# block 1

Block 1, the clock network:
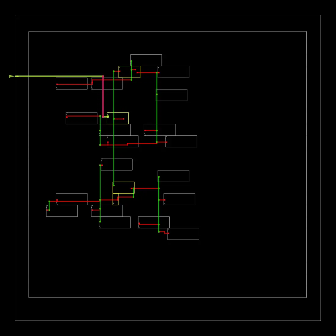

--- src/rtl/cpu_pkg.sv ---
// Shared CPU pipeline definitions: forwarding-mux select encodings and
// the default register-address width.
package cpu_pkg;

   localparam int RA_W_DFLT = 5;

   typedef enum logic [1:0] {
      FWD_QA  = 2'b00,
      FWD_R   = 2'b01,
      FWD_MR  = 2'b10,
      FWD_MDO = 2'b11
   } fwd_e;

endpackage

--- src/rtl/fwd_sel.sv ---
// Operand forwarding select for one source register: EX result wins over
// MEM, a load still in EX never forwards, and register 0 never matches.
module fwd_sel
   import cpu_pkg::*;
#(
   parameter int RA_W = RA_W_DFLT
) (
   input  logic [RA_W-1:0] rs,
   input  logic            used,
   input  logic [RA_W-1:0] ex_rd,
   input  logic            ex_wreg,
   input  logic            ex_m2reg,
   input  logic [RA_W-1:0] mem_rd,
   input  logic            mem_wreg,
   input  logic            mem_m2reg,
   output logic [1:0]      sel
);

   always_comb begin
      sel = FWD_QA;
      if (used && (rs != '0)) begin
         if (ex_wreg && (ex_rd == rs) && !ex_m2reg)
            sel = FWD_R;
         else if (mem_wreg && (mem_rd == rs))
            sel = mem_m2reg ? FWD_MDO : FWD_MR;
      end
   end

endmodule

--- src/rtl/fwd_hazard_ctrl.sv ---
// Forwarding/hazard control for the ID stage: shadows EX/MEM destination
// info, stalls on load-use and holds EX while a multicycle multiply runs.
module fwd_hazard_ctrl
   import cpu_pkg::*;
#(
   parameter int unsigned MUL_LAT = 4,
   parameter int          RA_W    = RA_W_DFLT
) (
   input  logic            clk,
   input  logic            clrn,
   input  logic [RA_W-1:0] id_rs,
   input  logic [RA_W-1:0] id_rt,
   input  logic            id_use_rs,
   input  logic            id_use_rt,
   input  logic [RA_W-1:0] id_rd,
   input  logic            id_wreg,
   input  logic            id_m2reg,
   input  logic            id_mul,
   output logic [1:0]      fwda,
   output logic [1:0]      fwdb,
   output logic            wpcir,
   output logic            bubble,
   output logic            ex_hold
);

   logic [RA_W-1:0] ex_rd, mem_rd;
   logic            ex_wreg, ex_m2reg, ex_mul;
   logic            mem_wreg, mem_m2reg;
   logic [3:0]      mul_cnt;
   logic            mul_busy, ld_use;

   fwd_sel #(.RA_W(RA_W)) u_sel_a (
      .rs(id_rs), .used(id_use_rs),
      .ex_rd(ex_rd), .ex_wreg(ex_wreg), .ex_m2reg(ex_m2reg),
      .mem_rd(mem_rd), .mem_wreg(mem_wreg), .mem_m2reg(mem_m2reg),
      .sel(fwda)
   );

   fwd_sel #(.RA_W(RA_W)) u_sel_b (
      .rs(id_rt), .used(id_use_rt),
      .ex_rd(ex_rd), .ex_wreg(ex_wreg), .ex_m2reg(ex_m2reg),
      .mem_rd(mem_rd), .mem_wreg(mem_wreg), .mem_m2reg(mem_m2reg),
      .sel(fwdb)
   );

   // mul_cnt is only ever nonzero with a multiply in EX; ex_mul makes that explicit
   assign mul_busy = ex_mul && (mul_cnt != '0);

   always_comb begin
      ld_use = 1'b0;
      if (ex_wreg && ex_m2reg && (ex_rd != '0))
         ld_use = (id_use_rs && (ex_rd == id_rs)) ||
                  (id_use_rt && (ex_rd == id_rt));
   end

   assign ex_hold = mul_busy;
   assign bubble  = ld_use && !mul_busy;
   assign wpcir   = !(mul_busy || ld_use);

   always_ff @(posedge clk) begin
      if (!clrn) begin
         ex_rd     <= '0;
         ex_wreg   <= 1'b0;
         ex_m2reg  <= 1'b0;
         ex_mul    <= 1'b0;
         mem_rd    <= '0;
         mem_wreg  <= 1'b0;
         mem_m2reg <= 1'b0;
         mul_cnt   <= '0;
      end else if (mul_busy) begin
         mem_wreg  <= 1'b0;
         mem_m2reg <= 1'b0;
         mul_cnt   <= mul_cnt - 4'd1;
      end else begin
         mem_rd    <= ex_rd;
         mem_wreg  <= ex_wreg;
         mem_m2reg <= ex_m2reg;
         if (ld_use) begin
            ex_rd    <= '0;
            ex_wreg  <= 1'b0;
            ex_m2reg <= 1'b0;
            ex_mul   <= 1'b0;
            mul_cnt  <= '0;
         end else begin
            ex_rd    <= id_rd;
            ex_wreg  <= id_wreg;
            ex_m2reg <= id_m2reg;
            ex_mul   <= id_mul;
            mul_cnt  <= id_mul ? 4'(MUL_LAT - 1) : '0;
         end
      end
   end

endmodule
--- config.mk ---
export PLATFORM = sky130hd
export DESIGN_NAME = fwd_hazard_ctrl
export DESIGN_NICKNAME = d
export VERILOG_FILES = /design/src/rtl/cpu_pkg.sv /design/src/rtl/fwd_sel.sv /design/src/rtl/fwd_hazard_ctrl.sv
export SDC_FILE = /design/constraint.sdc
export NUM_CORES = 1
export LEC_CHECK = 0
export ABC_AREA = 1
export CORE_MARGIN = 3
export CORE_UTILIZATION = 25
export CTS_CLUSTER_SIZE = 8
export DETAILED_ROUTE_END_ITERATION = 7
export GPL_TIMING_DRIVEN = 0
export PLACE_DENSITY = 0.57
export SKIP_LAST_GASP = 1
export SLEW_MARGIN = 25
export SYNTH_ARGS = -nofsm -noshare
export SYNTH_HDL_FRONTEND = slang
export SYNTH_SLANG_ARGS = --single-unit
--- constraint.sdc ---
create_clock -name clk -period 3.1 [get_ports clk]
set_clock_uncertainty 0.1 [all_clocks]
set_input_delay 0.62 -clock clk [delete_from_list [all_inputs] [get_ports clk]]
set_output_delay 0.62 -clock clk [all_outputs]
set_load 0.01 [all_outputs]
# block 2

[src/rtl/fade_sequencer.sv]
// RGB colour-wheel fade sequencer: six hue phases, one channel ramping per phase,
// publishing registered per-channel PWM duty values.
module fade_sequencer #(
    parameter int unsigned PWM_INTERVAL     = 1200,
    parameter int unsigned INC_DEC_MAX      = 200,
    parameter int unsigned INC_DEC_INTERVAL = 10000,
    localparam int unsigned DUTY_W          = $clog2(PWM_INTERVAL + 1),
    localparam int unsigned LVL_W           = $clog2(INC_DEC_MAX + 1)
) (
    input  logic              clk,
    input  logic              rst_n,
    input  logic              en,
    input  logic              restart,
    output logic [DUTY_W-1:0] duty_r,
    output logic [DUTY_W-1:0] duty_g,
    output logic [DUTY_W-1:0] duty_b,
    output logic [2:0]        phase,
    output logic              step_tick,
    output logic              wrap
);

    localparam int unsigned DUTY_STEP = PWM_INTERVAL / INC_DEC_MAX;
    localparam int unsigned PS_W      = (INC_DEC_INTERVAL > 1) ? $clog2(INC_DEC_INTERVAL) : 1;

    localparam logic [PS_W-1:0]   PS_LAST   = PS_W'(INC_DEC_INTERVAL - 1);
    localparam logic [LVL_W-1:0]  LVL_MAX   = LVL_W'(INC_DEC_MAX);
    localparam logic [LVL_W-1:0]  STEP_LAST = LVL_W'(INC_DEC_MAX - 1);
    localparam logic [DUTY_W-1:0] DUTY_MAX  = DUTY_W'(PWM_INTERVAL);

    if (INC_DEC_INTERVAL < 1) begin : g_bad_interval
        $error("fade_sequencer: INC_DEC_INTERVAL must be >= 1");
    end
    if ((PWM_INTERVAL % INC_DEC_MAX) != 0) begin : g_bad_step
        $error("fade_sequencer: PWM_INTERVAL must be a multiple of INC_DEC_MAX");
    end

    // Enumerator names give the channel that ramps and its direction in that phase.
    typedef enum logic [2:0] {
        PhGUp   = 3'd0,
        PhRDown = 3'd1,
        PhBUp   = 3'd2,
        PhGDown = 3'd3,
        PhRUp   = 3'd4,
        PhBDown = 3'd5
    } phase_e;

    phase_e            phase_q, phase_d;
    logic [PS_W-1:0]   prescaler_q, prescaler_d;
    logic [LVL_W-1:0]  step_cnt_q, step_cnt_d;
    logic [LVL_W-1:0]  lvl_r_q, lvl_r_d, lvl_g_q, lvl_g_d, lvl_b_q, lvl_b_d;
    logic [DUTY_W-1:0] duty_r_q, duty_r_d, duty_g_q, duty_g_d, duty_b_q, duty_b_d;

    function automatic logic [LVL_W-1:0] lvl_up(input logic [LVL_W-1:0] l);
        return (l >= LVL_MAX) ? LVL_MAX : l + 1'b1;
    endfunction

    function automatic logic [LVL_W-1:0] lvl_dn(input logic [LVL_W-1:0] l);
        return (l == '0) ? '0 : l - 1'b1;
    endfunction

    function automatic logic [DUTY_W-1:0] scale(input logic [LVL_W-1:0] l);
        return DUTY_W'(32'(l) * DUTY_STEP);
    endfunction

    always_comb begin
        phase_d     = phase_q;
        prescaler_d = prescaler_q;
        step_cnt_d  = step_cnt_q;
        lvl_r_d     = lvl_r_q;
        lvl_g_d     = lvl_g_q;
        lvl_b_d     = lvl_b_q;

        step_tick = en & ~restart & (prescaler_q == PS_LAST);
        wrap      = step_tick & (phase_q == PhBDown) & (step_cnt_q == STEP_LAST);

        if (restart) begin
            phase_d     = PhGUp;
            prescaler_d = '0;
            step_cnt_d  = '0;
            lvl_r_d     = LVL_MAX;
            lvl_g_d     = '0;
            lvl_b_d     = '0;
        end else if (en) begin
            prescaler_d = (prescaler_q == PS_LAST) ? '0 : prescaler_q + 1'b1;
            if (step_tick) begin
                case (phase_q)
                    PhGUp:   lvl_g_d = lvl_up(lvl_g_q);
                    PhRDown: lvl_r_d = lvl_dn(lvl_r_q);
                    PhBUp:   lvl_b_d = lvl_up(lvl_b_q);
                    PhGDown: lvl_g_d = lvl_dn(lvl_g_q);
                    PhRUp:   lvl_r_d = lvl_up(lvl_r_q);
                    PhBDown: lvl_b_d = lvl_dn(lvl_b_q);
                    default: ;
                endcase
                if (step_cnt_q == STEP_LAST) begin
                    step_cnt_d = '0;
                    phase_d    = (phase_q == PhBDown) ? PhGUp : phase_e'(phase_q + 3'd1);
                end else begin
                    step_cnt_d = step_cnt_q + 1'b1;
                end
            end
        end

        // Duty follows the next level so it lands on the same edge as the level change.
        duty_r_d = scale(lvl_r_d);
        duty_g_d = scale(lvl_g_d);
        duty_b_d = scale(lvl_b_d);
    end

    always_ff @(posedge clk or negedge rst_n) begin
        if (!rst_n) begin
            phase_q     <= PhGUp;
            prescaler_q <= '0;
            step_cnt_q  <= '0;
            lvl_r_q     <= LVL_MAX;
            lvl_g_q     <= '0;
            lvl_b_q     <= '0;
            duty_r_q    <= DUTY_MAX;
            duty_g_q    <= '0;
            duty_b_q    <= '0;
        end else begin
            phase_q     <= phase_d;
            prescaler_q <= prescaler_d;
            step_cnt_q  <= step_cnt_d;
            lvl_r_q     <= lvl_r_d;
            lvl_g_q     <= lvl_g_d;
            lvl_b_q     <= lvl_b_d;
            duty_r_q    <= duty_r_d;
            duty_g_q    <= duty_g_d;
            duty_b_q    <= duty_b_d;
        end
    end

    assign duty_r = duty_r_q;
    assign duty_g = duty_g_q;
    assign duty_b = duty_b_q;
    assign phase  = phase_q;

endmodule

[config.mk]
export PLATFORM = sky130hd
export DESIGN_NAME = fade_sequencer
export DESIGN_NICKNAME = d
export VERILOG_FILES = /design/src/rtl/fade_sequencer.sv
export SDC_FILE = /design/constraint.sdc
export NUM_CORES = 1
export LEC_CHECK = 0
export CAP_MARGIN = 10
export CORE_MARGIN = 10
export CORE_UTILIZATION = 45
export CTS_CLUSTER_SIZE = 8
export DETAILED_ROUTE_END_ITERATION = 10
export PLACE_DENSITY = 0.69
export REMOVE_ABC_BUFFERS = 1
export SLEW_MARGIN = 20
export SYNTH_ARGS = -nofsm -noshare
export SYNTH_HDL_FRONTEND = slang
export SYNTH_SLANG_ARGS = --single-unit
export TNS_END_PERCENT = 30
[constraint.sdc]
create_clock -name clk -period 5.6 [get_ports clk]
set_clock_uncertainty 0.1 [all_clocks]
set_input_delay 1.12 -clock clk [delete_from_list [all_inputs] [get_ports clk]]
set_output_delay 1.12 -clock clk [all_outputs]
set_load 0.01 [all_outputs]
# block 3

File: config.mk
export PLATFORM = sky130hd
export DESIGN_NAME = adder_share_arbiter
export DESIGN_NICKNAME = d
export VERILOG_FILES = /design/src/rtl/adder_share_arbiter.sv
export SDC_FILE = /design/constraint.sdc
export NUM_CORES = 1
export LEC_CHECK = 0
export CAP_MARGIN = 20
export CORE_ASPECT_RATIO = 0.7
export CORE_UTILIZATION = 35
export CTS_BUF_LIST = sky130_fd_sc_hd__clkbuf_8
export DETAILED_ROUTE_END_ITERATION = 7
export PLACE_DENSITY_LB_ADDON = 0.1
export REMOVE_ABC_BUFFERS = 1
export SLEW_MARGIN = 15
export SYNTH_ARGS = -nofsm -noshare
export SYNTH_HDL_FRONTEND = slang
export SYNTH_SLANG_ARGS = --single-unit
export TNS_END_PERCENT = 20
File: constraint.sdc
create_clock -name i_clk -period 5.8 [get_ports i_clk]
set_input_delay 1.16 -clock i_clk [delete_from_list [all_inputs] [get_ports i_clk]]
set_output_delay 1.16 -clock i_clk [all_outputs]
set_load 0.02 [all_outputs]
File: src/rtl/adder_share_arbiter.sv
// ============================================================================
//  Module   : adder_share_arbiter (with helper adder_nbit_top)
//  Purpose  : Round-robin sharing of one N-bit adder between two requesters,
//             with registered sum and active-low seven-segment display.
//             Optional display hold state enabled by macro ADDER_SHARE_HOLD_EN.
//  Revision : 1.0 - initial release
// ============================================================================
`default_nettype none

module adder_nbit_top #(
  parameter int N = 3
) (
  input  logic [N-1:0] i_a,
  input  logic [N-1:0] i_b,
  output logic [N:0]   o_sum
);
  logic [N:0] w_carry;

  assign w_carry[0] = 1'b0;

  for (genvar i = 0; i < N; i++) begin : g_bit
    assign o_sum[i]     = i_a[i] ^ i_b[i] ^ w_carry[i];
    assign w_carry[i+1] = (i_a[i] & i_b[i]) | (w_carry[i] & (i_a[i] ^ i_b[i]));
  end

  assign o_sum[N] = w_carry[N];
endmodule

module adder_share_arbiter #(
  parameter int N           = 3,
  parameter int HOLD_CYCLES = 8
) (
  input  logic         i_clk,
  input  logic         i_rst,
  input  logic [1:0]   i_req,
  input  logic [N-1:0] i_a0,
  input  logic [N-1:0] i_b0,
  input  logic [N-1:0] i_a1,
  input  logic [N-1:0] i_b1,
  output logic [1:0]   o_gnt,
  output logic [1:0]   o_ack,
  output logic         o_busy,
  output logic         o_owner,
  output logic [N:0]   o_sum,
  output logic [6:0]   o_HEX
);
  typedef enum logic [1:0] {
    S_IDLE    = 2'd0,
    S_GRANT   = 2'd1,
    S_COMPUTE = 2'd2,
    S_HOLD    = 2'd3
  } state_t;

  state_t       state_q, state_d;
  logic [1:0]   gnt_q, gnt_d;
  logic [1:0]   ack_q, ack_d;
  logic         busy_q, busy_d;
  logic         owner_q, owner_d;
  logic [N:0]   sum_q, sum_d;
  logic [6:0]   hex_q, hex_d;
  logic         last_q, last_d;
  logic         win_q, win_d;
  logic [N-1:0] a_q, a_d;
  logic [N-1:0] b_q, b_d;

`ifdef ADDER_SHARE_HOLD_EN
  localparam int HOLD_CNT_W = (HOLD_CYCLES > 1) ? $clog2(HOLD_CYCLES) : 1;
  logic [HOLD_CNT_W-1:0] hold_cnt_q, hold_cnt_d;
`endif

  logic [N:0] w_sum;
  logic [3:0] w_nib;
  logic [6:0] w_hex;
  logic       w_win;

  adder_nbit_top #(.N(N)) u_adder (
    .i_a   (a_q),
    .i_b   (b_q),
    .o_sum (w_sum)
  );

  if (N >= 3) begin : g_nib_direct
    assign w_nib = w_sum[3:0];
  end else begin : g_nib_pad
    assign w_nib = {{(3-N){1'b0}}, w_sum};
  end

  always_comb begin
    w_hex = 7'b1000000;
    case (w_nib)
      4'h0: w_hex = 7'b1000000;
      4'h1: w_hex = 7'b1111001;
      4'h2: w_hex = 7'b0100100;
      4'h3: w_hex = 7'b0110000;
      4'h4: w_hex = 7'b0011001;
      4'h5: w_hex = 7'b0010010;
      4'h6: w_hex = 7'b0000010;
      4'h7: w_hex = 7'b1111000;
      4'h8: w_hex = 7'b0000000;
      4'h9: w_hex = 7'b0010000;
      4'hA: w_hex = 7'b0001000;
      4'hB: w_hex = 7'b0000011;
      4'hC: w_hex = 7'b1000110;
      4'hD: w_hex = 7'b0100001;
      4'hE: w_hex = 7'b0000110;
      default: w_hex = 7'b0001110;
    endcase
  end

  // On a tie the requester not served last wins; a lone request always wins.
  assign w_win = (i_req == 2'b11) ? ~last_q : i_req[1];

  always_comb begin
    state_d = state_q;
    gnt_d   = gnt_q;
    ack_d   = 2'b00;
    owner_d = owner_q;
    sum_d   = sum_q;
    hex_d   = hex_q;
    last_d  = last_q;
    win_d   = win_q;
    a_d     = a_q;
    b_d     = b_q;
`ifdef ADDER_SHARE_HOLD_EN
    hold_cnt_d = hold_cnt_q;
`endif
    case (state_q)
      S_IDLE: begin
        if (|i_req) begin
          state_d = S_GRANT;
          gnt_d   = w_win ? 2'b10 : 2'b01;
          win_d   = w_win;
          a_d     = w_win ? i_a1 : i_a0;
          b_d     = w_win ? i_b1 : i_b0;
        end
      end
      // Operands are already frozen, so the result lands as COMPUTE begins.
      S_GRANT: begin
        state_d = S_COMPUTE;
        gnt_d   = 2'b00;
        ack_d   = win_q ? 2'b10 : 2'b01;
        sum_d   = w_sum;
        hex_d   = w_hex;
        owner_d = win_q;
        last_d  = win_q;
      end
      S_COMPUTE: begin
`ifdef ADDER_SHARE_HOLD_EN
        state_d    = S_HOLD;
        hold_cnt_d = '0;
`else
        state_d = S_IDLE;
`endif
      end
      S_HOLD: begin
`ifdef ADDER_SHARE_HOLD_EN
        if (hold_cnt_q == HOLD_CNT_W'(HOLD_CYCLES - 1)) begin
          state_d = S_IDLE;
        end else begin
          hold_cnt_d = hold_cnt_q + HOLD_CNT_W'(1);
        end
`else
        state_d = S_IDLE;
`endif
      end
      default: state_d = S_IDLE;
    endcase
    busy_d = (state_d != S_IDLE);
  end

  always_ff @(posedge i_clk or posedge i_rst) begin
    if (i_rst) begin
      state_q <= S_IDLE;
      gnt_q   <= 2'b00;
      ack_q   <= 2'b00;
      busy_q  <= 1'b0;
      owner_q <= 1'b0;
      sum_q   <= '0;
      hex_q   <= 7'b1000000;
      last_q  <= 1'b1;
      win_q   <= 1'b0;
      a_q     <= '0;
      b_q     <= '0;
`ifdef ADDER_SHARE_HOLD_EN
      hold_cnt_q <= '0;
`endif
    end else begin
      state_q <= state_d;
      gnt_q   <= gnt_d;
      ack_q   <= ack_d;
      busy_q  <= busy_d;
      owner_q <= owner_d;
      sum_q   <= sum_d;
      hex_q   <= hex_d;
      last_q  <= last_d;
      win_q   <= win_d;
      a_q     <= a_d;
      b_q     <= b_d;
`ifdef ADDER_SHARE_HOLD_EN
      hold_cnt_q <= hold_cnt_d;
`endif
    end
  end

  assign o_gnt   = gnt_q;
  assign o_ack   = ack_q;
  assign o_busy  = busy_q;
  assign o_owner = owner_q;
  assign o_sum   = sum_q;
  assign o_HEX   = hex_q;
endmodule

`default_nettype wire
# block 4

### config.mk
export PLATFORM = sky130hd
export DESIGN_NAME = rv32_branch_ctrl
export DESIGN_NICKNAME = d
export VERILOG_FILES = /design/src/rtl/rv32_branch_ctrl.sv
export SDC_FILE = /design/constraint.sdc
export NUM_CORES = 1
export LEC_CHECK = 0
export ABC_AREA = 1
export CORE_ASPECT_RATIO = 0.75
export CORE_MARGIN = 2
export CORE_UTILIZATION = 49
export CTS_BUF_LIST = sky130_fd_sc_hd__clkbuf_8 sky130_fd_sc_hd__clkbuf_16
export DETAILED_ROUTE_END_ITERATION = 8
export GPL_TIMING_DRIVEN = 0
export MAX_ROUTING_LAYER = met4
export PLACE_DENSITY = 0.82
export SYNTH_ARGS = -nofsm -noshare
export SYNTH_HDL_FRONTEND = slang
export SYNTH_SLANG_ARGS = --single-unit
export TNS_END_PERCENT = 5
### constraint.sdc
create_clock -name clk -period 5.1 [get_ports clk]
set_input_delay 1.53 -clock clk [delete_from_list [all_inputs] [get_ports clk]]
set_output_delay 1.53 -clock clk [all_outputs]
set_load 0.02 [all_outputs]
### src/rtl/rv32_branch_ctrl.sv
// Branch resolution / redirect controller with a 2-bit saturating-counter BHT.
//   clk, rst                     : clock (rising edge), asynchronous active-high reset
//   fetch_pc_i / pred_taken_o    : BHT lookup for the PC in fetch (combinational)
//   ex_*_i                       : resolved branch/jump information from exec
//   flush_o                      : one-cycle kill of younger instructions on mispredict
//   stall_o                      : hold IF/ID/EX while a redirect is outstanding
//   redirect_valid_o/_pc_o/_ready_i : valid/ready redirect handshake to fetch
//   mispredict_cnt_o             : wrapping count of mispredicts since reset
module rv32_branch_ctrl #(
  parameter int unsigned BHT_ENTRIES = 16,
  parameter logic [1:0]  CNT_INIT    = 2'b01
) (
  input  logic        clk,
  input  logic        rst,
  input  logic [31:0] fetch_pc_i,
  output logic        pred_taken_o,
  input  logic        ex_valid_i,
  input  logic        ex_is_branch_i,
  input  logic        ex_is_jump_i,
  input  logic [31:0] ex_pc_i,
  input  logic [31:0] ex_target_i,
  input  logic        ex_do_branch_i,
  input  logic        ex_pred_taken_i,
  input  logic [31:0] ex_pred_target_i,
  output logic        flush_o,
  output logic        stall_o,
  output logic        redirect_valid_o,
  output logic [31:0] redirect_pc_o,
  input  logic        redirect_ready_i,
  output logic [31:0] mispredict_cnt_o
);

  localparam int unsigned IDX_W = $clog2(BHT_ENTRIES);

  typedef enum logic {
    IDLE     = 1'b0,
    REDIRECT = 1'b1
  } state_e;

  state_e      state_q;
  logic        flush_q;
  logic        redirect_valid_q;
  logic [31:0] redirect_pc_q;
  logic [31:0] mispredict_cnt_q;
  logic [1:0]  bht_q [BHT_ENTRIES];

  logic             taken_c;
  logic             resolve_c;
  logic             mispred_c;
  logic [31:0]      next_pc_c;
  logic [IDX_W-1:0] ex_idx_c;
  logic [IDX_W-1:0] fetch_idx_c;
  logic             bht_we_c;
  logic [1:0]       bht_cur_c;
  logic [1:0]       bht_d;

  // Only the word-index bits of the fetch PC address the table.
  logic unused_fetch_bits;
  assign unused_fetch_bits = &{1'b0, fetch_pc_i[31:IDX_W+2], fetch_pc_i[1:0]};

  // Resolution, mispredict detection and BHT next value.
  always_comb begin
    taken_c     = ex_is_jump_i | ex_do_branch_i;
    resolve_c   = ex_valid_i & (ex_is_branch_i | ex_is_jump_i) & (state_q == IDLE);
    mispred_c   = resolve_c &
                  ((taken_c != ex_pred_taken_i) |
                   (taken_c & ex_pred_taken_i & (ex_target_i != ex_pred_target_i)));
    next_pc_c   = taken_c ? ex_target_i : ex_pc_i + 32'd4;
    ex_idx_c    = ex_pc_i[IDX_W+1:2];
    fetch_idx_c = fetch_pc_i[IDX_W+1:2];
    // Jumps never train the predictor.
    bht_we_c    = resolve_c & ex_is_branch_i;
    bht_cur_c   = bht_q[ex_idx_c];
    bht_d       = bht_cur_c;
    if (taken_c) begin
      if (bht_cur_c != 2'b11) bht_d = bht_cur_c + 2'd1;
    end else begin
      if (bht_cur_c != 2'b00) bht_d = bht_cur_c - 2'd1;
    end
  end

  // Redirect FSM, mispredict counter and BHT storage.
  always_ff @(posedge clk or posedge rst) begin
    if (rst) begin
      state_q          <= IDLE;
      flush_q          <= 1'b0;
      redirect_valid_q <= 1'b0;
      redirect_pc_q    <= 32'd0;
      mispredict_cnt_q <= 32'd0;
      for (int i = 0; i < int'(BHT_ENTRIES); i++) begin
        bht_q[i] <= CNT_INIT;
      end
    end else begin
      // Flush only in the first REDIRECT cycle.
      flush_q <= 1'b0;
      case (state_q)
        IDLE: begin
          if (mispred_c) begin
            state_q          <= REDIRECT;
            redirect_pc_q    <= next_pc_c;
            redirect_valid_q <= 1'b1;
            flush_q          <= 1'b1;
            mispredict_cnt_q <= mispredict_cnt_q + 32'd1;
          end
        end
        REDIRECT: begin
          if (redirect_ready_i) begin
            state_q          <= IDLE;
            redirect_valid_q <= 1'b0;
          end
        end
        default: begin
          state_q          <= IDLE;
          redirect_valid_q <= 1'b0;
        end
      endcase
      if (bht_we_c) begin
        bht_q[ex_idx_c] <= bht_d;
      end
    end
  end

  // Read returns the pre-update value when fetch and exec hit the same entry.
  assign pred_taken_o     = bht_q[fetch_idx_c][1];
  assign stall_o          = (state_q == REDIRECT);
  assign flush_o          = flush_q;
  assign redirect_valid_o = redirect_valid_q;
  assign redirect_pc_o    = redirect_pc_q;
  assign mispredict_cnt_o = mispredict_cnt_q;

endmodule

Block 2, the clock network:
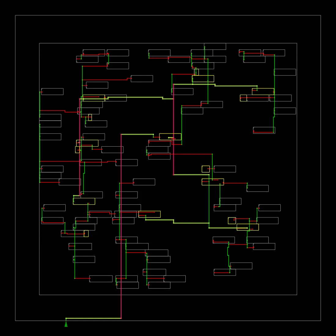
Worst-Skew Late Latency: 0.35 ns
P_clk: 0.537 mW
number of CTS-inserted buffers: 9
CLK BUF: 10
CTS Sinks: 76

==> flow_summary.toml, block 2 <==
# flow metrics
[final_timing]
slew_headroom = 0.3250
max_freq_ghz = 0.2026
rsz0062_at_grt = "false"
final.min_clock_period_ns = 4.936
fin_tns_setup_ns = 0
worst_slack_ns = 0.6637

[clock_network]
path_clk_slew_ns = 0.06
post_cts_resized = 0
cts_tree = "done"
clockRootBuffer = "clkbuf_16"
cts.path.max_buffers = 2
post-cts-setup-buffers = 0

[routing]
drc = 0
routedWlPerCell_um = 16.98
drtIter0Drc = 528
detail_route.first_pass.iterations = 5

[hold_path]
whs_path_depth = 2

[global_route]
grt_use_total = 0.1673
antenna_found_initial = 0
grt.overflow.total = 0
grt_pass1_vias = 4645

[placement]
place_worst_setup_slack_ns = 0.3914
gp_congestion = 0.9144
post_dp_cell_area_um2 = 5789
place_inst = 769

[logic_synthesis]
synthAdderAreaFrac = 0.08892
async_flop_share = 1.000
avgSynthCellArea_um2 = 8.719
syn_inst = 610
ys_top_cells_by_count = "69 x dfrtp_1, 57 x nor2_1, 42 x nand2_1"
mux_area_frac = 0.003764
synth_seq_share = 0.3592
ff_type = "dfrtp_1"
ys_top_logic_family = "AND-OR/OR-AND gates"
synth-compound-area-share = 0.2374

[final_layout]
largest_reg_flops = 14
layout_top_cell = "dfrtp_1"
fin_area_um2 = 6058

[pwr]
p_leak_nw = 2.665
switching_power_mw = 0.2636
swShare = 0.2352

[status]
status = "complete, no violations"

[setup_path]
path_class = "primary input to primary output"
r2r-start = "prescaler_q[7]"
timing.rr.end = "duty_b[9]"
arrival_ns = 3.72
cp_slowest_cell = "or4_1"
worstSetupStartpoint = "restart"
crit_required_ns = 4.38

[floorplanning]
io_pins = 42
rows = 39
==> block 2: final cells by class <==
| type | instances | area [um2] |
|---|---|---|
| Fill cell | 1071 | 5458 |
| Timing Repair Buffer | 44 | 422.9 |
| Sequential cell | 76 | 1911 |
| Clock inverter | 6 | 40.04 |
| Inverter | 33 | 128.9 |
| Clock buffer | 10 | 229.0 |
| Tap cell | 143 | 178.9 |
| Multi-Input combinational cell | 473 | 3148 |
==> block 2: logic make-up (layout without fill, tap and decap cells) <==
kind of cell             after synthesis  in the layout
AND-OR/OR-AND                        187            187
multiplexers                           2              2
adder cells (fa/ha/maj)               36             36
buffers and inverters                 63             93
flip-flops                            76             76
XOR/XNOR                              32             32
other                                  1              3
AND/OR/NAND/NOR                      213            213
==> block 2: routing by layer <==
metal  global-route usage  part of all wire  wire length (um)  vias up
li1                     -                 -                 -     2276
met1               0.2134              0.45              6061     2281
met2               0.2621              0.46              6124      146
met3              0.03943             0.058               776       30
met4              0.08094             0.028               368        0
met5                    0                 0                 0        -
==> block 2: worst max-delay path, delay by kind of cell <==
| kind | cells | cell delay (ns) |
|---|---|---|
| buffers and inverters | 3 | 1.23 |
| AND/OR/NAND/NOR | 4 | 1.36 |
Block 4, cell classes on the final placement:
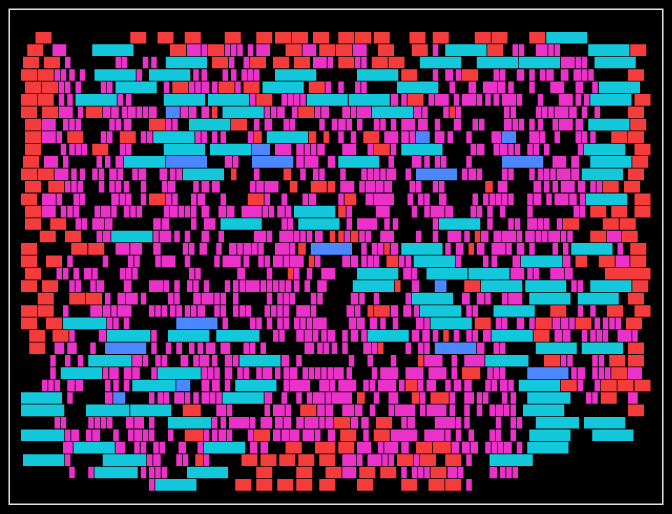
Blue shows clock drivers and dummy loads, cells 16. Cyan shows flip-flops, cells 99. Red shows other buffers and delay cells, cells 213. Magenta shows all other logic, cells 943.

==> flow_summary.toml, block 4 <==
# flow metrics
[status]
status = "complete, no violations"

[logic_synthesis]
synth-edff-count = 0
ys.flops = 99
ys_sh_simple = 0.4221

[clock_network]
cts_sinks = 99

[final_layout]
syn_to_final_growth_pct = 32.38
post-route-util = 0.6744
clkCellAreaFrac = 0.03059
nets = 1408
logic_area_um2 = 4043
buf_share = 0.2123

[setup_path]
r2r-start = "stall_o"
path_class = "primary input to primary output"

[routing]
wl_met1_um = 10820
routed_wl_um = 23600
wl_met2_um = 10100

[final_timing]
setup_viol = 0

[floorplanning]
fp_util = 0.5095
tap_cells = 175

[global_route]
grt_use_total = 0.3245
grt_max_degree = 70
grt_use_met1 = 0.4570
met2_usage = 0.4842

[pwr]
powerSeq_mw = 1.08
p_clk_frac = 0.252

[hold_path]
worstHoldEndpoint = "bht_q[0]"
[block 4: cells in the final DEF (no fill, tap or decap), types with 2 or more instances in the layout]
master | netlist | routed
nand4_1 | 8 | 8
buf_1 | 4 | 4
clkinvlp_4 | 0 | 2
clkbuf_16 | 0 | 9
dfrtp_1 | 83 | 83
o21ai_0 | 26 | 26
nand2_4 | 4 | 4
xor2_1 | 27 | 27
o21ai_1 | 11 | 11
buf_2 | 11 | 11
inv_2 | 3 | 3
nor3_1 | 20 | 20
a21oi_1 | 14 | 14
xnor2_1 | 35 | 35
clkbuf_1 | 13 | 12
clkinv_4 | 0 | 3
o211ai_2 | 4 | 4
buf_6 | 5 | 5
nand3b_1 | 4 | 4
dfstp_2 | 16 | 16
a21o_1 | 3 | 3
nor2_1 | 110 | 110
o22ai_1 | 4 | 4
o211ai_1 | 3 | 3
ha_1 | 6 | 6
inv_1 | 84 | 83
clkdlybuf4s50_1 | 0 | 174
nand2_1 | 446 | 446
nand2_2 | 15 | 15
buf_4 | 4 | 4
nand3_1 | 96 | 96
nor2_4 | 3 | 3
nor2_2 | 5 | 5
o21a_1 | 2 | 2
Block 3, the clock network:
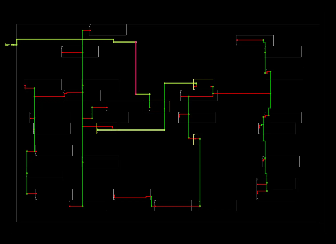
CLK BUF: 3
P_clk: 0.103 mW

==> flow_summary.toml, block 3 <==
# flow metrics
[floorplanning]
coreArea_um2 = 3671

[setup_path]
cp_num_cells = 1
worstSetupStartpoint = "o_HEX[6]"

[global_route]
grt_pass1_vias = 961
use_met3 = 0.04098
grt.overflow.total = 0
grt.busiest_layer = "met2"
grt_pass1_wl_um = 4602

[final_timing]
final_max_slew_viol_count = 0
setup_viol = 0
fin_tns_setup_ns = 0
final.setup_skew_ns = 0.009170
min_period_over_period = 0.4408

[pwr]
p_clk_frac = 0.087
peakVddDrop_v = 0.0002322

[logic_synthesis]
mux_area_frac = 0.03036
ys.flops = 27
ys_types = 33

[routing]
drc = 0

[final_layout]
fin_area_um2 = 1795
diodes = 0

[clock_network]
path_clk_slew_ns = 0.09
cts_tree = "done"
clk_latency_ns = 0.27

[status]
status = "complete, no violations"
block 3: area by class of cell:
cell class	instances	area share
flip-flops and latches	27	0.3777
multi-input cells	85	0.3512
clock inverters	1	0.002091
well taps	50	0.03484
inverters	11	0.02439
repair buffers	33	0.1868
clock buffers	3	0.02300
block 3: per-layer routing:
| layer | part of all wire | up-vias |
|---|---|---|
| li1 | - | 512 |
| met1 | 0.51 | 482 |
| met5 | 0 | - |
| met3 | 0.045 | 2 |
| met4 | 0.0043 | 0 |
| met2 | 0.44 | 24 |
block 3: Yosys cell counts, types with 2 or more instances:
cell | n | area, um2
mux2i_1 | 2 | 20.02
buf_2 | 3 | 15.01
buf_6 | 2 | 22.52
nand2_1 | 19 | 71.32
and4_2 | 6 | 60.06
a21oi_1 | 6 | 30.03
nand2b_1 | 4 | 25.02
nor2b_1 | 3 | 18.77
a221o_1 | 6 | 60.06
o221ai_1 | 3 | 26.28
a21o_2 | 2 | 17.52
dfrtp_1 | 25 | 625.6
inv_1 | 10 | 37.54
fa_1 | 2 | 40.04
o21ai_0 | 6 | 30.03
ha_1 | 8 | 100.1
dfstp_2 | 2 | 52.55
nor2_1 | 4 | 15.01
mux2_2 | 2 | 22.52
nor3_1 | 2 | 10.01
Block 1, cell classes on the final placement:
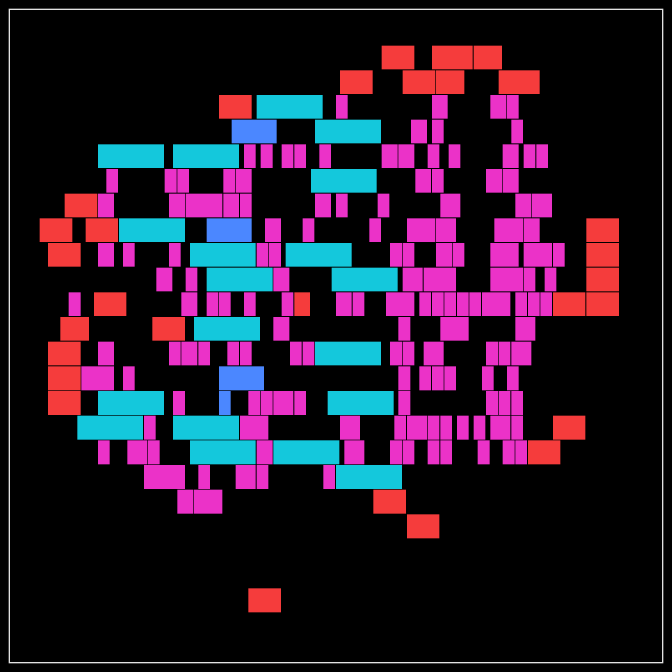
Blue shows clock drivers and dummy loads, cells 4. Magenta shows all other logic, cells 149. Red shows other buffers and delay cells, cells 29. Cyan shows flip-flops, cells 19.

Notes on 'the clock network' of block 1 above:
Flops: 19
Worst-Skew Late Latency: 0.25 ns

==> flow_summary.toml, block 1 <==
# flow metrics
[routing]
vias = 1094
routed.top_layer = "met4"
detail_route.first_pass.iterations = 4

[status]
status = "complete, no violations"

[clock_network]
cts_sinks = 19
cts_tree = "done"
cts.path.max_buffers = 2

[final_layout]
diodes = 0
buf_share = 0.1931
buffers = 29
post-route-util = 0.3631

[global_route]
antenna_found_initial = 0
grt_max_degree = 11
grt_use_total = 0.1089
grt.overflow.total = 0

[pwr]
switching_power_mw = 0.1646
p_seq_frac = 0.484
power-top-group = "sequential cells"

[logic_synthesis]
avgSynthCellArea_um2 = 6.419
syn_nets = 192

[hold_path]
min_path_type = "flop to flop"

[placement]
place_worst_setup_slack_ns = -0.04097
place_inst = 247

[setup_path]
cp_slowest_cell = "clkdlybuf4s50_1"
crit_fanout = 3

[floorplanning]
io_pins = 29
fp_util = 0.2655

[final_timing]
worstMarginPinSlew_ns = 0.2781
setup_viol = 0
block 1: kinds of logic (layout without fill, tap and decap cells):
family | Yosys count | after routing | synth area share
adders and majority gates | 1 | 1 | 0.01153
buffers and inverters | 29 | 61 | 0.1015
xor gates and xnor gates | 8 | 8 | 0.06459
AOI/OAI and AO/OA | 16 | 16 | 0.07958
and+or+nand+nor | 96 | 96 | 0.3922
DFF | 19 | 19 | 0.3506
block 1: sequential cells by signal (all words and copies together), names as in the netlist:
name	cells
ex_mul	1
mem_wreg	1
ex_m2reg	1
mul_cnt	4
ex_wreg	1
mem_m2reg	1
mem_rd	5
ex_rd	5
block 1: critical path, delay by kind of cell:
kind | cells | cell delay, ns
buffers and inverters | 3 | 1.06
AOI/OAI and AO/OA | 1 | 0.07
and+or+nand+nor | 5 | 0.48
block 1: path summary, 6_finish.rpt:
path / endpoint / startpoint / slack, ns / cells past startpoint
min reg2reg: mem_wreg / ex_wreg / 0.37 / 2
max reg2reg: ex_rd[2] / mul_cnt[0] / 1.54 / 8
min: mem_wreg / ex_wreg / 0.37 / 2
max: wpcir / id_rs[2] / 0.15 / 9

==> notes/layouts.md <==
Pictures saved along the way, in no particular order.

Logic cells by family.
panel A
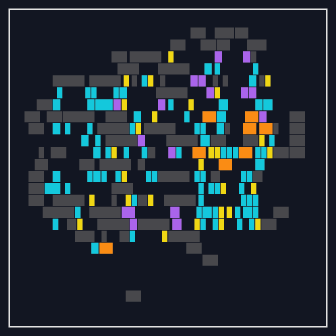
panel B
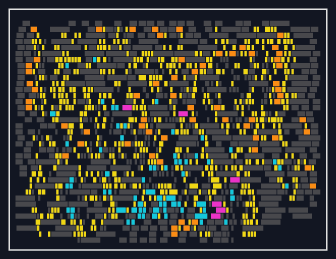
panel C
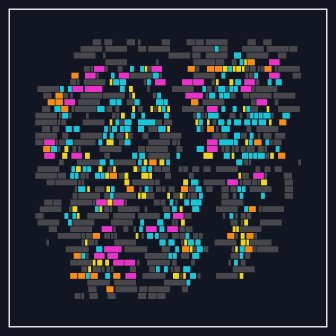
panel D
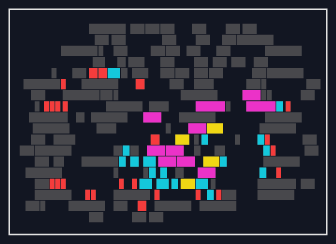
- panel C = block 2
- panel D = block 3
- panel A = block 1
- panel B = block 4
Of these, most cells: panel B
Of these, fewest cells: panel D


# block 5

## config.mk

```make
export PLATFORM = sky130hd
export DESIGN_NAME = pulse_gen
export DESIGN_NICKNAME = d
export VERILOG_FILES = /design/src/rtl/pulse_gen_pkg.sv /design/src/rtl/pulse_dcnt.sv /design/src/rtl/pulse_gen.sv
export SDC_FILE = /design/constraint.sdc
export NUM_CORES = 1
export LEC_CHECK = 0
export ABC_CLOCK_PERIOD_IN_PS = 6230
export CORE_MARGIN = 3
export CORE_UTILIZATION = 50
export DETAILED_ROUTE_END_ITERATION = 6
export GPL_ROUTABILITY_DRIVEN = 0
export GPL_TIMING_DRIVEN = 0
export PLACE_DENSITY = 0.73
export SLEW_MARGIN = 20
export SYNTH_ARGS = -nofsm -noshare
export SYNTH_HDL_FRONTEND = slang
export SYNTH_SLANG_ARGS = --single-unit
```

## constraint.sdc

```tcl
create_clock -name clk -period 6.23 [get_ports clk]
set_input_delay 0.9345 -clock clk [delete_from_list [all_inputs] [get_ports clk]]
set_output_delay 0.9345 -clock clk [all_outputs]
set_load 0.05 [all_outputs]
```

## src/rtl/pulse_gen_pkg.sv

```systemverilog
// pulse_gen_pkg: definitions shared by the pulse_gen slice.
//   state_t       - pulse-train FSM state encoding (IDLE, HIGH, LOW)
//   CNT_W_DEFAULT - default width of the width/gap/count inputs and counters
package pulse_gen_pkg;

  localparam int unsigned CNT_W_DEFAULT = 8;

  typedef enum logic [1:0] {
    IDLE,
    HIGH,
    LOW
  } state_t;

endpackage

```

## src/rtl/pulse_dcnt.sv

```systemverilog
// pulse_dcnt: loadable down-counter with a zero flag.
//   clk      - system clock
//   reset    - synchronous active-low reset, clears the count
//   load     - load load_val (takes priority over dec)
//   load_val - value to load
//   dec      - decrement by one; holds at zero
//   value    - current count
//   zero     - high when value is zero
module pulse_dcnt
  import pulse_gen_pkg::*;
#(
  parameter int unsigned CNT_W = CNT_W_DEFAULT
) (
  input  logic             clk,
  input  logic             reset,
  input  logic             load,
  input  logic [CNT_W-1:0] load_val,
  input  logic             dec,
  output logic [CNT_W-1:0] value,
  output logic             zero
);

  localparam logic [CNT_W-1:0] ONE = CNT_W'(1);

  always_ff @(posedge clk) begin
    if (!reset) begin
      value <= '0;
    end else if (load) begin
      value <= load_val;
    end else if (dec && (value != '0)) begin
      value <= value - ONE;
    end
  end

  assign zero = (value == '0);

endmodule

```

## src/rtl/pulse_gen.sv

```systemverilog
// pulse_gen: programmable pulse-train generator.
//   clk   - system clock
//   reset - synchronous active-low reset; aborts a train without done
//   trig  - start request, accepted only when idle with width/count nonzero
//   width - high cycles per pulse (latched on accepted trig)
//   gap   - low cycles between pulses (latched on accepted trig)
//   count - number of pulses (latched on accepted trig)
//   out   - registered pulse output
//   busy  - high while a train is in progress
//   done  - one-cycle completion strobe
module pulse_gen
  import pulse_gen_pkg::*;
#(
  parameter int unsigned CNT_W = CNT_W_DEFAULT
) (
  input  logic             clk,
  input  logic             reset,
  input  logic             trig,
  input  logic [CNT_W-1:0] width,
  input  logic [CNT_W-1:0] gap,
  input  logic [CNT_W-1:0] count,
  output logic             out,
  output logic             busy,
  output logic             done
);

  localparam logic [CNT_W-1:0] ONE = CNT_W'(1);

  state_t           state;
  logic [CNT_W-1:0] w_q;
  logic [CNT_W-1:0] g_q;

  logic             start;
  logic             ph_load;
  logic [CNT_W-1:0] ph_val;
  logic             ph_dec;
  logic [CNT_W-1:0] ph_value;
  logic             ph_zero;
  logic             pc_load;
  logic [CNT_W-1:0] pc_val;
  logic             pc_dec;
  logic [CNT_W-1:0] pc_value;
  logic             pc_zero;

  assign start = trig && (width != '0) && (count != '0);

  // Phase counter: cycles remaining in the current high or low phase.
  pulse_dcnt #(.CNT_W(CNT_W)) u_phase (
    .clk      (clk),
    .reset    (reset),
    .load     (ph_load),
    .load_val (ph_val),
    .dec      (ph_dec),
    .value    (ph_value),
    .zero     (ph_zero)
  );

  // Pulse counter: pulses remaining after the current one.
  pulse_dcnt #(.CNT_W(CNT_W)) u_pulses (
    .clk      (clk),
    .reset    (reset),
    .load     (pc_load),
    .load_val (pc_val),
    .dec      (pc_dec),
    .value    (pc_value),
    .zero     (pc_zero)
  );

  // Counter controls are derived from the same state/zero terms the FSM uses,
  // so each counter reload lines up with the matching state transition.
  always_comb begin
    ph_load = 1'b0;
    ph_val  = '0;
    ph_dec  = 1'b0;
    pc_load = 1'b0;
    pc_val  = '0;
    pc_dec  = 1'b0;
    case (state)
      IDLE: begin
        if (start) begin
          ph_load = 1'b1;
          ph_val  = width - ONE;
          pc_load = 1'b1;
          pc_val  = count - ONE;
        end
      end
      HIGH: begin
        if (ph_zero) begin
          if (!pc_zero) begin
            pc_dec  = 1'b1;
            ph_load = 1'b1;
            ph_val  = (g_q == '0) ? (w_q - ONE) : (g_q - ONE);
          end
        end else begin
          ph_dec = 1'b1;
        end
      end
      LOW: begin
        if (ph_zero) begin
          ph_load = 1'b1;
          ph_val  = w_q - ONE;
        end else begin
          ph_dec = 1'b1;
        end
      end
      default: ;
    endcase
  end

  always_ff @(posedge clk) begin
    if (!reset) begin
      state <= IDLE;
      out   <= 1'b0;
      busy  <= 1'b0;
      done  <= 1'b0;
      w_q   <= '0;
      g_q   <= '0;
    end else begin
      done <= 1'b0;
      case (state)
        IDLE: begin
          if (start) begin
            w_q   <= width;
            g_q   <= gap;
            state <= HIGH;
            out   <= 1'b1;
            busy  <= 1'b1;
          end
        end
        HIGH: begin
          if (ph_zero) begin
            if (pc_zero) begin
              state <= IDLE;
              out   <= 1'b0;
              busy  <= 1'b0;
              done  <= 1'b1;
            end else if (g_q != '0) begin
              state <= LOW;
              out   <= 1'b0;
            end
          end
        end
        LOW: begin
          if (ph_zero) begin
            state <= HIGH;
            out   <= 1'b1;
          end
        end
        default: begin
          state <= IDLE;
          out   <= 1'b0;
          busy  <= 1'b0;
        end
      endcase
    end
  end

endmodule

```

# block 6

<file path="src/rtl/append_buffer_pkg.sv">
// -----------------------------------------------------------------------------
// append_buffer_pkg
// Shared address-formation constants for the 16-bit processor.
//   HI_W   : width of the PC-derived upper field of a jump target
//   IMM_W  : width of the immediate lower field of a jump target
//   ADDR_W : full address width (HI_W + IMM_W)
//   addr_t : address-wide vector type used by the PC and branch logic
// -----------------------------------------------------------------------------
package append_buffer_pkg;

    localparam int HI_W   = 4;
    localparam int IMM_W  = 12;
    localparam int ADDR_W = 16;

    typedef logic [ADDR_W-1:0] addr_t;

endpackage : append_buffer_pkg

</file>
<file path="src/rtl/append_concat.sv">
// -----------------------------------------------------------------------------
// append_concat
// Purely combinational field concatenation: {hi_field, lo_field}.
// Ports:
//   hi_field  in  HI_W    upper field (occupies the MSBs of the result)
//   lo_field  in  IMM_W   lower field (occupies the LSBs of the result)
//   addr      out ADDR_W  concatenated address, zero latency
// -----------------------------------------------------------------------------
module append_concat
    import append_buffer_pkg::*;
#(
    parameter int HI_W   = append_buffer_pkg::HI_W,
    parameter int IMM_W  = append_buffer_pkg::IMM_W,
    parameter int ADDR_W = append_buffer_pkg::ADDR_W
) (
    input  logic [HI_W-1:0]   hi_field,
    input  logic [IMM_W-1:0]  lo_field,
    output logic [ADDR_W-1:0] addr
);

    generate
        if (HI_W + IMM_W != ADDR_W) begin : g_width_check
            $error("append_concat: HI_W + IMM_W must equal ADDR_W");
        end
    endgenerate

    assign addr = {hi_field, lo_field};

endmodule : append_concat

</file>
<file path="src/rtl/append_buffer.sv">
// -----------------------------------------------------------------------------
// append_buffer
// Jump-target address former. The upper PC bits are concatenated with the
// jump immediate to form the target. The combinational target feeds the
// PC-select mux directly; a registered copy with a sticky valid flag serves
// pipelined or multi-cycle consumers.
// Ports:
//   clk           in  1       rising-edge clock
//   reset         in  1       synchronous active-high reset
//   load          in  1       capture enable for the registered target
//   Upper_4_PC    in  HI_W    upper bits of the current PC
//   Lower_12_Imm  in  IMM_W   immediate field of the jump instruction
//   Append_Out    out ADDR_W  combinational target, independent of clk/reset
//   Target_Q      out ADDR_W  registered target (0 after reset)
//   Target_Valid  out 1       set by the first load after reset, held until reset
// -----------------------------------------------------------------------------
module append_buffer
    import append_buffer_pkg::*;
#(
    parameter int HI_W   = append_buffer_pkg::HI_W,
    parameter int IMM_W  = append_buffer_pkg::IMM_W,
    parameter int ADDR_W = append_buffer_pkg::ADDR_W
) (
    input  logic              clk,
    input  logic              reset,
    input  logic              load,
    input  logic [HI_W-1:0]   Upper_4_PC,
    input  logic [IMM_W-1:0]  Lower_12_Imm,
    output logic [ADDR_W-1:0] Append_Out,
    output logic [ADDR_W-1:0] Target_Q,
    output logic              Target_Valid
);

    generate
        if (HI_W + IMM_W != ADDR_W) begin : g_width_check
            $error("append_buffer: HI_W + IMM_W must equal ADDR_W");
        end
    endgenerate

    logic [ADDR_W-1:0] target_p0;
    logic [ADDR_W-1:0] target_p1;
    logic              vld_p1;

    // Stage p0: combinational concatenation, exported unregistered.
    append_concat #(
        .HI_W   (HI_W),
        .IMM_W  (IMM_W),
        .ADDR_W (ADDR_W)
    ) u_concat (
        .hi_field (Upper_4_PC),
        .lo_field (Lower_12_Imm),
        .addr     (target_p0)
    );

    assign Append_Out = target_p0;

    // Stage p1: captured target. Reset takes priority over a coincident load,
    // and the valid flag is sticky until the next reset.
    always_ff @(posedge clk) begin
        if (reset) begin
            target_p1 <= '0;
            vld_p1    <= 1'b0;
        end else if (load) begin
            target_p1 <= target_p0;
            vld_p1    <= 1'b1;
        end
    end

    assign Target_Q     = target_p1;
    assign Target_Valid = vld_p1;

endmodule : append_buffer

</file>
<file path="config.mk">
export PLATFORM = sky130hd
export DESIGN_NAME = append_buffer
export DESIGN_NICKNAME = d
export VERILOG_FILES = /design/src/rtl/append_buffer_pkg.sv /design/src/rtl/append_concat.sv /design/src/rtl/append_buffer.sv
export SDC_FILE = /design/constraint.sdc
export NUM_CORES = 1
export LEC_CHECK = 0
export CORE_MARGIN = 2
export CORE_UTILIZATION = 33
export DETAILED_ROUTE_END_ITERATION = 6
export PLACE_DENSITY = 0.86
export SLEW_MARGIN = 40
export SYNTH_ARGS = -nofsm -noshare
export SYNTH_HDL_FRONTEND = slang
export SYNTH_SLANG_ARGS = --single-unit
</file>
<file path="constraint.sdc">
create_clock -name clk -period 1.1 [get_ports clk]
set_clock_uncertainty 0.2 [all_clocks]
set_input_delay 0.165 -clock clk [delete_from_list [all_inputs] [get_ports clk]]
set_output_delay 0.165 -clock clk [all_outputs]
set_load 0.1 [all_outputs]
</file>
Block 6, the clock network:
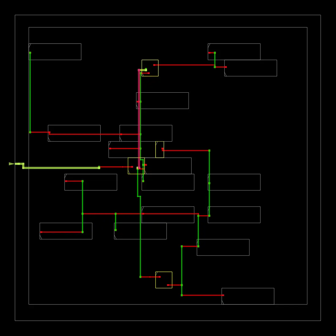
CTS Sinks: 17
number of CTS-inserted buffers: 3

==> flow_summary.toml, block 6 <==
# flow metrics
[status]
status = "finished, violations left"
violations = "negative setup slack"

[final_layout]
nets = 131
diodes = 0

[hold_path]
worstHoldEndpoint = "Target_Q[2]"

[pwr]
swShare = 0.4262
p_int_mw = 1.138

[final_timing]
rsz0062_at_grt = "true"
worst_slack_ns = -0.1033
final-hold-violation-count = 0
setup_viol = 17

[logic_synthesis]
top_area_cell = "dfxtp_1"

[clock_network]
cts.path.max_buffers = 2
cts_tree = "done"
post_cts_resized = 18
holdBufCountCts = 0

[floorplanning]
die_h_um = 51.02

[setup_path]
crit_chain = "buf_12"

[routing]
detail_route.first_pass.iterations = 3
routedWlPerCell_um = 14.87
via_per_inst = 4.532

[global_route]
grt_pass1_wl_um = 3456
[block 6: flip-flops by register name, indices dropped and copies added (netlist names)]
register	count
Target_Q	16
Target_Valid	1
[block 6: through the flow]
stage	power (mW)	area, um2
4_1_cts	2.019	1592
6_report	1.984	1599
2_1_floorplan	1.300	788.3
3_5_place_dp	1.665	1543
5_1_grt	2.068	1599
3_3_place_gp	1.647	1543
[block 6: synthesized netlist by cell type]
| cell type | n |
|---|---|
| mux2i_1 | 16 |
| nor2_1 | 18 |
| buf_12 | 1 |
| buf_4 | 16 |
| buf_2 | 2 |
| buf_6 | 1 |
| dfxtp_1 | 17 |
[block 6: layer usage]
metal  global-route usage  up-vias  wire, um
li1                     -      297         -
met1               0.1883      292       729
met2               0.3442       39      1126
met3              0.05263        2       194
met4              0.07207        0        16
met5                    0        -         0
[block 6: layout make-up]
type                    instances  area, um2  share of cell area
flip-flops and latches         17      399.1              0.2496
well taps                      28      35.03             0.02191
multi-input cells              34      231.5              0.1448
repair buffers                 56      907.1              0.5673
clock buffers                   4      26.28             0.01643
Block 5, sequential cells grouped by signal name:
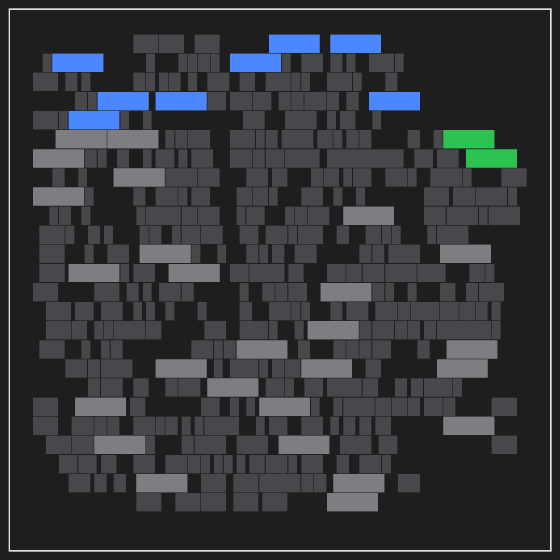
Blue shows `g_q`, placed flops 8. Green shows `state`, placed flops 2.

==> flow_summary.toml, block 5 <==
# flow metrics
[setup_path]
r2r-start = "u_pulses.value[2]"
path_class = "primary input to flop"

[pwr]
peakVddDrop_v = 0.0001774
p_clk_frac = 0.166

[logic_synthesis]
synthAdderAreaFrac = 0.07968
area_leaders = "dfxtp_1 29%, ha_1 8.0%, nand2_1 7.2%"

[final_layout]
comb_share = 0.5492
fin_area_um2 = 2998
fillers = 443
drive_gt1_frac = 0.06612
clkCellAreaFrac = 0.03715

[clock_network]
cts_sinks = 36
cts.path.max_buffers = 2

[placement]
post_dp_cell_area_um2 = 2887

[hold_path]
whs_path_depth = 2
worstHoldStart = "w_q[7]"

[global_route]
antenna_found_initial = 0

[status]
status = "complete, no violations"

[final_timing]
fin_tns_setup_ns = 0
==> block 5: layer usage <==
| layer | global-route usage | vias up |
|---|---|---|
| met1 | 0.3086 | 1133 |
| met2 | 0.3310 | 81 |
| met4 | 0.07790 | 0 |
| met5 | 0 | - |
| li1 | - | 1228 |
| met3 | 0.04577 | 14 |
==> block 5: critical path: stages <==
cell and delay (ns):
clkdlybuf4s50_1 0.46, or4_1 0.62, o41ai_2 0.46, or3_1 0.18
buf_2 0.19, clkbuf_1 0.43, o21ai_0 0.17, a21oi_1 0.15
==> block 5: placed cells by master, fill, tap and decap left out, types with 5 or more instances in the layout <==
cell and instances:
a21oi_1 30, buf_2 5, clkbuf_1 7, clkbuf_8 5, clkdlybuf4s50_1 29, dfxtp_1 36, ha_1 16, inv_1 22
nand2_1 48, nand3_1 10, nor2_1 17, nor3_1 15, nor4_1 8, o21ai_0 10, xnor2_1 16, xor2_1 15
==> block 5: kinds of logic after synthesis <==
family                     Yosys count
muxes                                2
DFF                                 36
xor gates and xnor gates            31
AOI/OAI and AO/OA                   78
buffers and inverters               37
and+or+nand+nor                    126
adders and majority gates           16

==> layout pictures side by side <==
Logic cells by family.
image #1
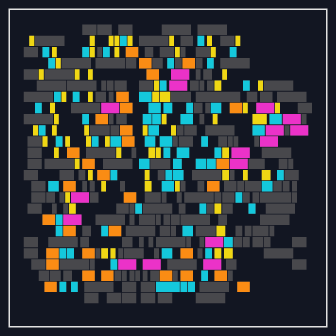
image #2
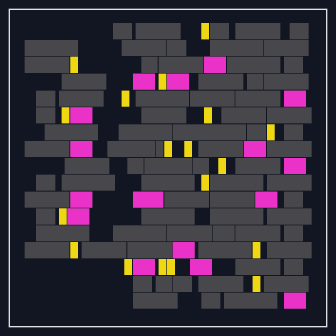
Image #2 is block 6.
Image #1 is block 5.
- most cells: image #1

Key to image #1:
Orange shows XOR/XNOR gates, cells 31. Yellow shows NAND gates, cells 63. Cyan shows inverting AOI/OAI gates, cells 67. Magenta shows adder and majority cells, cells 16.


# block 7

Block 7, the clock network:
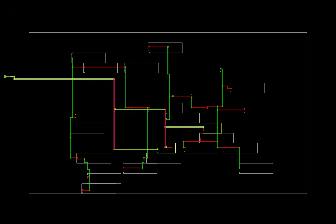

## config.mk

```make
export PLATFORM = sky130hd
export DESIGN_NAME = serial_nbit_adder_flat
export DESIGN_NICKNAME = d
export VERILOG_FILES = /design/src/rtl/serial_nbit_adder_if.sv /design/src/rtl/serial_nbit_adder.sv /design/src/flat_wrapper.sv
export SDC_FILE = /design/constraint.sdc
export NUM_CORES = 1
export LEC_CHECK = 0
export ABC_AREA = 1
export CORE_ASPECT_RATIO = 0.6
export CORE_MARGIN = 5
export CORE_UTILIZATION = 30
export DETAILED_ROUTE_END_ITERATION = 8
export PLACE_DENSITY = 0.52
export SYNTH_ARGS = -nofsm -noshare
export SYNTH_HDL_FRONTEND = slang
export SYNTH_SLANG_ARGS = --single-unit
```

## constraint.sdc

```tcl
create_clock -name clk -period 1.8 [get_ports clk]
set_input_delay 0.36 -clock clk [delete_from_list [all_inputs] [get_ports clk]]
set_output_delay 0.36 -clock clk [all_outputs]
set_load 0.005 [all_outputs]
```

## src/rtl/serial_nbit_adder_if.sv

```systemverilog
// Start/done handshake bundle for the bit-serial N-bit adder.
//   start           request, sampled by the adder only while idle
//   a, b            operands, captured on the accepting edge
//   busy            high while operand bits are being processed
//   done            one-cycle pulse marking sum/cout/overflow valid
//   sum             a+b mod 2^N, held until the next accepted start
//   cout            unsigned carry out of bit N-1
//   overflow        signed two's-complement overflow
// master drives the request side; slave is the adder.
interface serial_nbit_adder_if #(
  parameter int unsigned N = 4
);
  logic         start;
  logic [N-1:0] a;
  logic [N-1:0] b;
  logic         busy;
  logic         done;
  logic [N-1:0] sum;
  logic         cout;
  logic         overflow;

  modport master (
    output start, a, b,
    input  busy, done, sum, cout, overflow
  );

  modport slave (
    input  start, a, b,
    output busy, done, sum, cout, overflow
  );
endinterface

```

## src/rtl/serial_nbit_adder.sv

```systemverilog
// Bit-serial N-bit two's-complement adder, LSB first, one bit per clock.
//   clk    rising-edge clock
//   rst_n  asynchronous reset, active low; abandons any running operation
//   bus    slave side of serial_nbit_adder_if (start/a/b in;
//          busy/done/sum/cout/overflow out, all registered)
// A start seen in IDLE loads the operands; N SHIFT edges later done pulses
// for one cycle, then the FSM returns to IDLE before another start is taken.
module serial_nbit_adder #(
  parameter int unsigned N = 4
) (
  input logic                clk,
  input logic                rst_n,
  serial_nbit_adder_if.slave bus
);

  localparam int unsigned CW = $clog2(N);

  typedef enum logic [1:0] {
    IDLE  = 2'd0,
    SHIFT = 2'd1,
    DONE  = 2'd2
  } state_t;

  state_t        state_q, state_d;
  logic [N-1:0]  a_sh_q, a_sh_d;
  logic [N-1:0]  b_sh_q, b_sh_d;
  logic          carry_q, carry_d;
  logic [CW-1:0] cnt_q, cnt_d;
  logic [N-1:0]  sum_q, sum_d;
  logic          cout_q, cout_d;
  logic          ovf_q, ovf_d;
  logic          busy_q, busy_d;
  logic          done_q, done_d;

  // One full-adder slice on the current LSBs.
  logic bit_s;
  logic carry_nxt;

  // State and datapath registers.
  always_ff @(posedge clk or negedge rst_n) begin
    if (!rst_n) begin
      state_q <= IDLE;
      a_sh_q  <= '0;
      b_sh_q  <= '0;
      carry_q <= 1'b0;
      cnt_q   <= '0;
      sum_q   <= '0;
      cout_q  <= 1'b0;
      ovf_q   <= 1'b0;
      busy_q  <= 1'b0;
      done_q  <= 1'b0;
    end else begin
      state_q <= state_d;
      a_sh_q  <= a_sh_d;
      b_sh_q  <= b_sh_d;
      carry_q <= carry_d;
      cnt_q   <= cnt_d;
      sum_q   <= sum_d;
      cout_q  <= cout_d;
      ovf_q   <= ovf_d;
      busy_q  <= busy_d;
      done_q  <= done_d;
    end
  end

  // Next-state and next-output logic.
  always_comb begin
    state_d   = state_q;
    a_sh_d    = a_sh_q;
    b_sh_d    = b_sh_q;
    carry_d   = carry_q;
    cnt_d     = cnt_q;
    sum_d     = sum_q;
    cout_d    = cout_q;
    ovf_d     = ovf_q;
    busy_d    = busy_q;
    done_d    = 1'b0;
    bit_s     = a_sh_q[0] ^ b_sh_q[0] ^ carry_q;
    carry_nxt = (a_sh_q[0] & b_sh_q[0]) | (a_sh_q[0] & carry_q) |
                (b_sh_q[0] & carry_q);

    case (state_q)
      IDLE: begin
        if (bus.start) begin
          a_sh_d  = bus.a;
          b_sh_d  = bus.b;
          carry_d = 1'b0;
          cnt_d   = '0;
          busy_d  = 1'b1;
          state_d = SHIFT;
        end
      end

      SHIFT: begin
        // Result bits enter at the MSB so bit 0 lands at sum[0] after N shifts.
        sum_d   = {bit_s, sum_q[N-1:1]};
        a_sh_d  = a_sh_q >> 1;
        b_sh_d  = b_sh_q >> 1;
        carry_d = carry_nxt;
        cnt_d   = cnt_q + CW'(1);
        if (cnt_q == CW'(N - 1)) begin
          // carry_q here is the carry into the MSB, carry_nxt the carry out.
          cout_d  = carry_nxt;
          ovf_d   = carry_q ^ carry_nxt;
          busy_d  = 1'b0;
          done_d  = 1'b1;
          state_d = DONE;
        end
      end

      DONE: begin
        state_d = IDLE;
      end

      default: begin
        busy_d  = 1'b0;
        state_d = IDLE;
      end
    endcase
  end

  assign bus.busy     = busy_q;
  assign bus.done     = done_q;
  assign bus.sum      = sum_q;
  assign bus.cout     = cout_q;
  assign bus.overflow = ovf_q;

endmodule

```

## src/flat_wrapper.sv

```systemverilog
// flat-port wrapper written by rule: the top's interface ports become plain ports
module serial_nbit_adder_flat 
#(
  parameter int unsigned N = 4
)
  (clk, rst_n, bus_start, bus_a, bus_b, bus_busy, bus_done, bus_sum, bus_cout, bus_overflow);
  serial_nbit_adder_if #(.N(N)) bus_i ();
  input logic clk;
  input logic rst_n;
  input wire logic [$bits(bus_i.start)-1:0] bus_start;
  input wire logic [$bits(bus_i.a)-1:0] bus_a;
  input wire logic [$bits(bus_i.b)-1:0] bus_b;
  output wire logic [$bits(bus_i.busy)-1:0] bus_busy;
  output wire logic [$bits(bus_i.done)-1:0] bus_done;
  output wire logic [$bits(bus_i.sum)-1:0] bus_sum;
  output wire logic [$bits(bus_i.cout)-1:0] bus_cout;
  output wire logic [$bits(bus_i.overflow)-1:0] bus_overflow;
  assign bus_i.start = bus_start;
  assign bus_i.a = bus_a;
  assign bus_i.b = bus_b;
  assign bus_busy = bus_i.busy;
  assign bus_done = bus_i.done;
  assign bus_sum = bus_i.sum;
  assign bus_cout = bus_i.cout;
  assign bus_overflow = bus_i.overflow;
  serial_nbit_adder #(.N(N)) u_core (.clk(clk), .rst_n(rst_n), .bus(bus_i));
endmodule
```

# block 8

## src/rtl/spi_master_ctrl.sv

```systemverilog
// spi_master_ctrl
//   SPI master that runs one full-duplex word per start request. The word
//   width, SCLK half-period and chip-select count are parameters. SPI mode
//   (CPOL/CPHA) and bit order are captured per transaction on the accept cycle.
//
// Ports
//   clk_i        system clock, rising edge
//   rst_n_i      asynchronous active-low reset
//   start_i      transaction request, accepted only while idle
//   data_in_bi   word to transmit (sampled on accept)
//   cs_sel_bi    slave index (sampled on accept); out-of-range selects none
//   cpol_i       SCLK idle level (sampled on accept, followed while idle)
//   cpha_i       0: sample on leading edge, 1: sample on trailing edge
//   lsb_first_i  0: MSB first, 1: LSB first (TX and RX)
//   busy_o       high from the cycle after accept until the done cycle
//   done_o       one-cycle pulse when data_out_bo is updated
//   data_out_bo  last received word
//   spi_sclk_o   SPI clock
//   spi_mosi_o   master out / slave in
//   spi_miso_i   master in / slave out
//   spi_cs_no    active-low chip selects, at most one low
module spi_master_ctrl #(
  parameter int DATA_W   = 8,
  parameter int CLK_DIV  = 2,
  parameter int NUM_CS   = 4,
  parameter int CS_SEL_W = 2
) (
  input  logic                clk_i,
  input  logic                rst_n_i,
  input  logic                start_i,
  input  logic [DATA_W-1:0]   data_in_bi,
  input  logic [CS_SEL_W-1:0] cs_sel_bi,
  input  logic                cpol_i,
  input  logic                cpha_i,
  input  logic                lsb_first_i,
  output logic                busy_o,
  output logic                done_o,
  output logic [DATA_W-1:0]   data_out_bo,
  output logic                spi_sclk_o,
  output logic                spi_mosi_o,
  input  logic                spi_miso_i,
  output logic [NUM_CS-1:0]   spi_cs_no
);

  localparam int EW = $clog2(2*DATA_W+1);  // edge counter width
  localparam int DW = $clog2(CLK_DIV+1);   // half-period counter width
  localparam int IW = $clog2(DATA_W);      // bit index width

  typedef enum logic [1:0] {IDLE, SETUP, XFER, HOLD} state_t;

  state_t            state;
  logic [DW-1:0]     div_cnt;
  logic [EW-1:0]     edge_cnt;
  logic [DATA_W-1:0] tx_word;
  logic [DATA_W-1:0] rx_word;
  logic              cpha_lat;
  logic              lsb_lat;

  // Chip-select pattern for the requested slave; an index beyond NUM_CS
  // matches no bit, so every select stays high.
  logic [NUM_CS-1:0] cs_dec;
  genvar gi;
  generate
    for (gi = 0; gi < NUM_CS; gi++) begin : g_cs_dec
      assign cs_dec[gi] = (cs_sel_bi != CS_SEL_W'(gi));
    end
  endgenerate

  logic          div_wrap;
  logic [EW-1:0] k_next;      // number of the SCLK edge produced on a wrap
  logic          last_edge;
  logic          drive_now;
  logic          sample_now;
  logic [IW-1:0] drive_i;
  logic [IW-1:0] sample_i;
  logic [IW-1:0] drive_pos;
  logic [IW-1:0] sample_pos;
  logic [IW-1:0] first_pos;

  always_comb begin
    div_wrap  = (div_cnt == DW'(CLK_DIV-1));
    k_next    = edge_cnt + EW'(1);
    last_edge = (k_next == EW'(2*DATA_W));
    // CPHA=0 drives on even edges (bit 0 is already out before edge 1) and
    // has nothing left to drive on the final edge; CPHA=1 drives on odd edges.
    drive_now  = cpha_lat ? k_next[0] : (~k_next[0] & ~last_edge);
    sample_now = cpha_lat ? ~k_next[0] : k_next[0];
    // floor(k/2) is the bit number driven on edge k in both modes, and the
    // bit sampled on edge k for CPHA=0; CPHA=1 samples one bit behind that.
    drive_i    = IW'(k_next >> 1);
    sample_i   = cpha_lat ? (IW'(k_next >> 1) - IW'(1)) : IW'(k_next >> 1);
    drive_pos  = lsb_lat ? drive_i  : IW'(DATA_W-1) - drive_i;
    sample_pos = lsb_lat ? sample_i : IW'(DATA_W-1) - sample_i;
    first_pos  = lsb_first_i ? '0 : IW'(DATA_W-1);
  end

  always_ff @(posedge clk_i or negedge rst_n_i) begin
    if (!rst_n_i) begin
      state       <= IDLE;
      div_cnt     <= '0;
      edge_cnt    <= '0;
      tx_word     <= '0;
      rx_word     <= '0;
      cpha_lat    <= 1'b0;
      lsb_lat     <= 1'b0;
      busy_o      <= 1'b0;
      done_o      <= 1'b0;
      data_out_bo <= '0;
      spi_sclk_o  <= 1'b0;
      spi_mosi_o  <= 1'b0;
      spi_cs_no   <= '1;
    end else begin
      done_o <= 1'b0;
      case (state)
        IDLE: begin
          spi_sclk_o <= cpol_i;
          spi_mosi_o <= 1'b0;
          spi_cs_no  <= '1;
          div_cnt    <= '0;
          edge_cnt   <= '0;
          if (start_i) begin
            state      <= SETUP;
            busy_o     <= 1'b1;
            spi_cs_no  <= cs_dec;
            tx_word    <= data_in_bi;
            cpha_lat   <= cpha_i;
            lsb_lat    <= lsb_first_i;
            spi_mosi_o <= cpha_i ? 1'b0 : data_in_bi[first_pos];
          end
        end
        SETUP, XFER: begin
          state <= XFER;
          if (div_wrap) begin
            div_cnt    <= '0;
            edge_cnt   <= k_next;
            spi_sclk_o <= ~spi_sclk_o;
            if (drive_now)
              spi_mosi_o <= tx_word[drive_pos];
            // MISO is captured on the same clock edge that moves SCLK.
            if (sample_now)
              rx_word[sample_pos] <= spi_miso_i;
            if (last_edge)
              state <= HOLD;
          end else begin
            div_cnt <= div_cnt + DW'(1);
          end
        end
        HOLD: begin
          if (div_wrap) begin
            state       <= IDLE;
            div_cnt     <= '0;
            edge_cnt    <= '0;
            busy_o      <= 1'b0;
            done_o      <= 1'b1;
            data_out_bo <= rx_word;
            spi_cs_no   <= '1;
            spi_mosi_o  <= 1'b0;
          end else begin
            div_cnt <= div_cnt + DW'(1);
          end
        end
      endcase
    end
  end

endmodule

```

## config.mk

```make
export PLATFORM = sky130hd
export DESIGN_NAME = spi_master_ctrl
export DESIGN_NICKNAME = d
export VERILOG_FILES = /design/src/rtl/spi_master_ctrl.sv
export SDC_FILE = /design/constraint.sdc
export NUM_CORES = 1
export LEC_CHECK = 0
export CAP_MARGIN = 40
export CORE_MARGIN = 3
export CORE_UTILIZATION = 31
export CTS_BUF_LIST = sky130_fd_sc_hd__clkbuf_8
export CTS_CLUSTER_SIZE = 25
export DETAILED_ROUTE_END_ITERATION = 10
export PLACE_DENSITY = 0.54
export SLEW_MARGIN = 20
export SYNTH_ARGS = -nofsm -noshare
export SYNTH_HDL_FRONTEND = slang
export SYNTH_SLANG_ARGS = --single-unit
```

## constraint.sdc

```tcl
create_clock -name clk_i -period 3.7 [get_ports clk_i]
set_input_delay 0.74 -clock clk_i [delete_from_list [all_inputs] [get_ports clk_i]]
set_output_delay 0.74 -clock clk_i [all_outputs]
set_load 0.01 [all_outputs]
```

# block 9

File: config.mk
export PLATFORM = sky130hd
export DESIGN_NAME = instr_fetch
export DESIGN_NICKNAME = d
export VERILOG_FILES = /design/src/rtl/instr_fetch.sv
export SDC_FILE = /design/constraint.sdc
export NUM_CORES = 1
export LEC_CHECK = 0
export CORE_ASPECT_RATIO = 1.2
export CORE_MARGIN = 1.5
export CORE_UTILIZATION = 53
export DETAILED_ROUTE_END_ITERATION = 8
export GPL_TIMING_DRIVEN = 0
export HOLD_SLACK_MARGIN = 0.03
export PLACE_DENSITY = 0.86
export SLEW_MARGIN = 20
export SYNTH_ARGS = -nofsm -noshare
export SYNTH_HDL_FRONTEND = slang
export SYNTH_SLANG_ARGS = --single-unit
File: constraint.sdc
create_clock -name clk -period 3.7 [get_ports clk]
set_input_delay 0.555 -clock clk [delete_from_list [all_inputs] [get_ports clk]]
set_output_delay 0.555 -clock clk [all_outputs]
set_load 0.1 [all_outputs]
File: src/rtl/instr_fetch.sv
`default_nettype none
// ============================================================================
// Module      : instr_fetch
// Description : Fetches 16-bit big-endian instructions as two sequential byte
//               reads from a byte-wide memory and buffers them in a small
//               prefetch FIFO presented through a valid/ready interface.
//               Optional macro INSTR_FETCH_PERF_EN adds perf_fetched and
//               perf_stall counters.
// Revision    : 1.0 - initial release
// ============================================================================
module instr_fetch #(
    parameter logic [15:0] RESET_PC    = 16'h0000,
    parameter int          QUEUE_DEPTH = 2
) (
    input  logic        clk,
    input  logic        rst,
    output logic [15:0] mem_addr,
    output logic        mem_cs,
    output logic        mem_we,
    input  logic [7:0]  mem_rdata,
    input  logic        bus_gnt,
    output logic        bus_req,
    input  logic        redirect_valid,
    input  logic [15:0] redirect_pc,
    output logic [15:0] instr,
    output logic        instr_valid,
    input  logic        instr_ready,
    output logic [15:0] instr_pc
`ifdef INSTR_FETCH_PERF_EN
    ,
    output logic [15:0] perf_fetched,
    output logic [15:0] perf_stall
`endif
);

    localparam int c_aw = (QUEUE_DEPTH > 1) ? $clog2(QUEUE_DEPTH) : 1;
    localparam int c_cw = c_aw + 1;
    localparam logic [c_cw-1:0] c_depth = c_cw'(QUEUE_DEPTH);

    typedef enum logic [1:0] {
        S_REQ_HI = 2'd0,
        S_CAP_HI = 2'd1,
        S_REQ_LO = 2'd2,
        S_CAP_LO = 2'd3
    } state_t;

    state_t          r_state;
    state_t          w_state_nxt;
    logic [15:0]     r_pc;
    logic [7:0]      r_hi_byte;
    logic [15:0]     r_addr;
    logic [15:0]     w_req_addr;
    logic            w_push;
    logic            w_pop;
    logic            w_has_slot;

    logic [15:0]     r_q_instr [QUEUE_DEPTH];
    logic [15:0]     r_q_pc    [QUEUE_DEPTH];
    logic [c_aw-1:0] r_wptr;
    logic [c_aw-1:0] r_rptr;
    logic [c_cw-1:0] r_count;

    assign mem_we      = 1'b0;
    assign instr_valid = (r_count != '0);
    assign instr       = instr_valid ? r_q_instr[r_rptr] : 16'h0000;
    assign instr_pc    = instr_valid ? r_q_pc[r_rptr]    : 16'h0000;
    assign w_pop       = instr_valid & instr_ready;
    // A slot freed by a pop this cycle may be claimed by a new request.
    assign w_has_slot  = (r_count < c_depth) | w_pop;

    // Next-state, bus request and memory address; reset/redirect quiet the bus.
    always_comb begin
        w_state_nxt = r_state;
        bus_req     = 1'b0;
        w_req_addr  = r_pc;
        w_push      = 1'b0;
        case (r_state)
            S_REQ_HI: begin
                bus_req    = w_has_slot;
                w_req_addr = r_pc;
                if (w_has_slot && bus_gnt) begin
                    w_state_nxt = S_CAP_HI;
                end
            end
            S_CAP_HI: begin
                bus_req     = 1'b1;
                w_req_addr  = r_pc + 16'd1;
                w_state_nxt = bus_gnt ? S_CAP_LO : S_REQ_LO;
            end
            S_REQ_LO: begin
                bus_req    = 1'b1;
                w_req_addr = r_pc + 16'd1;
                if (bus_gnt) begin
                    w_state_nxt = S_CAP_LO;
                end
            end
            S_CAP_LO: begin
                w_push      = 1'b1;
                w_state_nxt = S_REQ_HI;
            end
            default: w_state_nxt = S_REQ_HI;
        endcase
        if (rst || redirect_valid) begin
            bus_req     = 1'b0;
            w_push      = 1'b0;
            w_state_nxt = S_REQ_HI;
        end
        mem_cs   = bus_req & bus_gnt;
        mem_addr = mem_cs ? w_req_addr : r_addr;
    end

    // State register.
    always_ff @(posedge clk) begin
        if (rst) begin
            r_state <= S_REQ_HI;
        end else begin
            r_state <= w_state_nxt;
        end
    end

    // Fetch PC, captured high byte and held memory address.
    always_ff @(posedge clk) begin
        if (rst) begin
            r_pc      <= RESET_PC;
            r_hi_byte <= 8'h00;
            r_addr    <= 16'h0000;
        end else begin
            if (redirect_valid) begin
                r_pc <= redirect_pc;
            end else if (w_push) begin
                r_pc <= r_pc + 16'd2;
            end
            if (r_state == S_CAP_HI) begin
                r_hi_byte <= mem_rdata;
            end
            if (mem_cs) begin
                r_addr <= w_req_addr;
            end
        end
    end

    // FIFO pointers and occupancy; redirect flushes ahead of push and pop.
    always_ff @(posedge clk) begin
        if (rst || redirect_valid) begin
            r_wptr  <= '0;
            r_rptr  <= '0;
            r_count <= '0;
        end else begin
            if (w_push) begin
                r_wptr <= r_wptr + c_aw'(1);
            end
            if (w_pop) begin
                r_rptr <= r_rptr + c_aw'(1);
            end
            case ({w_push, w_pop})
                2'b10:   r_count <= r_count + c_cw'(1);
                2'b01:   r_count <= r_count - c_cw'(1);
                default: r_count <= r_count;
            endcase
        end
    end

    // FIFO storage; contents are only visible while the count is non-zero.
    always_ff @(posedge clk) begin
        if (w_push) begin
            r_q_instr[r_wptr] <= {r_hi_byte, mem_rdata};
            r_q_pc[r_wptr]    <= r_pc;
        end
    end

`ifdef INSTR_FETCH_PERF_EN
    logic [15:0] r_perf_fetched;
    logic [15:0] r_perf_stall;

    // Push and stall counters; free-running, untouched by redirect.
    always_ff @(posedge clk) begin
        if (rst) begin
            r_perf_fetched <= 16'h0000;
            r_perf_stall   <= 16'h0000;
        end else begin
            if (w_push) begin
                r_perf_fetched <= r_perf_fetched + 16'd1;
            end
            if (bus_req && !bus_gnt) begin
                r_perf_stall <= r_perf_stall + 16'd1;
            end
        end
    end

    assign perf_fetched = r_perf_fetched;
    assign perf_stall   = r_perf_stall;
`endif

endmodule
`default_nettype wire


==> screenshots <==
Cell classes on the final placement.
picture 1
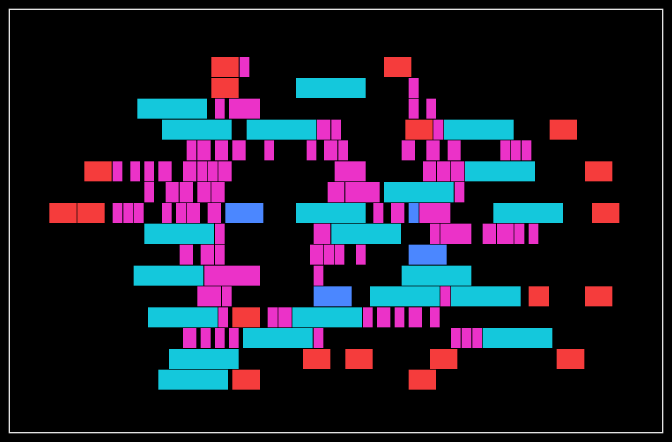
picture 2
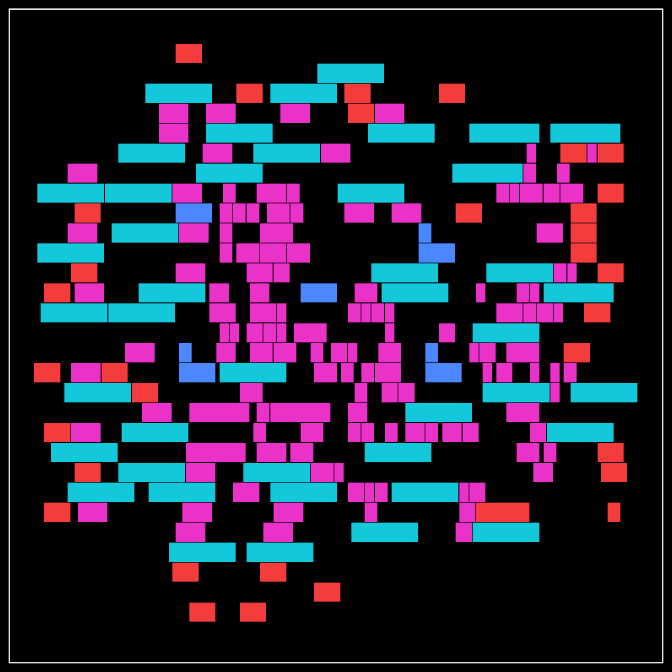
picture 3
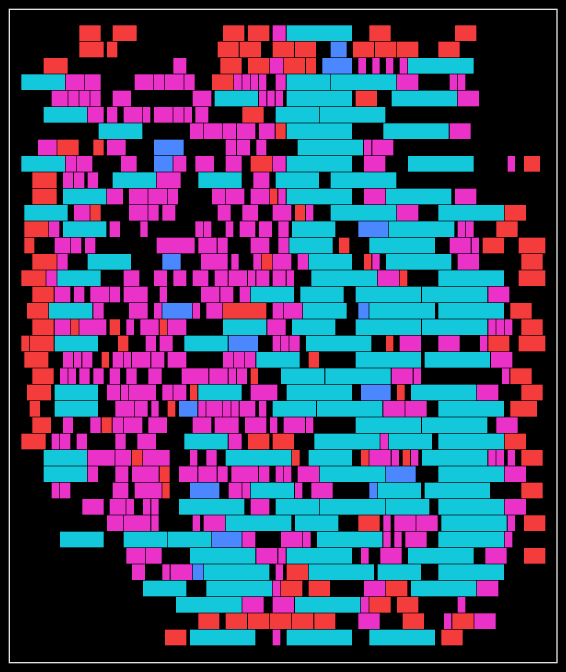
block 9: picture 3
block 8: picture 2
block 7: picture 1
- fewest sequential cells: picture 1

Key to picture 2:
Red shows other buffers and delay cells, cells 33. Magenta shows all other logic, cells 134. Blue shows clock drivers and dummy loads, cells 8. Cyan shows flip-flops, cells 43.

Block 8, sequential cells grouped by signal name:
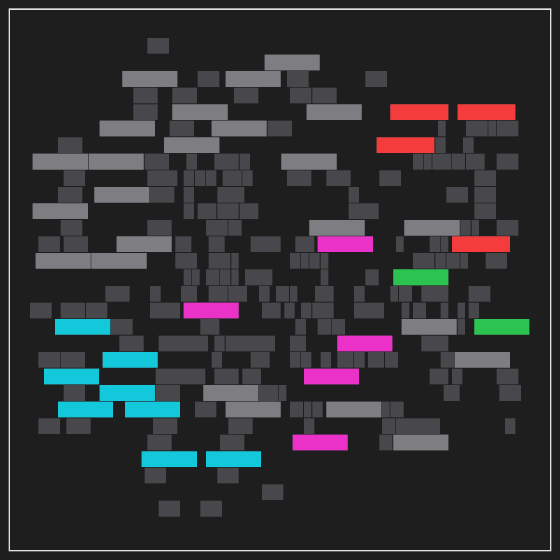
Red shows `spi_cs_no`, placed flops 4, where upper right. Cyan shows `tx_word`, placed flops 8, where lower left. Green shows `state`, placed flops 2. Magenta shows `edge_cnt`, placed flops 5.
Another 24 sequential cells are not coloured.
seq pwr: 0.825 mW
fraction of area in registers: 0.4120
Util after Layout: 0.4040
register area: 1081 um2

==> flow_summary.toml, block 8 <==
# flow metrics
[status]
status = "complete, no violations"

[final_timing]
final_max_slew_viol_count = 0
final.min_clock_period_ns = 2.445

[clock_network]
cts_tree = "done"
holdBufCountCts = 0
post_cts_resized = 0

[job]
cap_viol_max_count = 0

[setup_path]
path_class = "flop to flop"
timing.rr.end = "spi_mosi_o"
arrival_ns = 2.62
start_kind = "flop"
endpoint_kind = "flop"

[floorplanning]
die_width_um = 88.88

[pwr]
peakVddDrop_v = 0.0003484
pg_clk_mw = 0.290
p_int_mw = 1.420
total_power_mw = 2.235
p_seq_frac = 0.369

[logic_synthesis]
mux_area_frac = 0.1874
ys_sh_simple = 0.1187
ff_type = "dfrtp_1"

[routing]
routedWlPerCell_um = 14.16

[final_layout]
drive_gt1_frac = 0.2064
fin_area_um2 = 2624

[global_route]
antenna_found_initial = 0
## block 8: cell type report
cell class | count | area [um2]
Clock buffer | 5 | 68.82
Clock inverter | 3 | 15.01
Fill cell | 638 | 3871
Inverter | 10 | 37.54
Multi-Input combinational cell | 124 | 989.7
Sequential cell | 43 | 1081
Tap cell | 77 | 96.34
Timing Repair Buffer | 33 | 335.3
## block 8: cell usage in the layout, fill, tap and decap left out, types with 2 or more instances in the layout
master / count
mux2_2: 27
nor4b_1: 2
clkbuf_8: 5
o21bai_1: 2
o21ba_2: 2
inv_1: 10
xnor2_1: 8
dfstp_2: 4
o21ai_0: 10
nand2b_1: 4
dfrtp_1: 39
mux4_2: 2
clkdlybuf4s50_1: 31
nor2b_1: 5
nand2_1: 9
nand3_1: 10
nor2_1: 4
mux2i_1: 5
nor3_1: 5
ha_1: 4
and2_1: 2
clkinv_2: 3
a21oi_1: 6
## block 8: routing by layer
layer / routed length, um / part of all wire / vias up / track usage
met2: 1846 / 0.44 / 35 / 0.1775
li1: - / - / 717 / -
met5: 0 / 0 / - / 0
met4: 52 / 0.012 / 0 / 0.03709
met1: 2073 / 0.50 / 701 / 0.1662
met3: 206 / 0.049 / 6 / 0.03073
Block 9, the clock network:
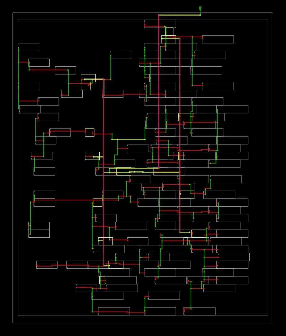
CTS Sinks: 111
Flops: 111
Worst-Skew Late Latency: 0.37 ns

==> flow_summary.toml, block 9 <==
# flow metrics
[status]
status = "complete, no violations"

[pwr]
p_int_mw = 1.674
p_clk_frac = 0.280
power-top-group = "sequential cells"

[logic_synthesis]
top_area_frac = 0.3902
synth-compound-area-share = 0.09502
yosysWarnings = 0
ys_cells = 440
ys_sh_simple = 0.1405

[setup_path]
reg2reg_setup_slack_ns = 1.34
path_class = "flop to primary output"

[final_layout]
sh_seq_area = 0.4697
logic_area_um2 = 1946

[routing]
routed-wl-met3_um = 452
routedWlPerCell_um = 16.73
wl_met2_um = 5623
routed.top_layer = "met4"

[clock_network]
cts_max_level = 3
holdBufCountCts = 0
clockRootBuffer = "clkbuf_8"

[final_timing]
max_freq_ghz = 0.2816

[hold_path]
whs_path_depth = 0

[placement]
hpwl_um = 7894
[block 9: sequential cells by signal (all words and copies together) (netlist names), named ones only]
| register | cells |
|---|---|
| r_pc | 16 |
| r_hi_byte | 8 |
| r_count | 2 |
| r_q_instr | 32 |
| r_wptr | 1 |
| r_addr | 16 |
| r_rptr | 1 |
| r_q_pc | 32 |
| r_state | 2 |
[block 9: critical path, stage by stage, from the launching register on]
cell and delay (ns):
dfxtp_1 0.32, clkbuf_1 0.23, buf_1 0.63, mux2i_1 0.17
nor2_1 0.13, clkdlybuf4s50_1 1.15
[block 9: kinds of logic after synthesis]
family                     count (synthesis)
xor gates and xnor gates                  26
adders and majority gates                  8
DFF                                      111
AOI/OAI and AO/OA                         75
buffers and inverters                     36
other                                      1
muxes                                     42
and+or+nand+nor                          141
[block 9: per-stage QoR]
stage                     setup TNS (ns)  power (mW)  hold slack (ns)  worst slack, ns
final                                  0       2.338           0.4608           0.1491
after global routing                   0       2.417           0.4852          0.01111
after CTS                              0       2.348           0.4632         0.006701
after detailed placement          -4.236       1.713           0.4400          -0.3285
after global placement            -18.70       1.706           0.4290          -0.4729
after floorplan                   -1.942       1.611           0.4202          -0.3642
Block 7, sequential cells grouped by signal name:
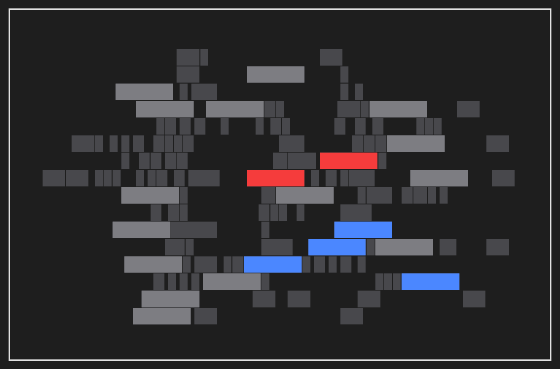
Red shows `u_core.cnt_q`, placed flops 2. Blue shows `u_core.bus.sum`, placed flops 4.
Util after Layout: 0.3838
fraction of area in registers: 0.4196
register area: 525.5 um2
seq pwr: 0.845 mW

Block 7, clock wires, drivers and flops:
The bar under the picture is 20 um long.
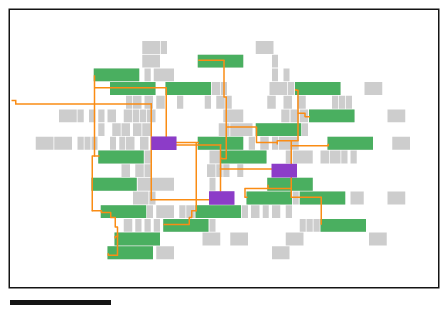
Green shows flip-flops, count 21. Orange shows clock wires, length 296 um. Purple shows cells driving clock nets, count 3.
There are 4 routed clock nets.
Clock Power Share: 0.148
Worst-Skew Late Latency: 0.26 ns
P_clk: 0.307 mW
Layout Skew: 0.006158 ns

About 'the clock network' of block 7:
CLK BUF: 4
Flops: 21
number of CTS-inserted buffers: 3
CTS Sinks: 21

==> flow_summary.toml, block 7 <==
# flow metrics
[routing]
vias = 760
routedWlPerCell_um = 11.03
ant_nets = 0
drc = 0

[status]
status = "complete, no violations"

[pwr]
p_leak_nw = 0.6098
total_power_mw = 2.082
peakVddDrop_v = 0.0004140

[final_layout]
final_cell_mix = "27 x nand2_1, 21 x dfrtp_1, 20 x nand3_1"
layout_top_cell = "nand2_1"
diodes = 0
syn_to_final_growth_pct = 23.43

[logic_synthesis]
top_area_cell = "dfrtp_1"
top_area_frac = 0.5179
ys_types = 19
ys_area_um2 = 1015

[final_timing]
fin_tns_setup_ns = 0
final-hold-violation-count = 0
worst_slack_ns = 0.2921
min_period_over_period = 0.8377

[floorplanning]
fp_util = 0.3110
dieArea_um2 = 4684

[clock_network]
cts_max_level = 1

[placement]
place_worst_setup_slack_ns = 0.3756
post_dp_cell_area_um2 = 1207
hpwl_um = 1436
block 7: per-layer routing:
| metal | global-route usage | share of wire | wire length [um] |
|---|---|---|---|
| met5 | 0 | 0 | 0 |
| met2 | 0.1495 | 0.44 | 856 |
| met3 | 0.04142 | 0.062 | 122 |
| met1 | 0.1317 | 0.49 | 956 |
| met4 | 0.03947 | 0.015 | 29 |
block 7: area by class of cell:
class | count | area, um2 | area share
Sequential cell | 21 | 525.5 | 0.4196
Multi-Input combinational cell | 70 | 364.1 | 0.2907
Timing Repair Buffer | 19 | 187.7 | 0.1499
Inverter | 19 | 73.82 | 0.05894
Tap cell | 45 | 56.30 | 0.04496
Clock buffer | 4 | 45.04 | 0.03596
block 7: path summary, 6_finish.rpt:
| path | cells after the start | end | start |
|---|---|---|---|
| setup / recovery | 1 | bus_sum[1] | u_core.bus.sum[1] |
| hold / removal | 2 | u_core.bus.sum[0] | rst_n |
| setup reg to reg | 4 | u_core.a_sh_q[2] | u_core.state_q[0] |
| hold reg to reg | 2 | u_core.bus.overflow | u_core.bus.overflow |
| max in group asynchronous | 2 | u_core.carry_q | rst_n |
| min in group clk | 2 | u_core.bus.overflow | u_core.bus.overflow |

# block 10

Block 10, the clock network:
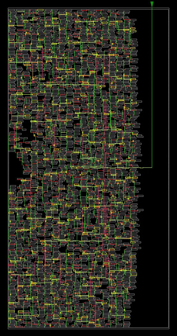

$ cat config.mk
export PLATFORM = sky130hd
export DESIGN_NAME = itag_flush_banks
export DESIGN_NICKNAME = d
export VERILOG_FILES = /design/src/rtl/itag_flush_banks.sv
export SDC_FILE = /design/constraint.sdc
export NUM_CORES = 2
export LEC_CHECK = 0
export CAP_MARGIN = 20
export CORE_ASPECT_RATIO = 2
export CORE_UTILIZATION = 55
export DETAILED_ROUTE_END_ITERATION = 8
export PLACE_DENSITY = 0.71
export SLEW_MARGIN = 40
export SYNTH_ARGS = -nofsm -noshare
export SYNTH_HDL_FRONTEND = slang
export SYNTH_SLANG_ARGS = --single-unit
$ cat constraint.sdc
create_clock -name clk -period 7.4 [get_ports clk]
set_clock_uncertainty 0.05 [all_clocks]
set_input_delay 1.85 -clock clk [delete_from_list [all_inputs] [get_ports clk]]
set_output_delay 1.85 -clock clk [all_outputs]
set_load 0.01 [all_outputs]
$ cat src/rtl/itag_flush_banks.sv
// Instruction-cache tag array: WAYS banks of {valid, tag} with one-cycle read,
// stage-2 hit compare, per-line invalidate and a full-array flush sweep.
module itag_flush_banks #(
   parameter int WAYS        = 2,
   parameter int LINE_ADDR_W = 6,
   parameter int TAG_W       = 20
) (
   input  logic                   clk,
   input  logic                   rst,
   input  logic                   stage1_adv,
   input  logic [LINE_ADDR_W-1:0] stage1_line_addr,
   input  logic [LINE_ADDR_W-1:0] stage2_line_addr,
   input  logic [TAG_W-1:0]       stage2_tag,
   input  logic                   update,
   input  logic [WAYS-1:0]        update_way,
   input  logic                   inval,
   input  logic [LINE_ADDR_W-1:0] inval_addr,
   input  logic                   flush_all,
   output logic                   busy,
   output logic                   tag_hit,
   output logic [WAYS-1:0]        tag_hit_way,
   output logic                   multi_hit
);

   localparam int DEPTH = 1 << LINE_ADDR_W;
   localparam logic [0:0] IDLE  = 1'b0;
   localparam logic [0:0] SWEEP = 1'b1;

   logic [0:0]             state_reg, state_next;
   logic [LINE_ADDR_W-1:0] cnt_reg, cnt_next;
   logic                   hit_allowed_reg;

   logic [WAYS-1:0]        wr_en;
   logic [LINE_ADDR_W-1:0] wr_addr;
   logic [TAG_W:0]         wr_data;
   logic [WAYS-1:0]        hit_way;

   assign busy = (state_reg == SWEEP);

   always_comb begin
      state_next = state_reg;
      cnt_next   = cnt_reg;
      case (state_reg)
         IDLE: begin
            if (flush_all) begin
               state_next = SWEEP;
               cnt_next   = '0;
            end
         end
         SWEEP: begin
            cnt_next = cnt_reg + LINE_ADDR_W'(1);
            if (cnt_reg == '1)
               state_next = IDLE;
         end
         default: state_next = IDLE;
      endcase
      // Reset lands in SWEEP so the unreset storage is scrubbed before use.
      if (rst) begin
         state_next = SWEEP;
         cnt_next   = '0;
      end
   end

   always_ff @(posedge clk) begin
      state_reg       <= state_next;
      cnt_reg         <= cnt_next;
      hit_allowed_reg <= rst ? 1'b0 : (stage1_adv & ~busy);
   end

   // Single shared write port: sweep beats inval beats fill.
   always_comb begin
      wr_en   = '0;
      wr_addr = cnt_reg;
      wr_data = '0;
      if (busy) begin
         wr_en = '1;
      end else if (!rst && inval) begin
         wr_en   = '1;
         wr_addr = inval_addr;
      end else if (!rst && update) begin
         wr_en   = update_way;
         wr_addr = stage2_line_addr;
         wr_data = {1'b1, stage2_tag};
      end
   end

   genvar gi;
   generate
      for (gi = 0; gi < WAYS; gi++) begin : g_way
         logic [TAG_W:0] mem [DEPTH];
         logic [TAG_W:0] rd_reg;

         // Non-blocking write and read of the same entry give read-first.
         always_ff @(posedge clk) begin
            if (wr_en[gi])
               mem[wr_addr] <= wr_data;
            if (stage1_adv)
               rd_reg <= mem[stage1_line_addr];
         end

         assign hit_way[gi] = rd_reg[TAG_W] && (rd_reg[TAG_W-1:0] == stage2_tag);
      end
   endgenerate

   assign tag_hit_way = (hit_allowed_reg && !rst) ? hit_way : '0;
   assign tag_hit     = |tag_hit_way;
   assign multi_hit   = |(tag_hit_way & (tag_hit_way - WAYS'(1)));

endmodule

# block 11

## config.mk

```make
export PLATFORM = sky130hd
export DESIGN_NAME = jno_check_gen_flat
export DESIGN_NICKNAME = d
export VERILOG_FILES = /design/src/rtl/jno_check_gen_if.sv /design/src/rtl/jno_check_gen.sv /design/src/flat_wrapper.sv
export SDC_FILE = /design/constraint.sdc
export NUM_CORES = 1
export LEC_CHECK = 0
export CAP_MARGIN = 10
export CORE_MARGIN = 5
export CORE_UTILIZATION = 45
export DETAILED_ROUTE_END_ITERATION = 10
export PLACE_DENSITY_LB_ADDON = 0.3
export SYNTH_ARGS = -nofsm -noshare
export SYNTH_HDL_FRONTEND = slang
export SYNTH_SLANG_ARGS = --single-unit
```

## constraint.sdc

```tcl
create_clock -name clk -period 2.35 [get_ports clk]
set_clock_uncertainty 0.05 [all_clocks]
set_input_delay 0.235 -clock clk [delete_from_list [all_inputs] [get_ports clk]]
set_output_delay 0.235 -clock clk [all_outputs]
set_load 0.05 [all_outputs]
```

## src/rtl/jno_check_gen_if.sv

```systemverilog
// Handshake and status bundle between the decoder/ALU/PC side and jno_check_gen.
// The slave modport is the checker's view of the bundle.
interface jno_check_gen_if #(
  parameter int AW = 8,
  parameter int CW = 8
);
  logic          alu_valid;
  logic          alu_ovf;
  logic          jno_req;
  logic [AW-1:0] jno_target;
  logic          jno_ready;
  logic          branch_valid;
  logic [AW-1:0] branch_target;
  logic          pc_ack;
  logic [1:0]    check;
  logic [CW-1:0] ovf_count;
  logic          timeout_err;

  modport master (
    output alu_valid, alu_ovf, jno_req, jno_target, pc_ack,
    input  jno_ready, branch_valid, branch_target, check, ovf_count, timeout_err
  );

  modport slave (
    input  alu_valid, alu_ovf, jno_req, jno_target, pc_ack,
    output jno_ready, branch_valid, branch_target, check, ovf_count, timeout_err
  );
endinterface

```

## src/rtl/jno_check_gen.sv

```systemverilog
// Jump-if-no-overflow evaluator: tracks the ALU overflow flag, decides JNO
// branches and issues them to the PC with an ack/timeout handshake.
module jno_check_gen #(
  parameter int AW      = 8,
  parameter int TIMEOUT = 15,
  parameter int CW      = 8
) (
  input  logic            clk,
  input  logic            reset_n,
  jno_check_gen_if.slave  bus
);

  localparam int            WW        = (TIMEOUT > 1) ? $clog2(TIMEOUT) : 1;
  localparam logic [WW-1:0] WAIT_LAST = WW'(TIMEOUT - 1);

  typedef enum logic [1:0] {IDLE, EVAL, ISSUE} state_t;

  state_t        state;
  logic          ovf_flag;
  logic [CW-1:0] ovf_cnt;
  logic [AW-1:0] tgt;
  logic [WW-1:0] wait_cnt;
  logic          bv;
  logic          err;

  function automatic logic [CW-1:0] sat_inc(input logic [CW-1:0] v);
    return (&v) ? v : v + CW'(1);
  endfunction

  // Overflow tracking runs regardless of what the branch FSM is doing.
  always_ff @(posedge clk or negedge reset_n) begin
    if (!reset_n) begin
      ovf_flag <= 1'b0;
      ovf_cnt  <= '0;
    end else if (bus.alu_valid) begin
      ovf_flag <= bus.alu_ovf;
      if (bus.alu_ovf) ovf_cnt <= sat_inc(ovf_cnt);
    end
  end

  // EVAL reads the registered flag, so an ALU result in the EVAL cycle itself
  // only affects the next JNO, not this one.
  always_ff @(posedge clk or negedge reset_n) begin
    if (!reset_n) begin
      state    <= IDLE;
      tgt      <= '0;
      wait_cnt <= '0;
      bv       <= 1'b0;
      err      <= 1'b0;
    end else begin
      case (state)
        IDLE: begin
          if (bus.jno_req) begin
            tgt   <= bus.jno_target;
            state <= EVAL;
          end
        end
        EVAL: begin
          if (ovf_flag) begin
            state <= IDLE;
          end else begin
            state    <= ISSUE;
            bv       <= 1'b1;
            wait_cnt <= '0;
          end
        end
        ISSUE: begin
          // An ack on the final wait cycle still counts as delivered.
          if (bus.pc_ack) begin
            state <= IDLE;
            bv    <= 1'b0;
          end else if (wait_cnt == WAIT_LAST) begin
            state <= IDLE;
            bv    <= 1'b0;
            err   <= 1'b1;
          end else begin
            wait_cnt <= wait_cnt + WW'(1);
          end
        end
        default: state <= IDLE;
      endcase
    end
  end

  assign bus.jno_ready     = (state == IDLE);
  assign bus.branch_valid  = bv;
  assign bus.branch_target = tgt;
  assign bus.check         = {bv, ovf_flag};
  assign bus.ovf_count     = ovf_cnt;
  assign bus.timeout_err   = err;

endmodule

```

## src/flat_wrapper.sv

```systemverilog
// flat-port wrapper written by rule: the top's interface ports become plain ports
module jno_check_gen_flat 
#(
  parameter int AW      = 8,
  parameter int TIMEOUT = 15,
  parameter int CW      = 8
)
  (clk, reset_n, bus_alu_valid, bus_alu_ovf, bus_jno_req, bus_jno_target, bus_pc_ack, bus_jno_ready, bus_branch_valid, bus_branch_target, bus_check, bus_ovf_count, bus_timeout_err);
  jno_check_gen_if #(.AW(AW), .CW(CW)) bus_i ();
  input  logic clk;
  input  logic reset_n;
  input wire logic [$bits(bus_i.alu_valid)-1:0] bus_alu_valid;
  input wire logic [$bits(bus_i.alu_ovf)-1:0] bus_alu_ovf;
  input wire logic [$bits(bus_i.jno_req)-1:0] bus_jno_req;
  input wire logic [$bits(bus_i.jno_target)-1:0] bus_jno_target;
  input wire logic [$bits(bus_i.pc_ack)-1:0] bus_pc_ack;
  output wire logic [$bits(bus_i.jno_ready)-1:0] bus_jno_ready;
  output wire logic [$bits(bus_i.branch_valid)-1:0] bus_branch_valid;
  output wire logic [$bits(bus_i.branch_target)-1:0] bus_branch_target;
  output wire logic [$bits(bus_i.check)-1:0] bus_check;
  output wire logic [$bits(bus_i.ovf_count)-1:0] bus_ovf_count;
  output wire logic [$bits(bus_i.timeout_err)-1:0] bus_timeout_err;
  assign bus_i.alu_valid = bus_alu_valid;
  assign bus_i.alu_ovf = bus_alu_ovf;
  assign bus_i.jno_req = bus_jno_req;
  assign bus_i.jno_target = bus_jno_target;
  assign bus_i.pc_ack = bus_pc_ack;
  assign bus_jno_ready = bus_i.jno_ready;
  assign bus_branch_valid = bus_i.branch_valid;
  assign bus_branch_target = bus_i.branch_target;
  assign bus_check = bus_i.check;
  assign bus_ovf_count = bus_i.ovf_count;
  assign bus_timeout_err = bus_i.timeout_err;
  jno_check_gen #(.AW(AW), .TIMEOUT(TIMEOUT), .CW(CW)) u_core (.clk(clk), .reset_n(reset_n), .bus(bus_i));
endmodule
```

# block 12

`config.mk`:
```
export PLATFORM = sky130hd
export DESIGN_NAME = cache_wt_ctrl
export DESIGN_NICKNAME = d
export VERILOG_FILES = /design/src/rtl/cache_wt_ctrl.sv
export SDC_FILE = /design/constraint.sdc
export NUM_CORES = 1
export LEC_CHECK = 0
export CAP_MARGIN = 20
export CORE_MARGIN = 3
export CORE_UTILIZATION = 35
export CTS_CLUSTER_DIAMETER = 40
export DETAILED_ROUTE_END_ITERATION = 10
export HOLD_SLACK_MARGIN = 0.03
export PLACE_DENSITY_LB_ADDON = 0.05
export SLEW_MARGIN = 5
export SYNTH_ARGS = -nofsm -noshare
export SYNTH_HDL_FRONTEND = slang
export SYNTH_SLANG_ARGS = --single-unit
```
`constraint.sdc`:
```
create_clock -name clk -period 9.3 [get_ports clk]
set_input_delay 1.395 -clock clk [delete_from_list [all_inputs] [get_ports clk]]
set_output_delay 1.395 -clock clk [all_outputs]
set_load 0.02 [all_outputs]
```
`src/rtl/cache_wt_ctrl.sv`:
```
// cache_wt_ctrl
// Controller for a direct-mapped, write-through, write-allocate cache of
// 4 lines x 4 words x 32 bits. It owns the tag/valid/data arrays and runs
// every CPU access against a multi-cycle main memory.
//
// Ports:
//   clk, reset            rising-edge clock, synchronous active-high reset
//   cpu_req/write/addr/wd CPU request, sampled only in IDLE
//   cpu_rd/ready/hit      completion: one-cycle cpu_ready pulse, read data and
//                         hit flag valid with it
//   mem_req/write/addr/wd memory request held until mem_ack; line read or
//                         word write
//   mem_rd, mem_ack       fetched line (word 0 in the top 32 bits) and the
//                         one-cycle completion
//   hit_cnt, miss_cnt     saturating access statistics
module cache_wt_ctrl #(
    parameter int ADDR_W = 10,
    parameter int CNT_W  = 16
) (
    input  logic              clk,
    input  logic              reset,
    input  logic              cpu_req,
    input  logic              cpu_write,
    input  logic [ADDR_W-1:0] cpu_addr,
    input  logic [31:0]       cpu_wd,
    output logic [31:0]       cpu_rd,
    output logic              cpu_ready,
    output logic              cpu_hit,
    output logic              mem_req,
    output logic              mem_write,
    output logic [ADDR_W-1:0] mem_addr,
    output logic [31:0]       mem_wd,
    input  logic [127:0]      mem_rd,
    input  logic              mem_ack,
    output logic [CNT_W-1:0]  hit_cnt,
    output logic [CNT_W-1:0]  miss_cnt
);

    localparam int TAG_W = ADDR_W - 6;

    typedef enum logic [2:0] {IDLE, COMPARE, FETCH, WRITE_MEM, DONE} state_t;

    state_t            state;
    logic [3:0]        valid;
    logic [TAG_W-1:0]  tags [4];
    logic [31:0]       data [4][4];

    // Latched request; byte-offset bits are never needed.
    logic              req_write;
    logic [ADDR_W-3:0] req_waddr;
    logic [31:0]       req_wd;

    logic [1:0]        idx;
    logic [1:0]        word;
    logic [TAG_W-1:0]  tag;
    logic              hit;
    logic              addr_lsb_unused;

    assign idx             = req_waddr[3:2];
    assign word            = req_waddr[1:0];
    assign tag             = req_waddr[ADDR_W-3:4];
    assign hit             = valid[idx] && (tags[idx] == tag);
    assign addr_lsb_unused = ^cpu_addr[1:0];

    // Word 0 of a line sits in the most significant 32 bits.
    function automatic logic [31:0] line_word(input logic [127:0] line,
                                              input logic [1:0]   w);
        return line[(3 - int'(w)) * 32 +: 32];
    endfunction

    always_ff @(posedge clk) begin
        if (reset) begin
            state     <= IDLE;
            valid     <= '0;
            req_write <= 1'b0;
            req_waddr <= '0;
            req_wd    <= '0;
            cpu_rd    <= '0;
            cpu_ready <= 1'b0;
            cpu_hit   <= 1'b0;
            mem_req   <= 1'b0;
            mem_write <= 1'b0;
            mem_addr  <= '0;
            mem_wd    <= '0;
            hit_cnt   <= '0;
            miss_cnt  <= '0;
        end else begin
            cpu_ready <= 1'b0;
            case (state)
                IDLE: begin
                    if (cpu_req) begin
                        req_write <= cpu_write;
                        req_waddr <= cpu_addr[ADDR_W-1:2];
                        req_wd    <= cpu_wd;
                        state     <= COMPARE;
                    end
                end

                COMPARE: begin
                    cpu_hit <= hit;
                    if (hit) begin
                        if (hit_cnt != '1)
                            hit_cnt <= hit_cnt + CNT_W'(1);
                        if (req_write) begin
                            // Update the cached copy now; memory follows.
                            data[idx][word] <= req_wd;
                            mem_req   <= 1'b1;
                            mem_write <= 1'b1;
                            mem_addr  <= {req_waddr, 2'b00};
                            mem_wd    <= req_wd;
                            state     <= WRITE_MEM;
                        end else begin
                            cpu_rd <= data[idx][word];
                            state  <= DONE;
                        end
                    end else begin
                        if (miss_cnt != '1)
                            miss_cnt <= miss_cnt + CNT_W'(1);
                        mem_req   <= 1'b1;
                        mem_write <= 1'b0;
                        mem_addr  <= {req_waddr[ADDR_W-3:2], 4'b0000};
                        state     <= FETCH;
                    end
                end

                FETCH: begin
                    if (mem_ack) begin
                        valid[idx] <= 1'b1;
                        tags[idx]  <= tag;
                        // Allocate the line, merging the write word if any.
                        for (int w = 0; w < 4; w++) begin
                            if (req_write && (2'(w) == word))
                                data[idx][w] <= req_wd;
                            else
                                data[idx][w] <= line_word(mem_rd, 2'(w));
                        end
                        if (req_write) begin
                            // mem_req stays high: the word write follows
                            // directly as the next memory transaction.
                            mem_write <= 1'b1;
                            mem_addr  <= {req_waddr, 2'b00};
                            mem_wd    <= req_wd;
                            state     <= WRITE_MEM;
                        end else begin
                            cpu_rd  <= line_word(mem_rd, word);
                            mem_req <= 1'b0;
                            state   <= DONE;
                        end
                    end
                end

                WRITE_MEM: begin
                    if (mem_ack) begin
                        mem_req   <= 1'b0;
                        mem_write <= 1'b0;
                        state     <= DONE;
                    end
                end

                DONE: begin
                    cpu_ready <= 1'b1;
                    state     <= IDLE;
                end

                default: state <= IDLE;
            endcase
        end
    end

endmodule
```
Block 11, cell classes on the final placement:
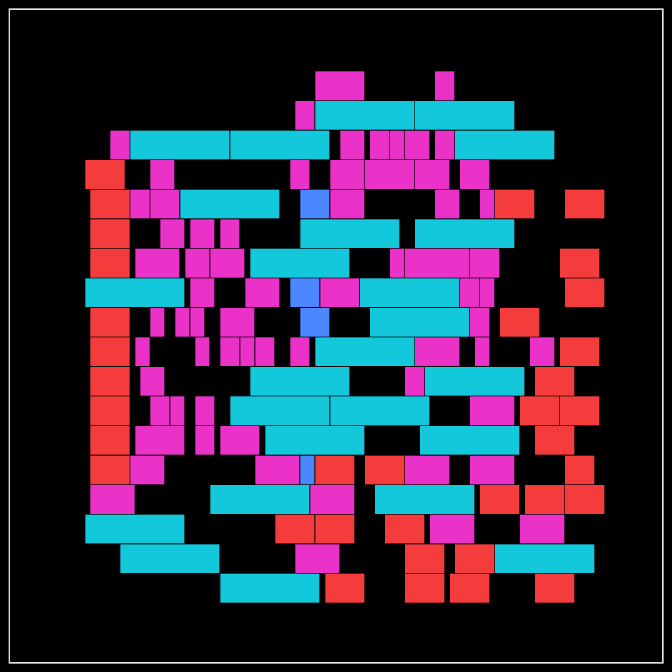
Cyan shows flip-flops, cells 25. Red shows other buffers and delay cells, cells 35. Blue shows clock drivers and dummy loads, cells 4. Magenta shows all other logic, cells 66.

Block 11, clock wires, drivers and flops:
The bar under the picture is 20 um long.
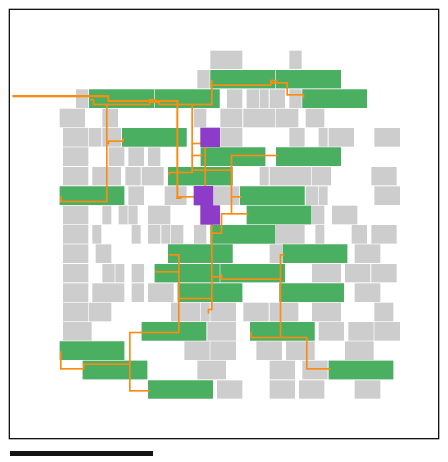
Green shows flip-flops, count 25. Purple shows cells driving clock nets, count 3. Orange shows clock wires, length 265 um.
There are 4 routed clock nets.

==> flow_summary.toml, block 11 <==
# flow metrics
[clock_network]
post_cts_resized = 0
cts_max_level = 1

[placement]
place_worst_setup_slack_ns = 0.7058
io_buffers = 34

[final_layout]
fin_area_um2 = 1511
nets = 148
post-route-util = 0.6214

[logic_synthesis]
synth-compound-area-share = 0.09667
ys_top_cells_by_count = "25 x dfrtp_1, 10 x mux2_2, 7 x nand3_1"
synthAdderAreaFrac = 0.03333
async_flop_share = 1.000
yosysWarnings = 0
synth-edff-count = 0

[pwr]
powerSeq_mw = 0.697
switching_power_mw = 0.8601
peakVddDrop_v = 0.0008999
p_int_mw = 0.9837
p_clk_frac = 0.100
p_seq_frac = 0.378

[setup_path]
arrival_ns = 1.70
critPathTopFamily = "buffers and inverters"

[global_route]
grt_use_total = 0.1318

[routing]
drc = 0
detail_route.first_pass.iterations = 4

[hold_path]
min_path_type = "primary input to asynchronous set/reset pin"

[status]
status = "complete, no violations"

[final_timing]
final.min_clock_period_ns = 1.984
setup_viol = 0
min_period_over_period = 0.8441
slew_headroom = 0.6652

[floorplanning]
die_width_um = 60.03
coreArea_um2 = 2432
-- block 11: metal layers --
metal / share of wire / track usage
met1: 0.47 / 0.1724
met2: 0.44 / 0.2160
met3: 0.074 / 0.02592
met4: 0.013 / 0.04747
met5: 0 / 0
-- block 11: logic make-up (layout without fill, tap and decap cells) --
| logic type | Yosys count | in the layout |
|---|---|---|
| multiplexers | 12 | 12 |
| XOR/XNOR | 3 | 3 |
| flip-flops | 25 | 25 |
| buffers and inverters | 6 | 42 |
| adder cells (fa/ha/maj) | 3 | 3 |
| AND/OR/NAND/NOR | 29 | 29 |
| AND-OR/OR-AND | 16 | 16 |
-- block 11: metrics by stage --
| stage | hold WS (ns) | total power [mW] |
|---|---|---|
| floorplan | -0.1106 | 1.349 |
| global placement | 0.3918 | 1.655 |
| detailed placement | 0.4028 | 1.675 |
| CTS | 0.2354 | 1.862 |
| global route | 0.2378 | 1.945 |
| finish | 0.2277 | 1.844 |
-- block 11: layout make-up --
class,count,area [um2]
inverters,3,11.26
multi-input cells,63,462.9
fillers,216,920.9
clock buffers,4,26.28
well taps,30,37.54
flip-flops and latches,25,625.6
repair buffers,35,347.8
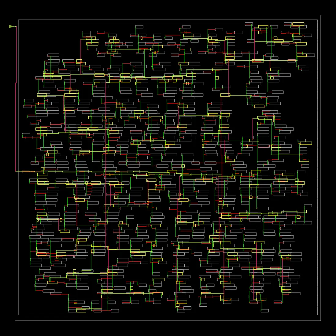
Block 12: the clock network
Worst-Skew Late Latency: 0.66 ns
CLK BUF: 133
Layout Skew: 0.02934 ns

==> flow_summary.toml, block 12 <==
# flow metrics
[logic_synthesis]
ys_sh_simple = 0.05570
synth_seq_share = 0.6618
yosysWarnings = 0
most_common_cell = "edfxtp_1"
ys_area_um2 = 28800
top_area_cell = "edfxtp_1"
ys_sh_xor = 0.002694
ys.flops = 688

[floorplanning]
die_h_um = 292.8
dieArea_um2 = 85750

[status]
status = "complete, no violations"

[final_timing]
slew_headroom = 0.2485
rsz0062_at_grt = "false"
final.min_clock_period_ns = 4.507
fin_tns_setup_ns = 0

[pwr]
p_int_mw = 6.599
pg_clk_mw = 4.52
p_seq_frac = 0.400
swShare = 0.2288

[setup_path]
endpoint_kind = "flop"
crit_fanout = 23
crit_chain = "buf_4 > mux4_2 > xnor2_1 > nand3_2 > nor3_1 > a31oi_1 > nor2_4 > buf_4"
start_kind = "flop"

[clock_network]
cts_max_level = 3
clockRootBuffer = "clkbuf_16"
path_clk_slew_ns = 0.05
post_cts_resized = 0
cts_made_buffers = 119
cts.path.max_buffers = 3

[placement]
io_buffers = 282
place_inst = 3110

[job]
warning_count = 28

[final_layout]
final_cell_mix = "528 x edfxtp_1, 281 x clkdlybuf4s50_1, 156 x dfxtp_1"
stdcell_count = 3346
layout_top_cell = "edfxtp_1"
fillers = 7077

[routing]
drc = 0
ant_nets = 0
block 12: routing by layer:
layer	share of wire	track usage
met5	0.00048	0
met4	0.018	0.05920
met1	0.43	0.2991
met2	0.48	0.3658
met3	0.066	0.05376
block 12: path summary, 6_finish.rpt:
check	endpoint	slack (ns)	depth (start not counted)
setup / recovery	data[2][41]	4.79	8
setup reg to reg	data[2][41]	4.79	8
hold / removal	valid[0]	0.45	1
hold reg to reg	valid[0]	0.45	1
block 12: state kept, by name, indices dropped and copies added, names as in the netlist, 4 cells and up, named ones only:
register / count
data: 512
cpu_rd: 32
mem_wd: 32
req_wd: 32
hit_cnt: 16
miss_cnt: 16
tags: 16
mem_addr: 10
req_waddr: 8
valid: 4
block 12: critical path: cells and delay by family, from the launching register on:
family	cells	cell delay, ns
flops	1	0.31
compound gates	1	0.50
buf+inv	2	0.97
mux	1	0.58
simple gates	3	1.49
xor+xnor	1	0.21
block 12: area by class of cell:
cell class,count,share of cell area
Sequential cell,688,0.5129
Multi-Input combinational cell,1027,0.2516
Clock buffer,133,0.08513
Timing Repair Buffer,325,0.08463
Tap cell,1060,0.03567
Clock inverter,93,0.02847
Inverter,10,0.001009
Antenna cell,10,0.0006730
Block 10, sequential cells grouped by signal name:
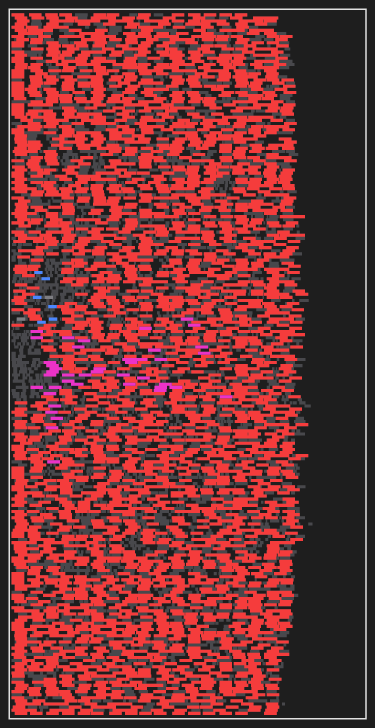
Magenta shows `g_way.rd_reg`, placed flops 42, where middle left. Blue shows `cnt_reg`, placed flops 6, where middle left. Red shows `g_way.mem`, placed flops 2688, where spread over the die.
Another 2 sequential cells are not coloured.
Util after Layout: 0.6203
seq pwr: 17.0 mW
register area: 82140 um2

Block 10, cell classes on the final placement:
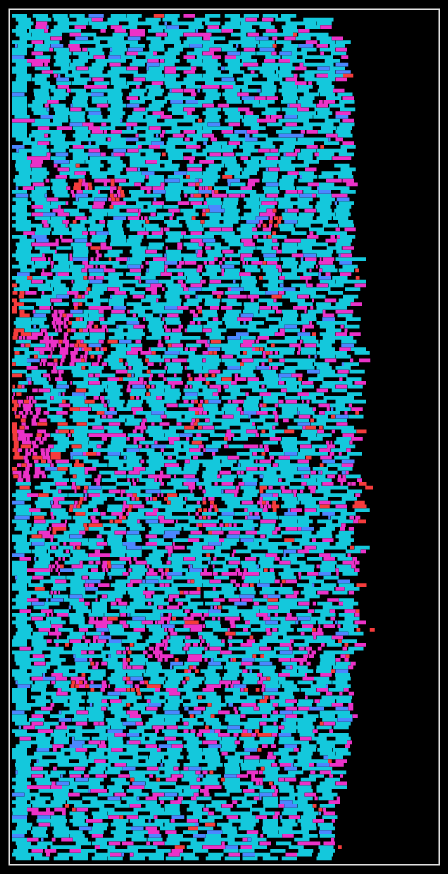
Magenta shows all other logic, cells 1804. Blue shows clock drivers and dummy loads, cells 379. Red shows other buffers and delay cells, cells 346. Cyan shows flip-flops, cells 2738.

About 'the clock network' of block 10:
CTS Sinks: 2738
Flops: 2738
Worst-Skew Late Latency: 0.89 ns
number of CTS-inserted buffers: 213

==> flow_summary.toml, block 10 <==
# flow metrics
[final_timing]
worst_slack_ns = 1.527
slew_headroom = 0.3220
final-hold-violation-count = 0
final_max_slew_viol_count = 0
final.min_clock_period_ns = 5.873

[logic_synthesis]
synthAdderAreaFrac = 0.0001190
ys_sh_xor = 0.003332
async_flop_share = 0
synth-compound-area-share = 0.02716

[final_layout]
syn_to_final_growth_pct = 11.95
largest_cell_class = "sequential cells"
nets = 5150
final_cell_mix = "2730 x edfxtp_1, 580 x mux4_2, 241 x buf_4"
comb_share = 0.1889
fin_area_um2 = 117700
layout_top_cell = "edfxtp_1"
diodes = 5

[setup_path]
r2r_cells = 7
setup.worst_path.end = "multi_hit"
critPathTopFamily = "buffers and inverters"
endpoint_kind = "primary output"
start_kind = "primary input"
worstSetupStartpoint = "stage2_tag[12]"

[job]
cap_viol_max_count = 0

[placement]
place_inst = 7391
io_buffers = 50

[floorplanning]
die_h_um = 620.3
fp_util = 0.5541
die_width_um = 311.2
tap_cells = 2508

[clock_network]
cts_tree = "done"
holdBufCountCts = 0
path_clk_slew_ns = 0.07

[status]
status = "complete, no violations"

[global_route]
grt.busiest_layer = "met2"

[pwr]
total_power_mw = 29.65
p_leak_nw = 37.63

[hold_path]
whs_path_depth = 2
worstHoldStart = "cnt_reg[4]"

[routing]
drtIter0Drc = 6790
detail_route.first_pass.iterations = 5
block 10: Yosys cell counts, types with 21 or more instances:
library cell | instances | share of area
xnor2_1 | 30 | 0.0025
nand3_1 | 82 | 0.0039
buf_6 | 21 | 0.0022
and3_1 | 46 | 0.0027
mux4_2 | 580 | 0.12
nand2_1 | 93 | 0.0033
o221ai_1 | 84 | 0.0070
o22ai_1 | 92 | 0.0055
a22oi_1 | 69 | 0.0049
mux2i_1 | 195 | 0.019
edfxtp_1 | 2730 | 0.78
a221o_1 | 25 | 0.0024
mux2_2 | 65 | 0.0070
nor2b_1 | 22 | 0.0013
clkbuf_1 | 140 | 0.0050
nor2_1 | 159 | 0.0057
buf_2 | 67 | 0.0032
buf_4 | 28 | 0.0020
nand4_1 | 77 | 0.0046
block 10: power breakdown:
| part | switching, mW | internal [mW] | total, mW |
|---|---|---|---|
| clock | 5.26 | 6.10 | 11.4 |
| combinational | 0.870 | 0.454 | 1.32 |
| sequential | 0.0551 | 16.9 | 17.0 |
| total | 6.18 | 23.5 | 29.6 |


==> screenshots <==
Cell classes on the final placement.
shot_01.png
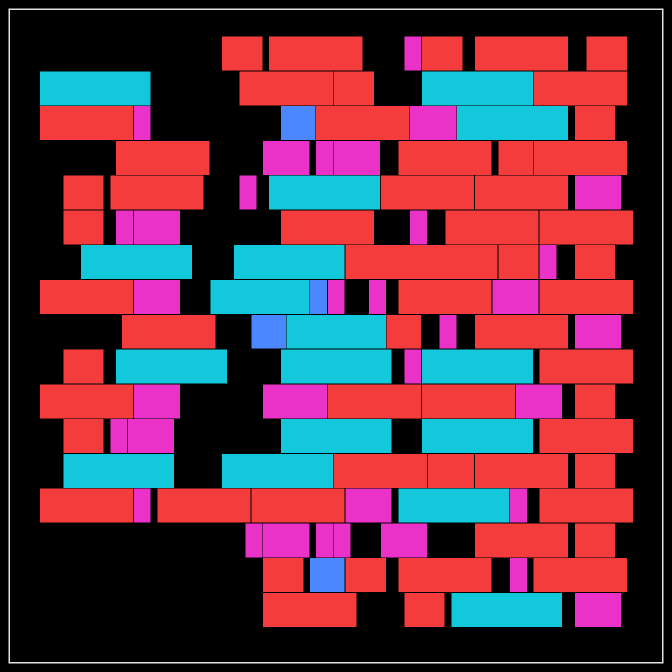
shot_02.png
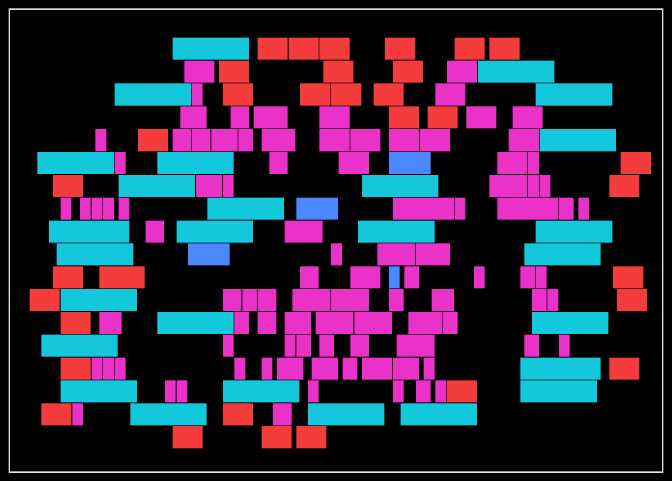
shot_03.png
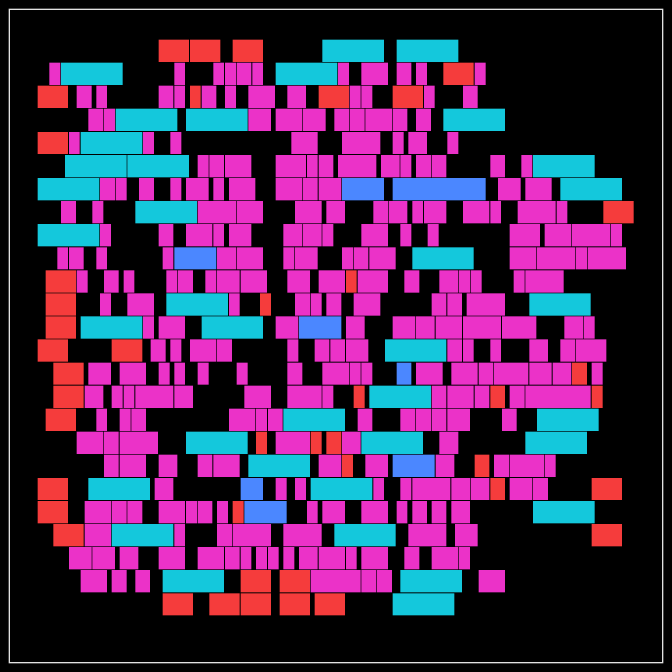
shot_04.png
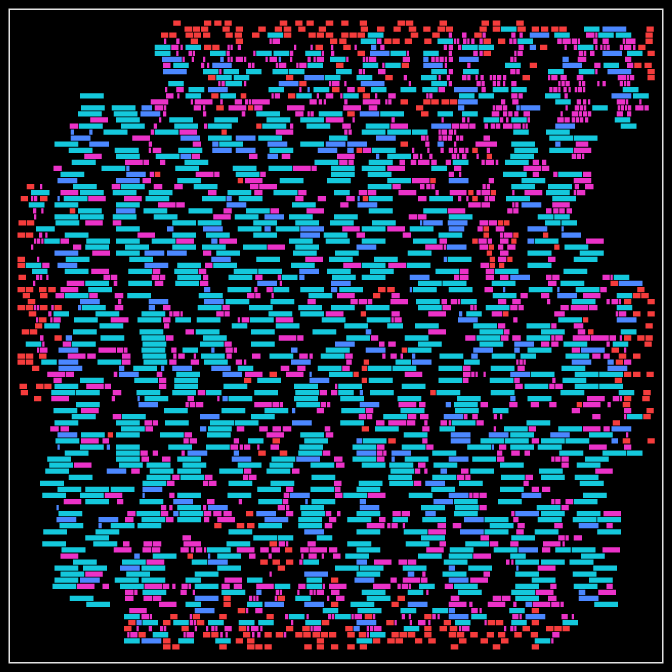
shot_05.png
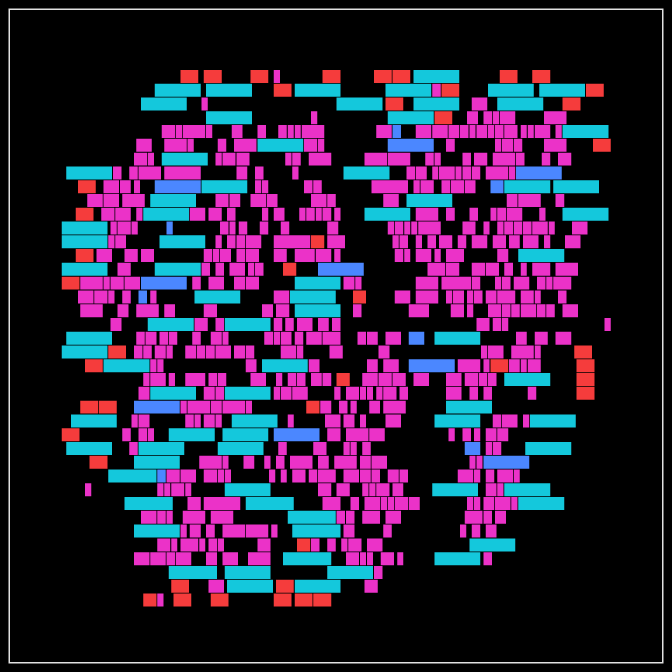
shot_03.png comes from block 5.
shot_04.png comes from block 12.
shot_02.png comes from block 3.
shot_01.png comes from block 6.
shot_05.png comes from block 2.
The one with the fewest sequential cells is shot_01.png.


## Gallery

The clock network.
(a)
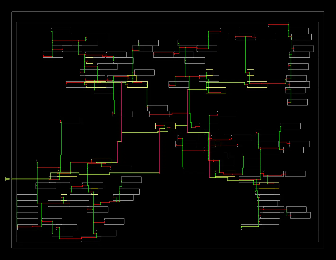
(b)
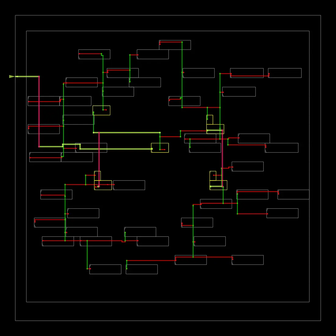
(c)
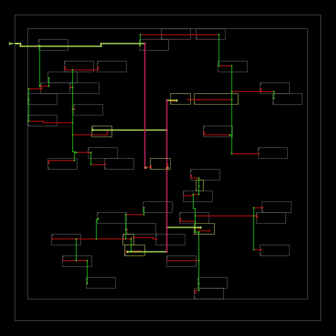
The one with the most sequential cells is (a).
| from | picture |
|---|---|
| block 5 | (c) |
| block 4 | (a) |
| block 8 | (b) |

Power figures rest on the tool's default switching activity, not on a simulated workload.
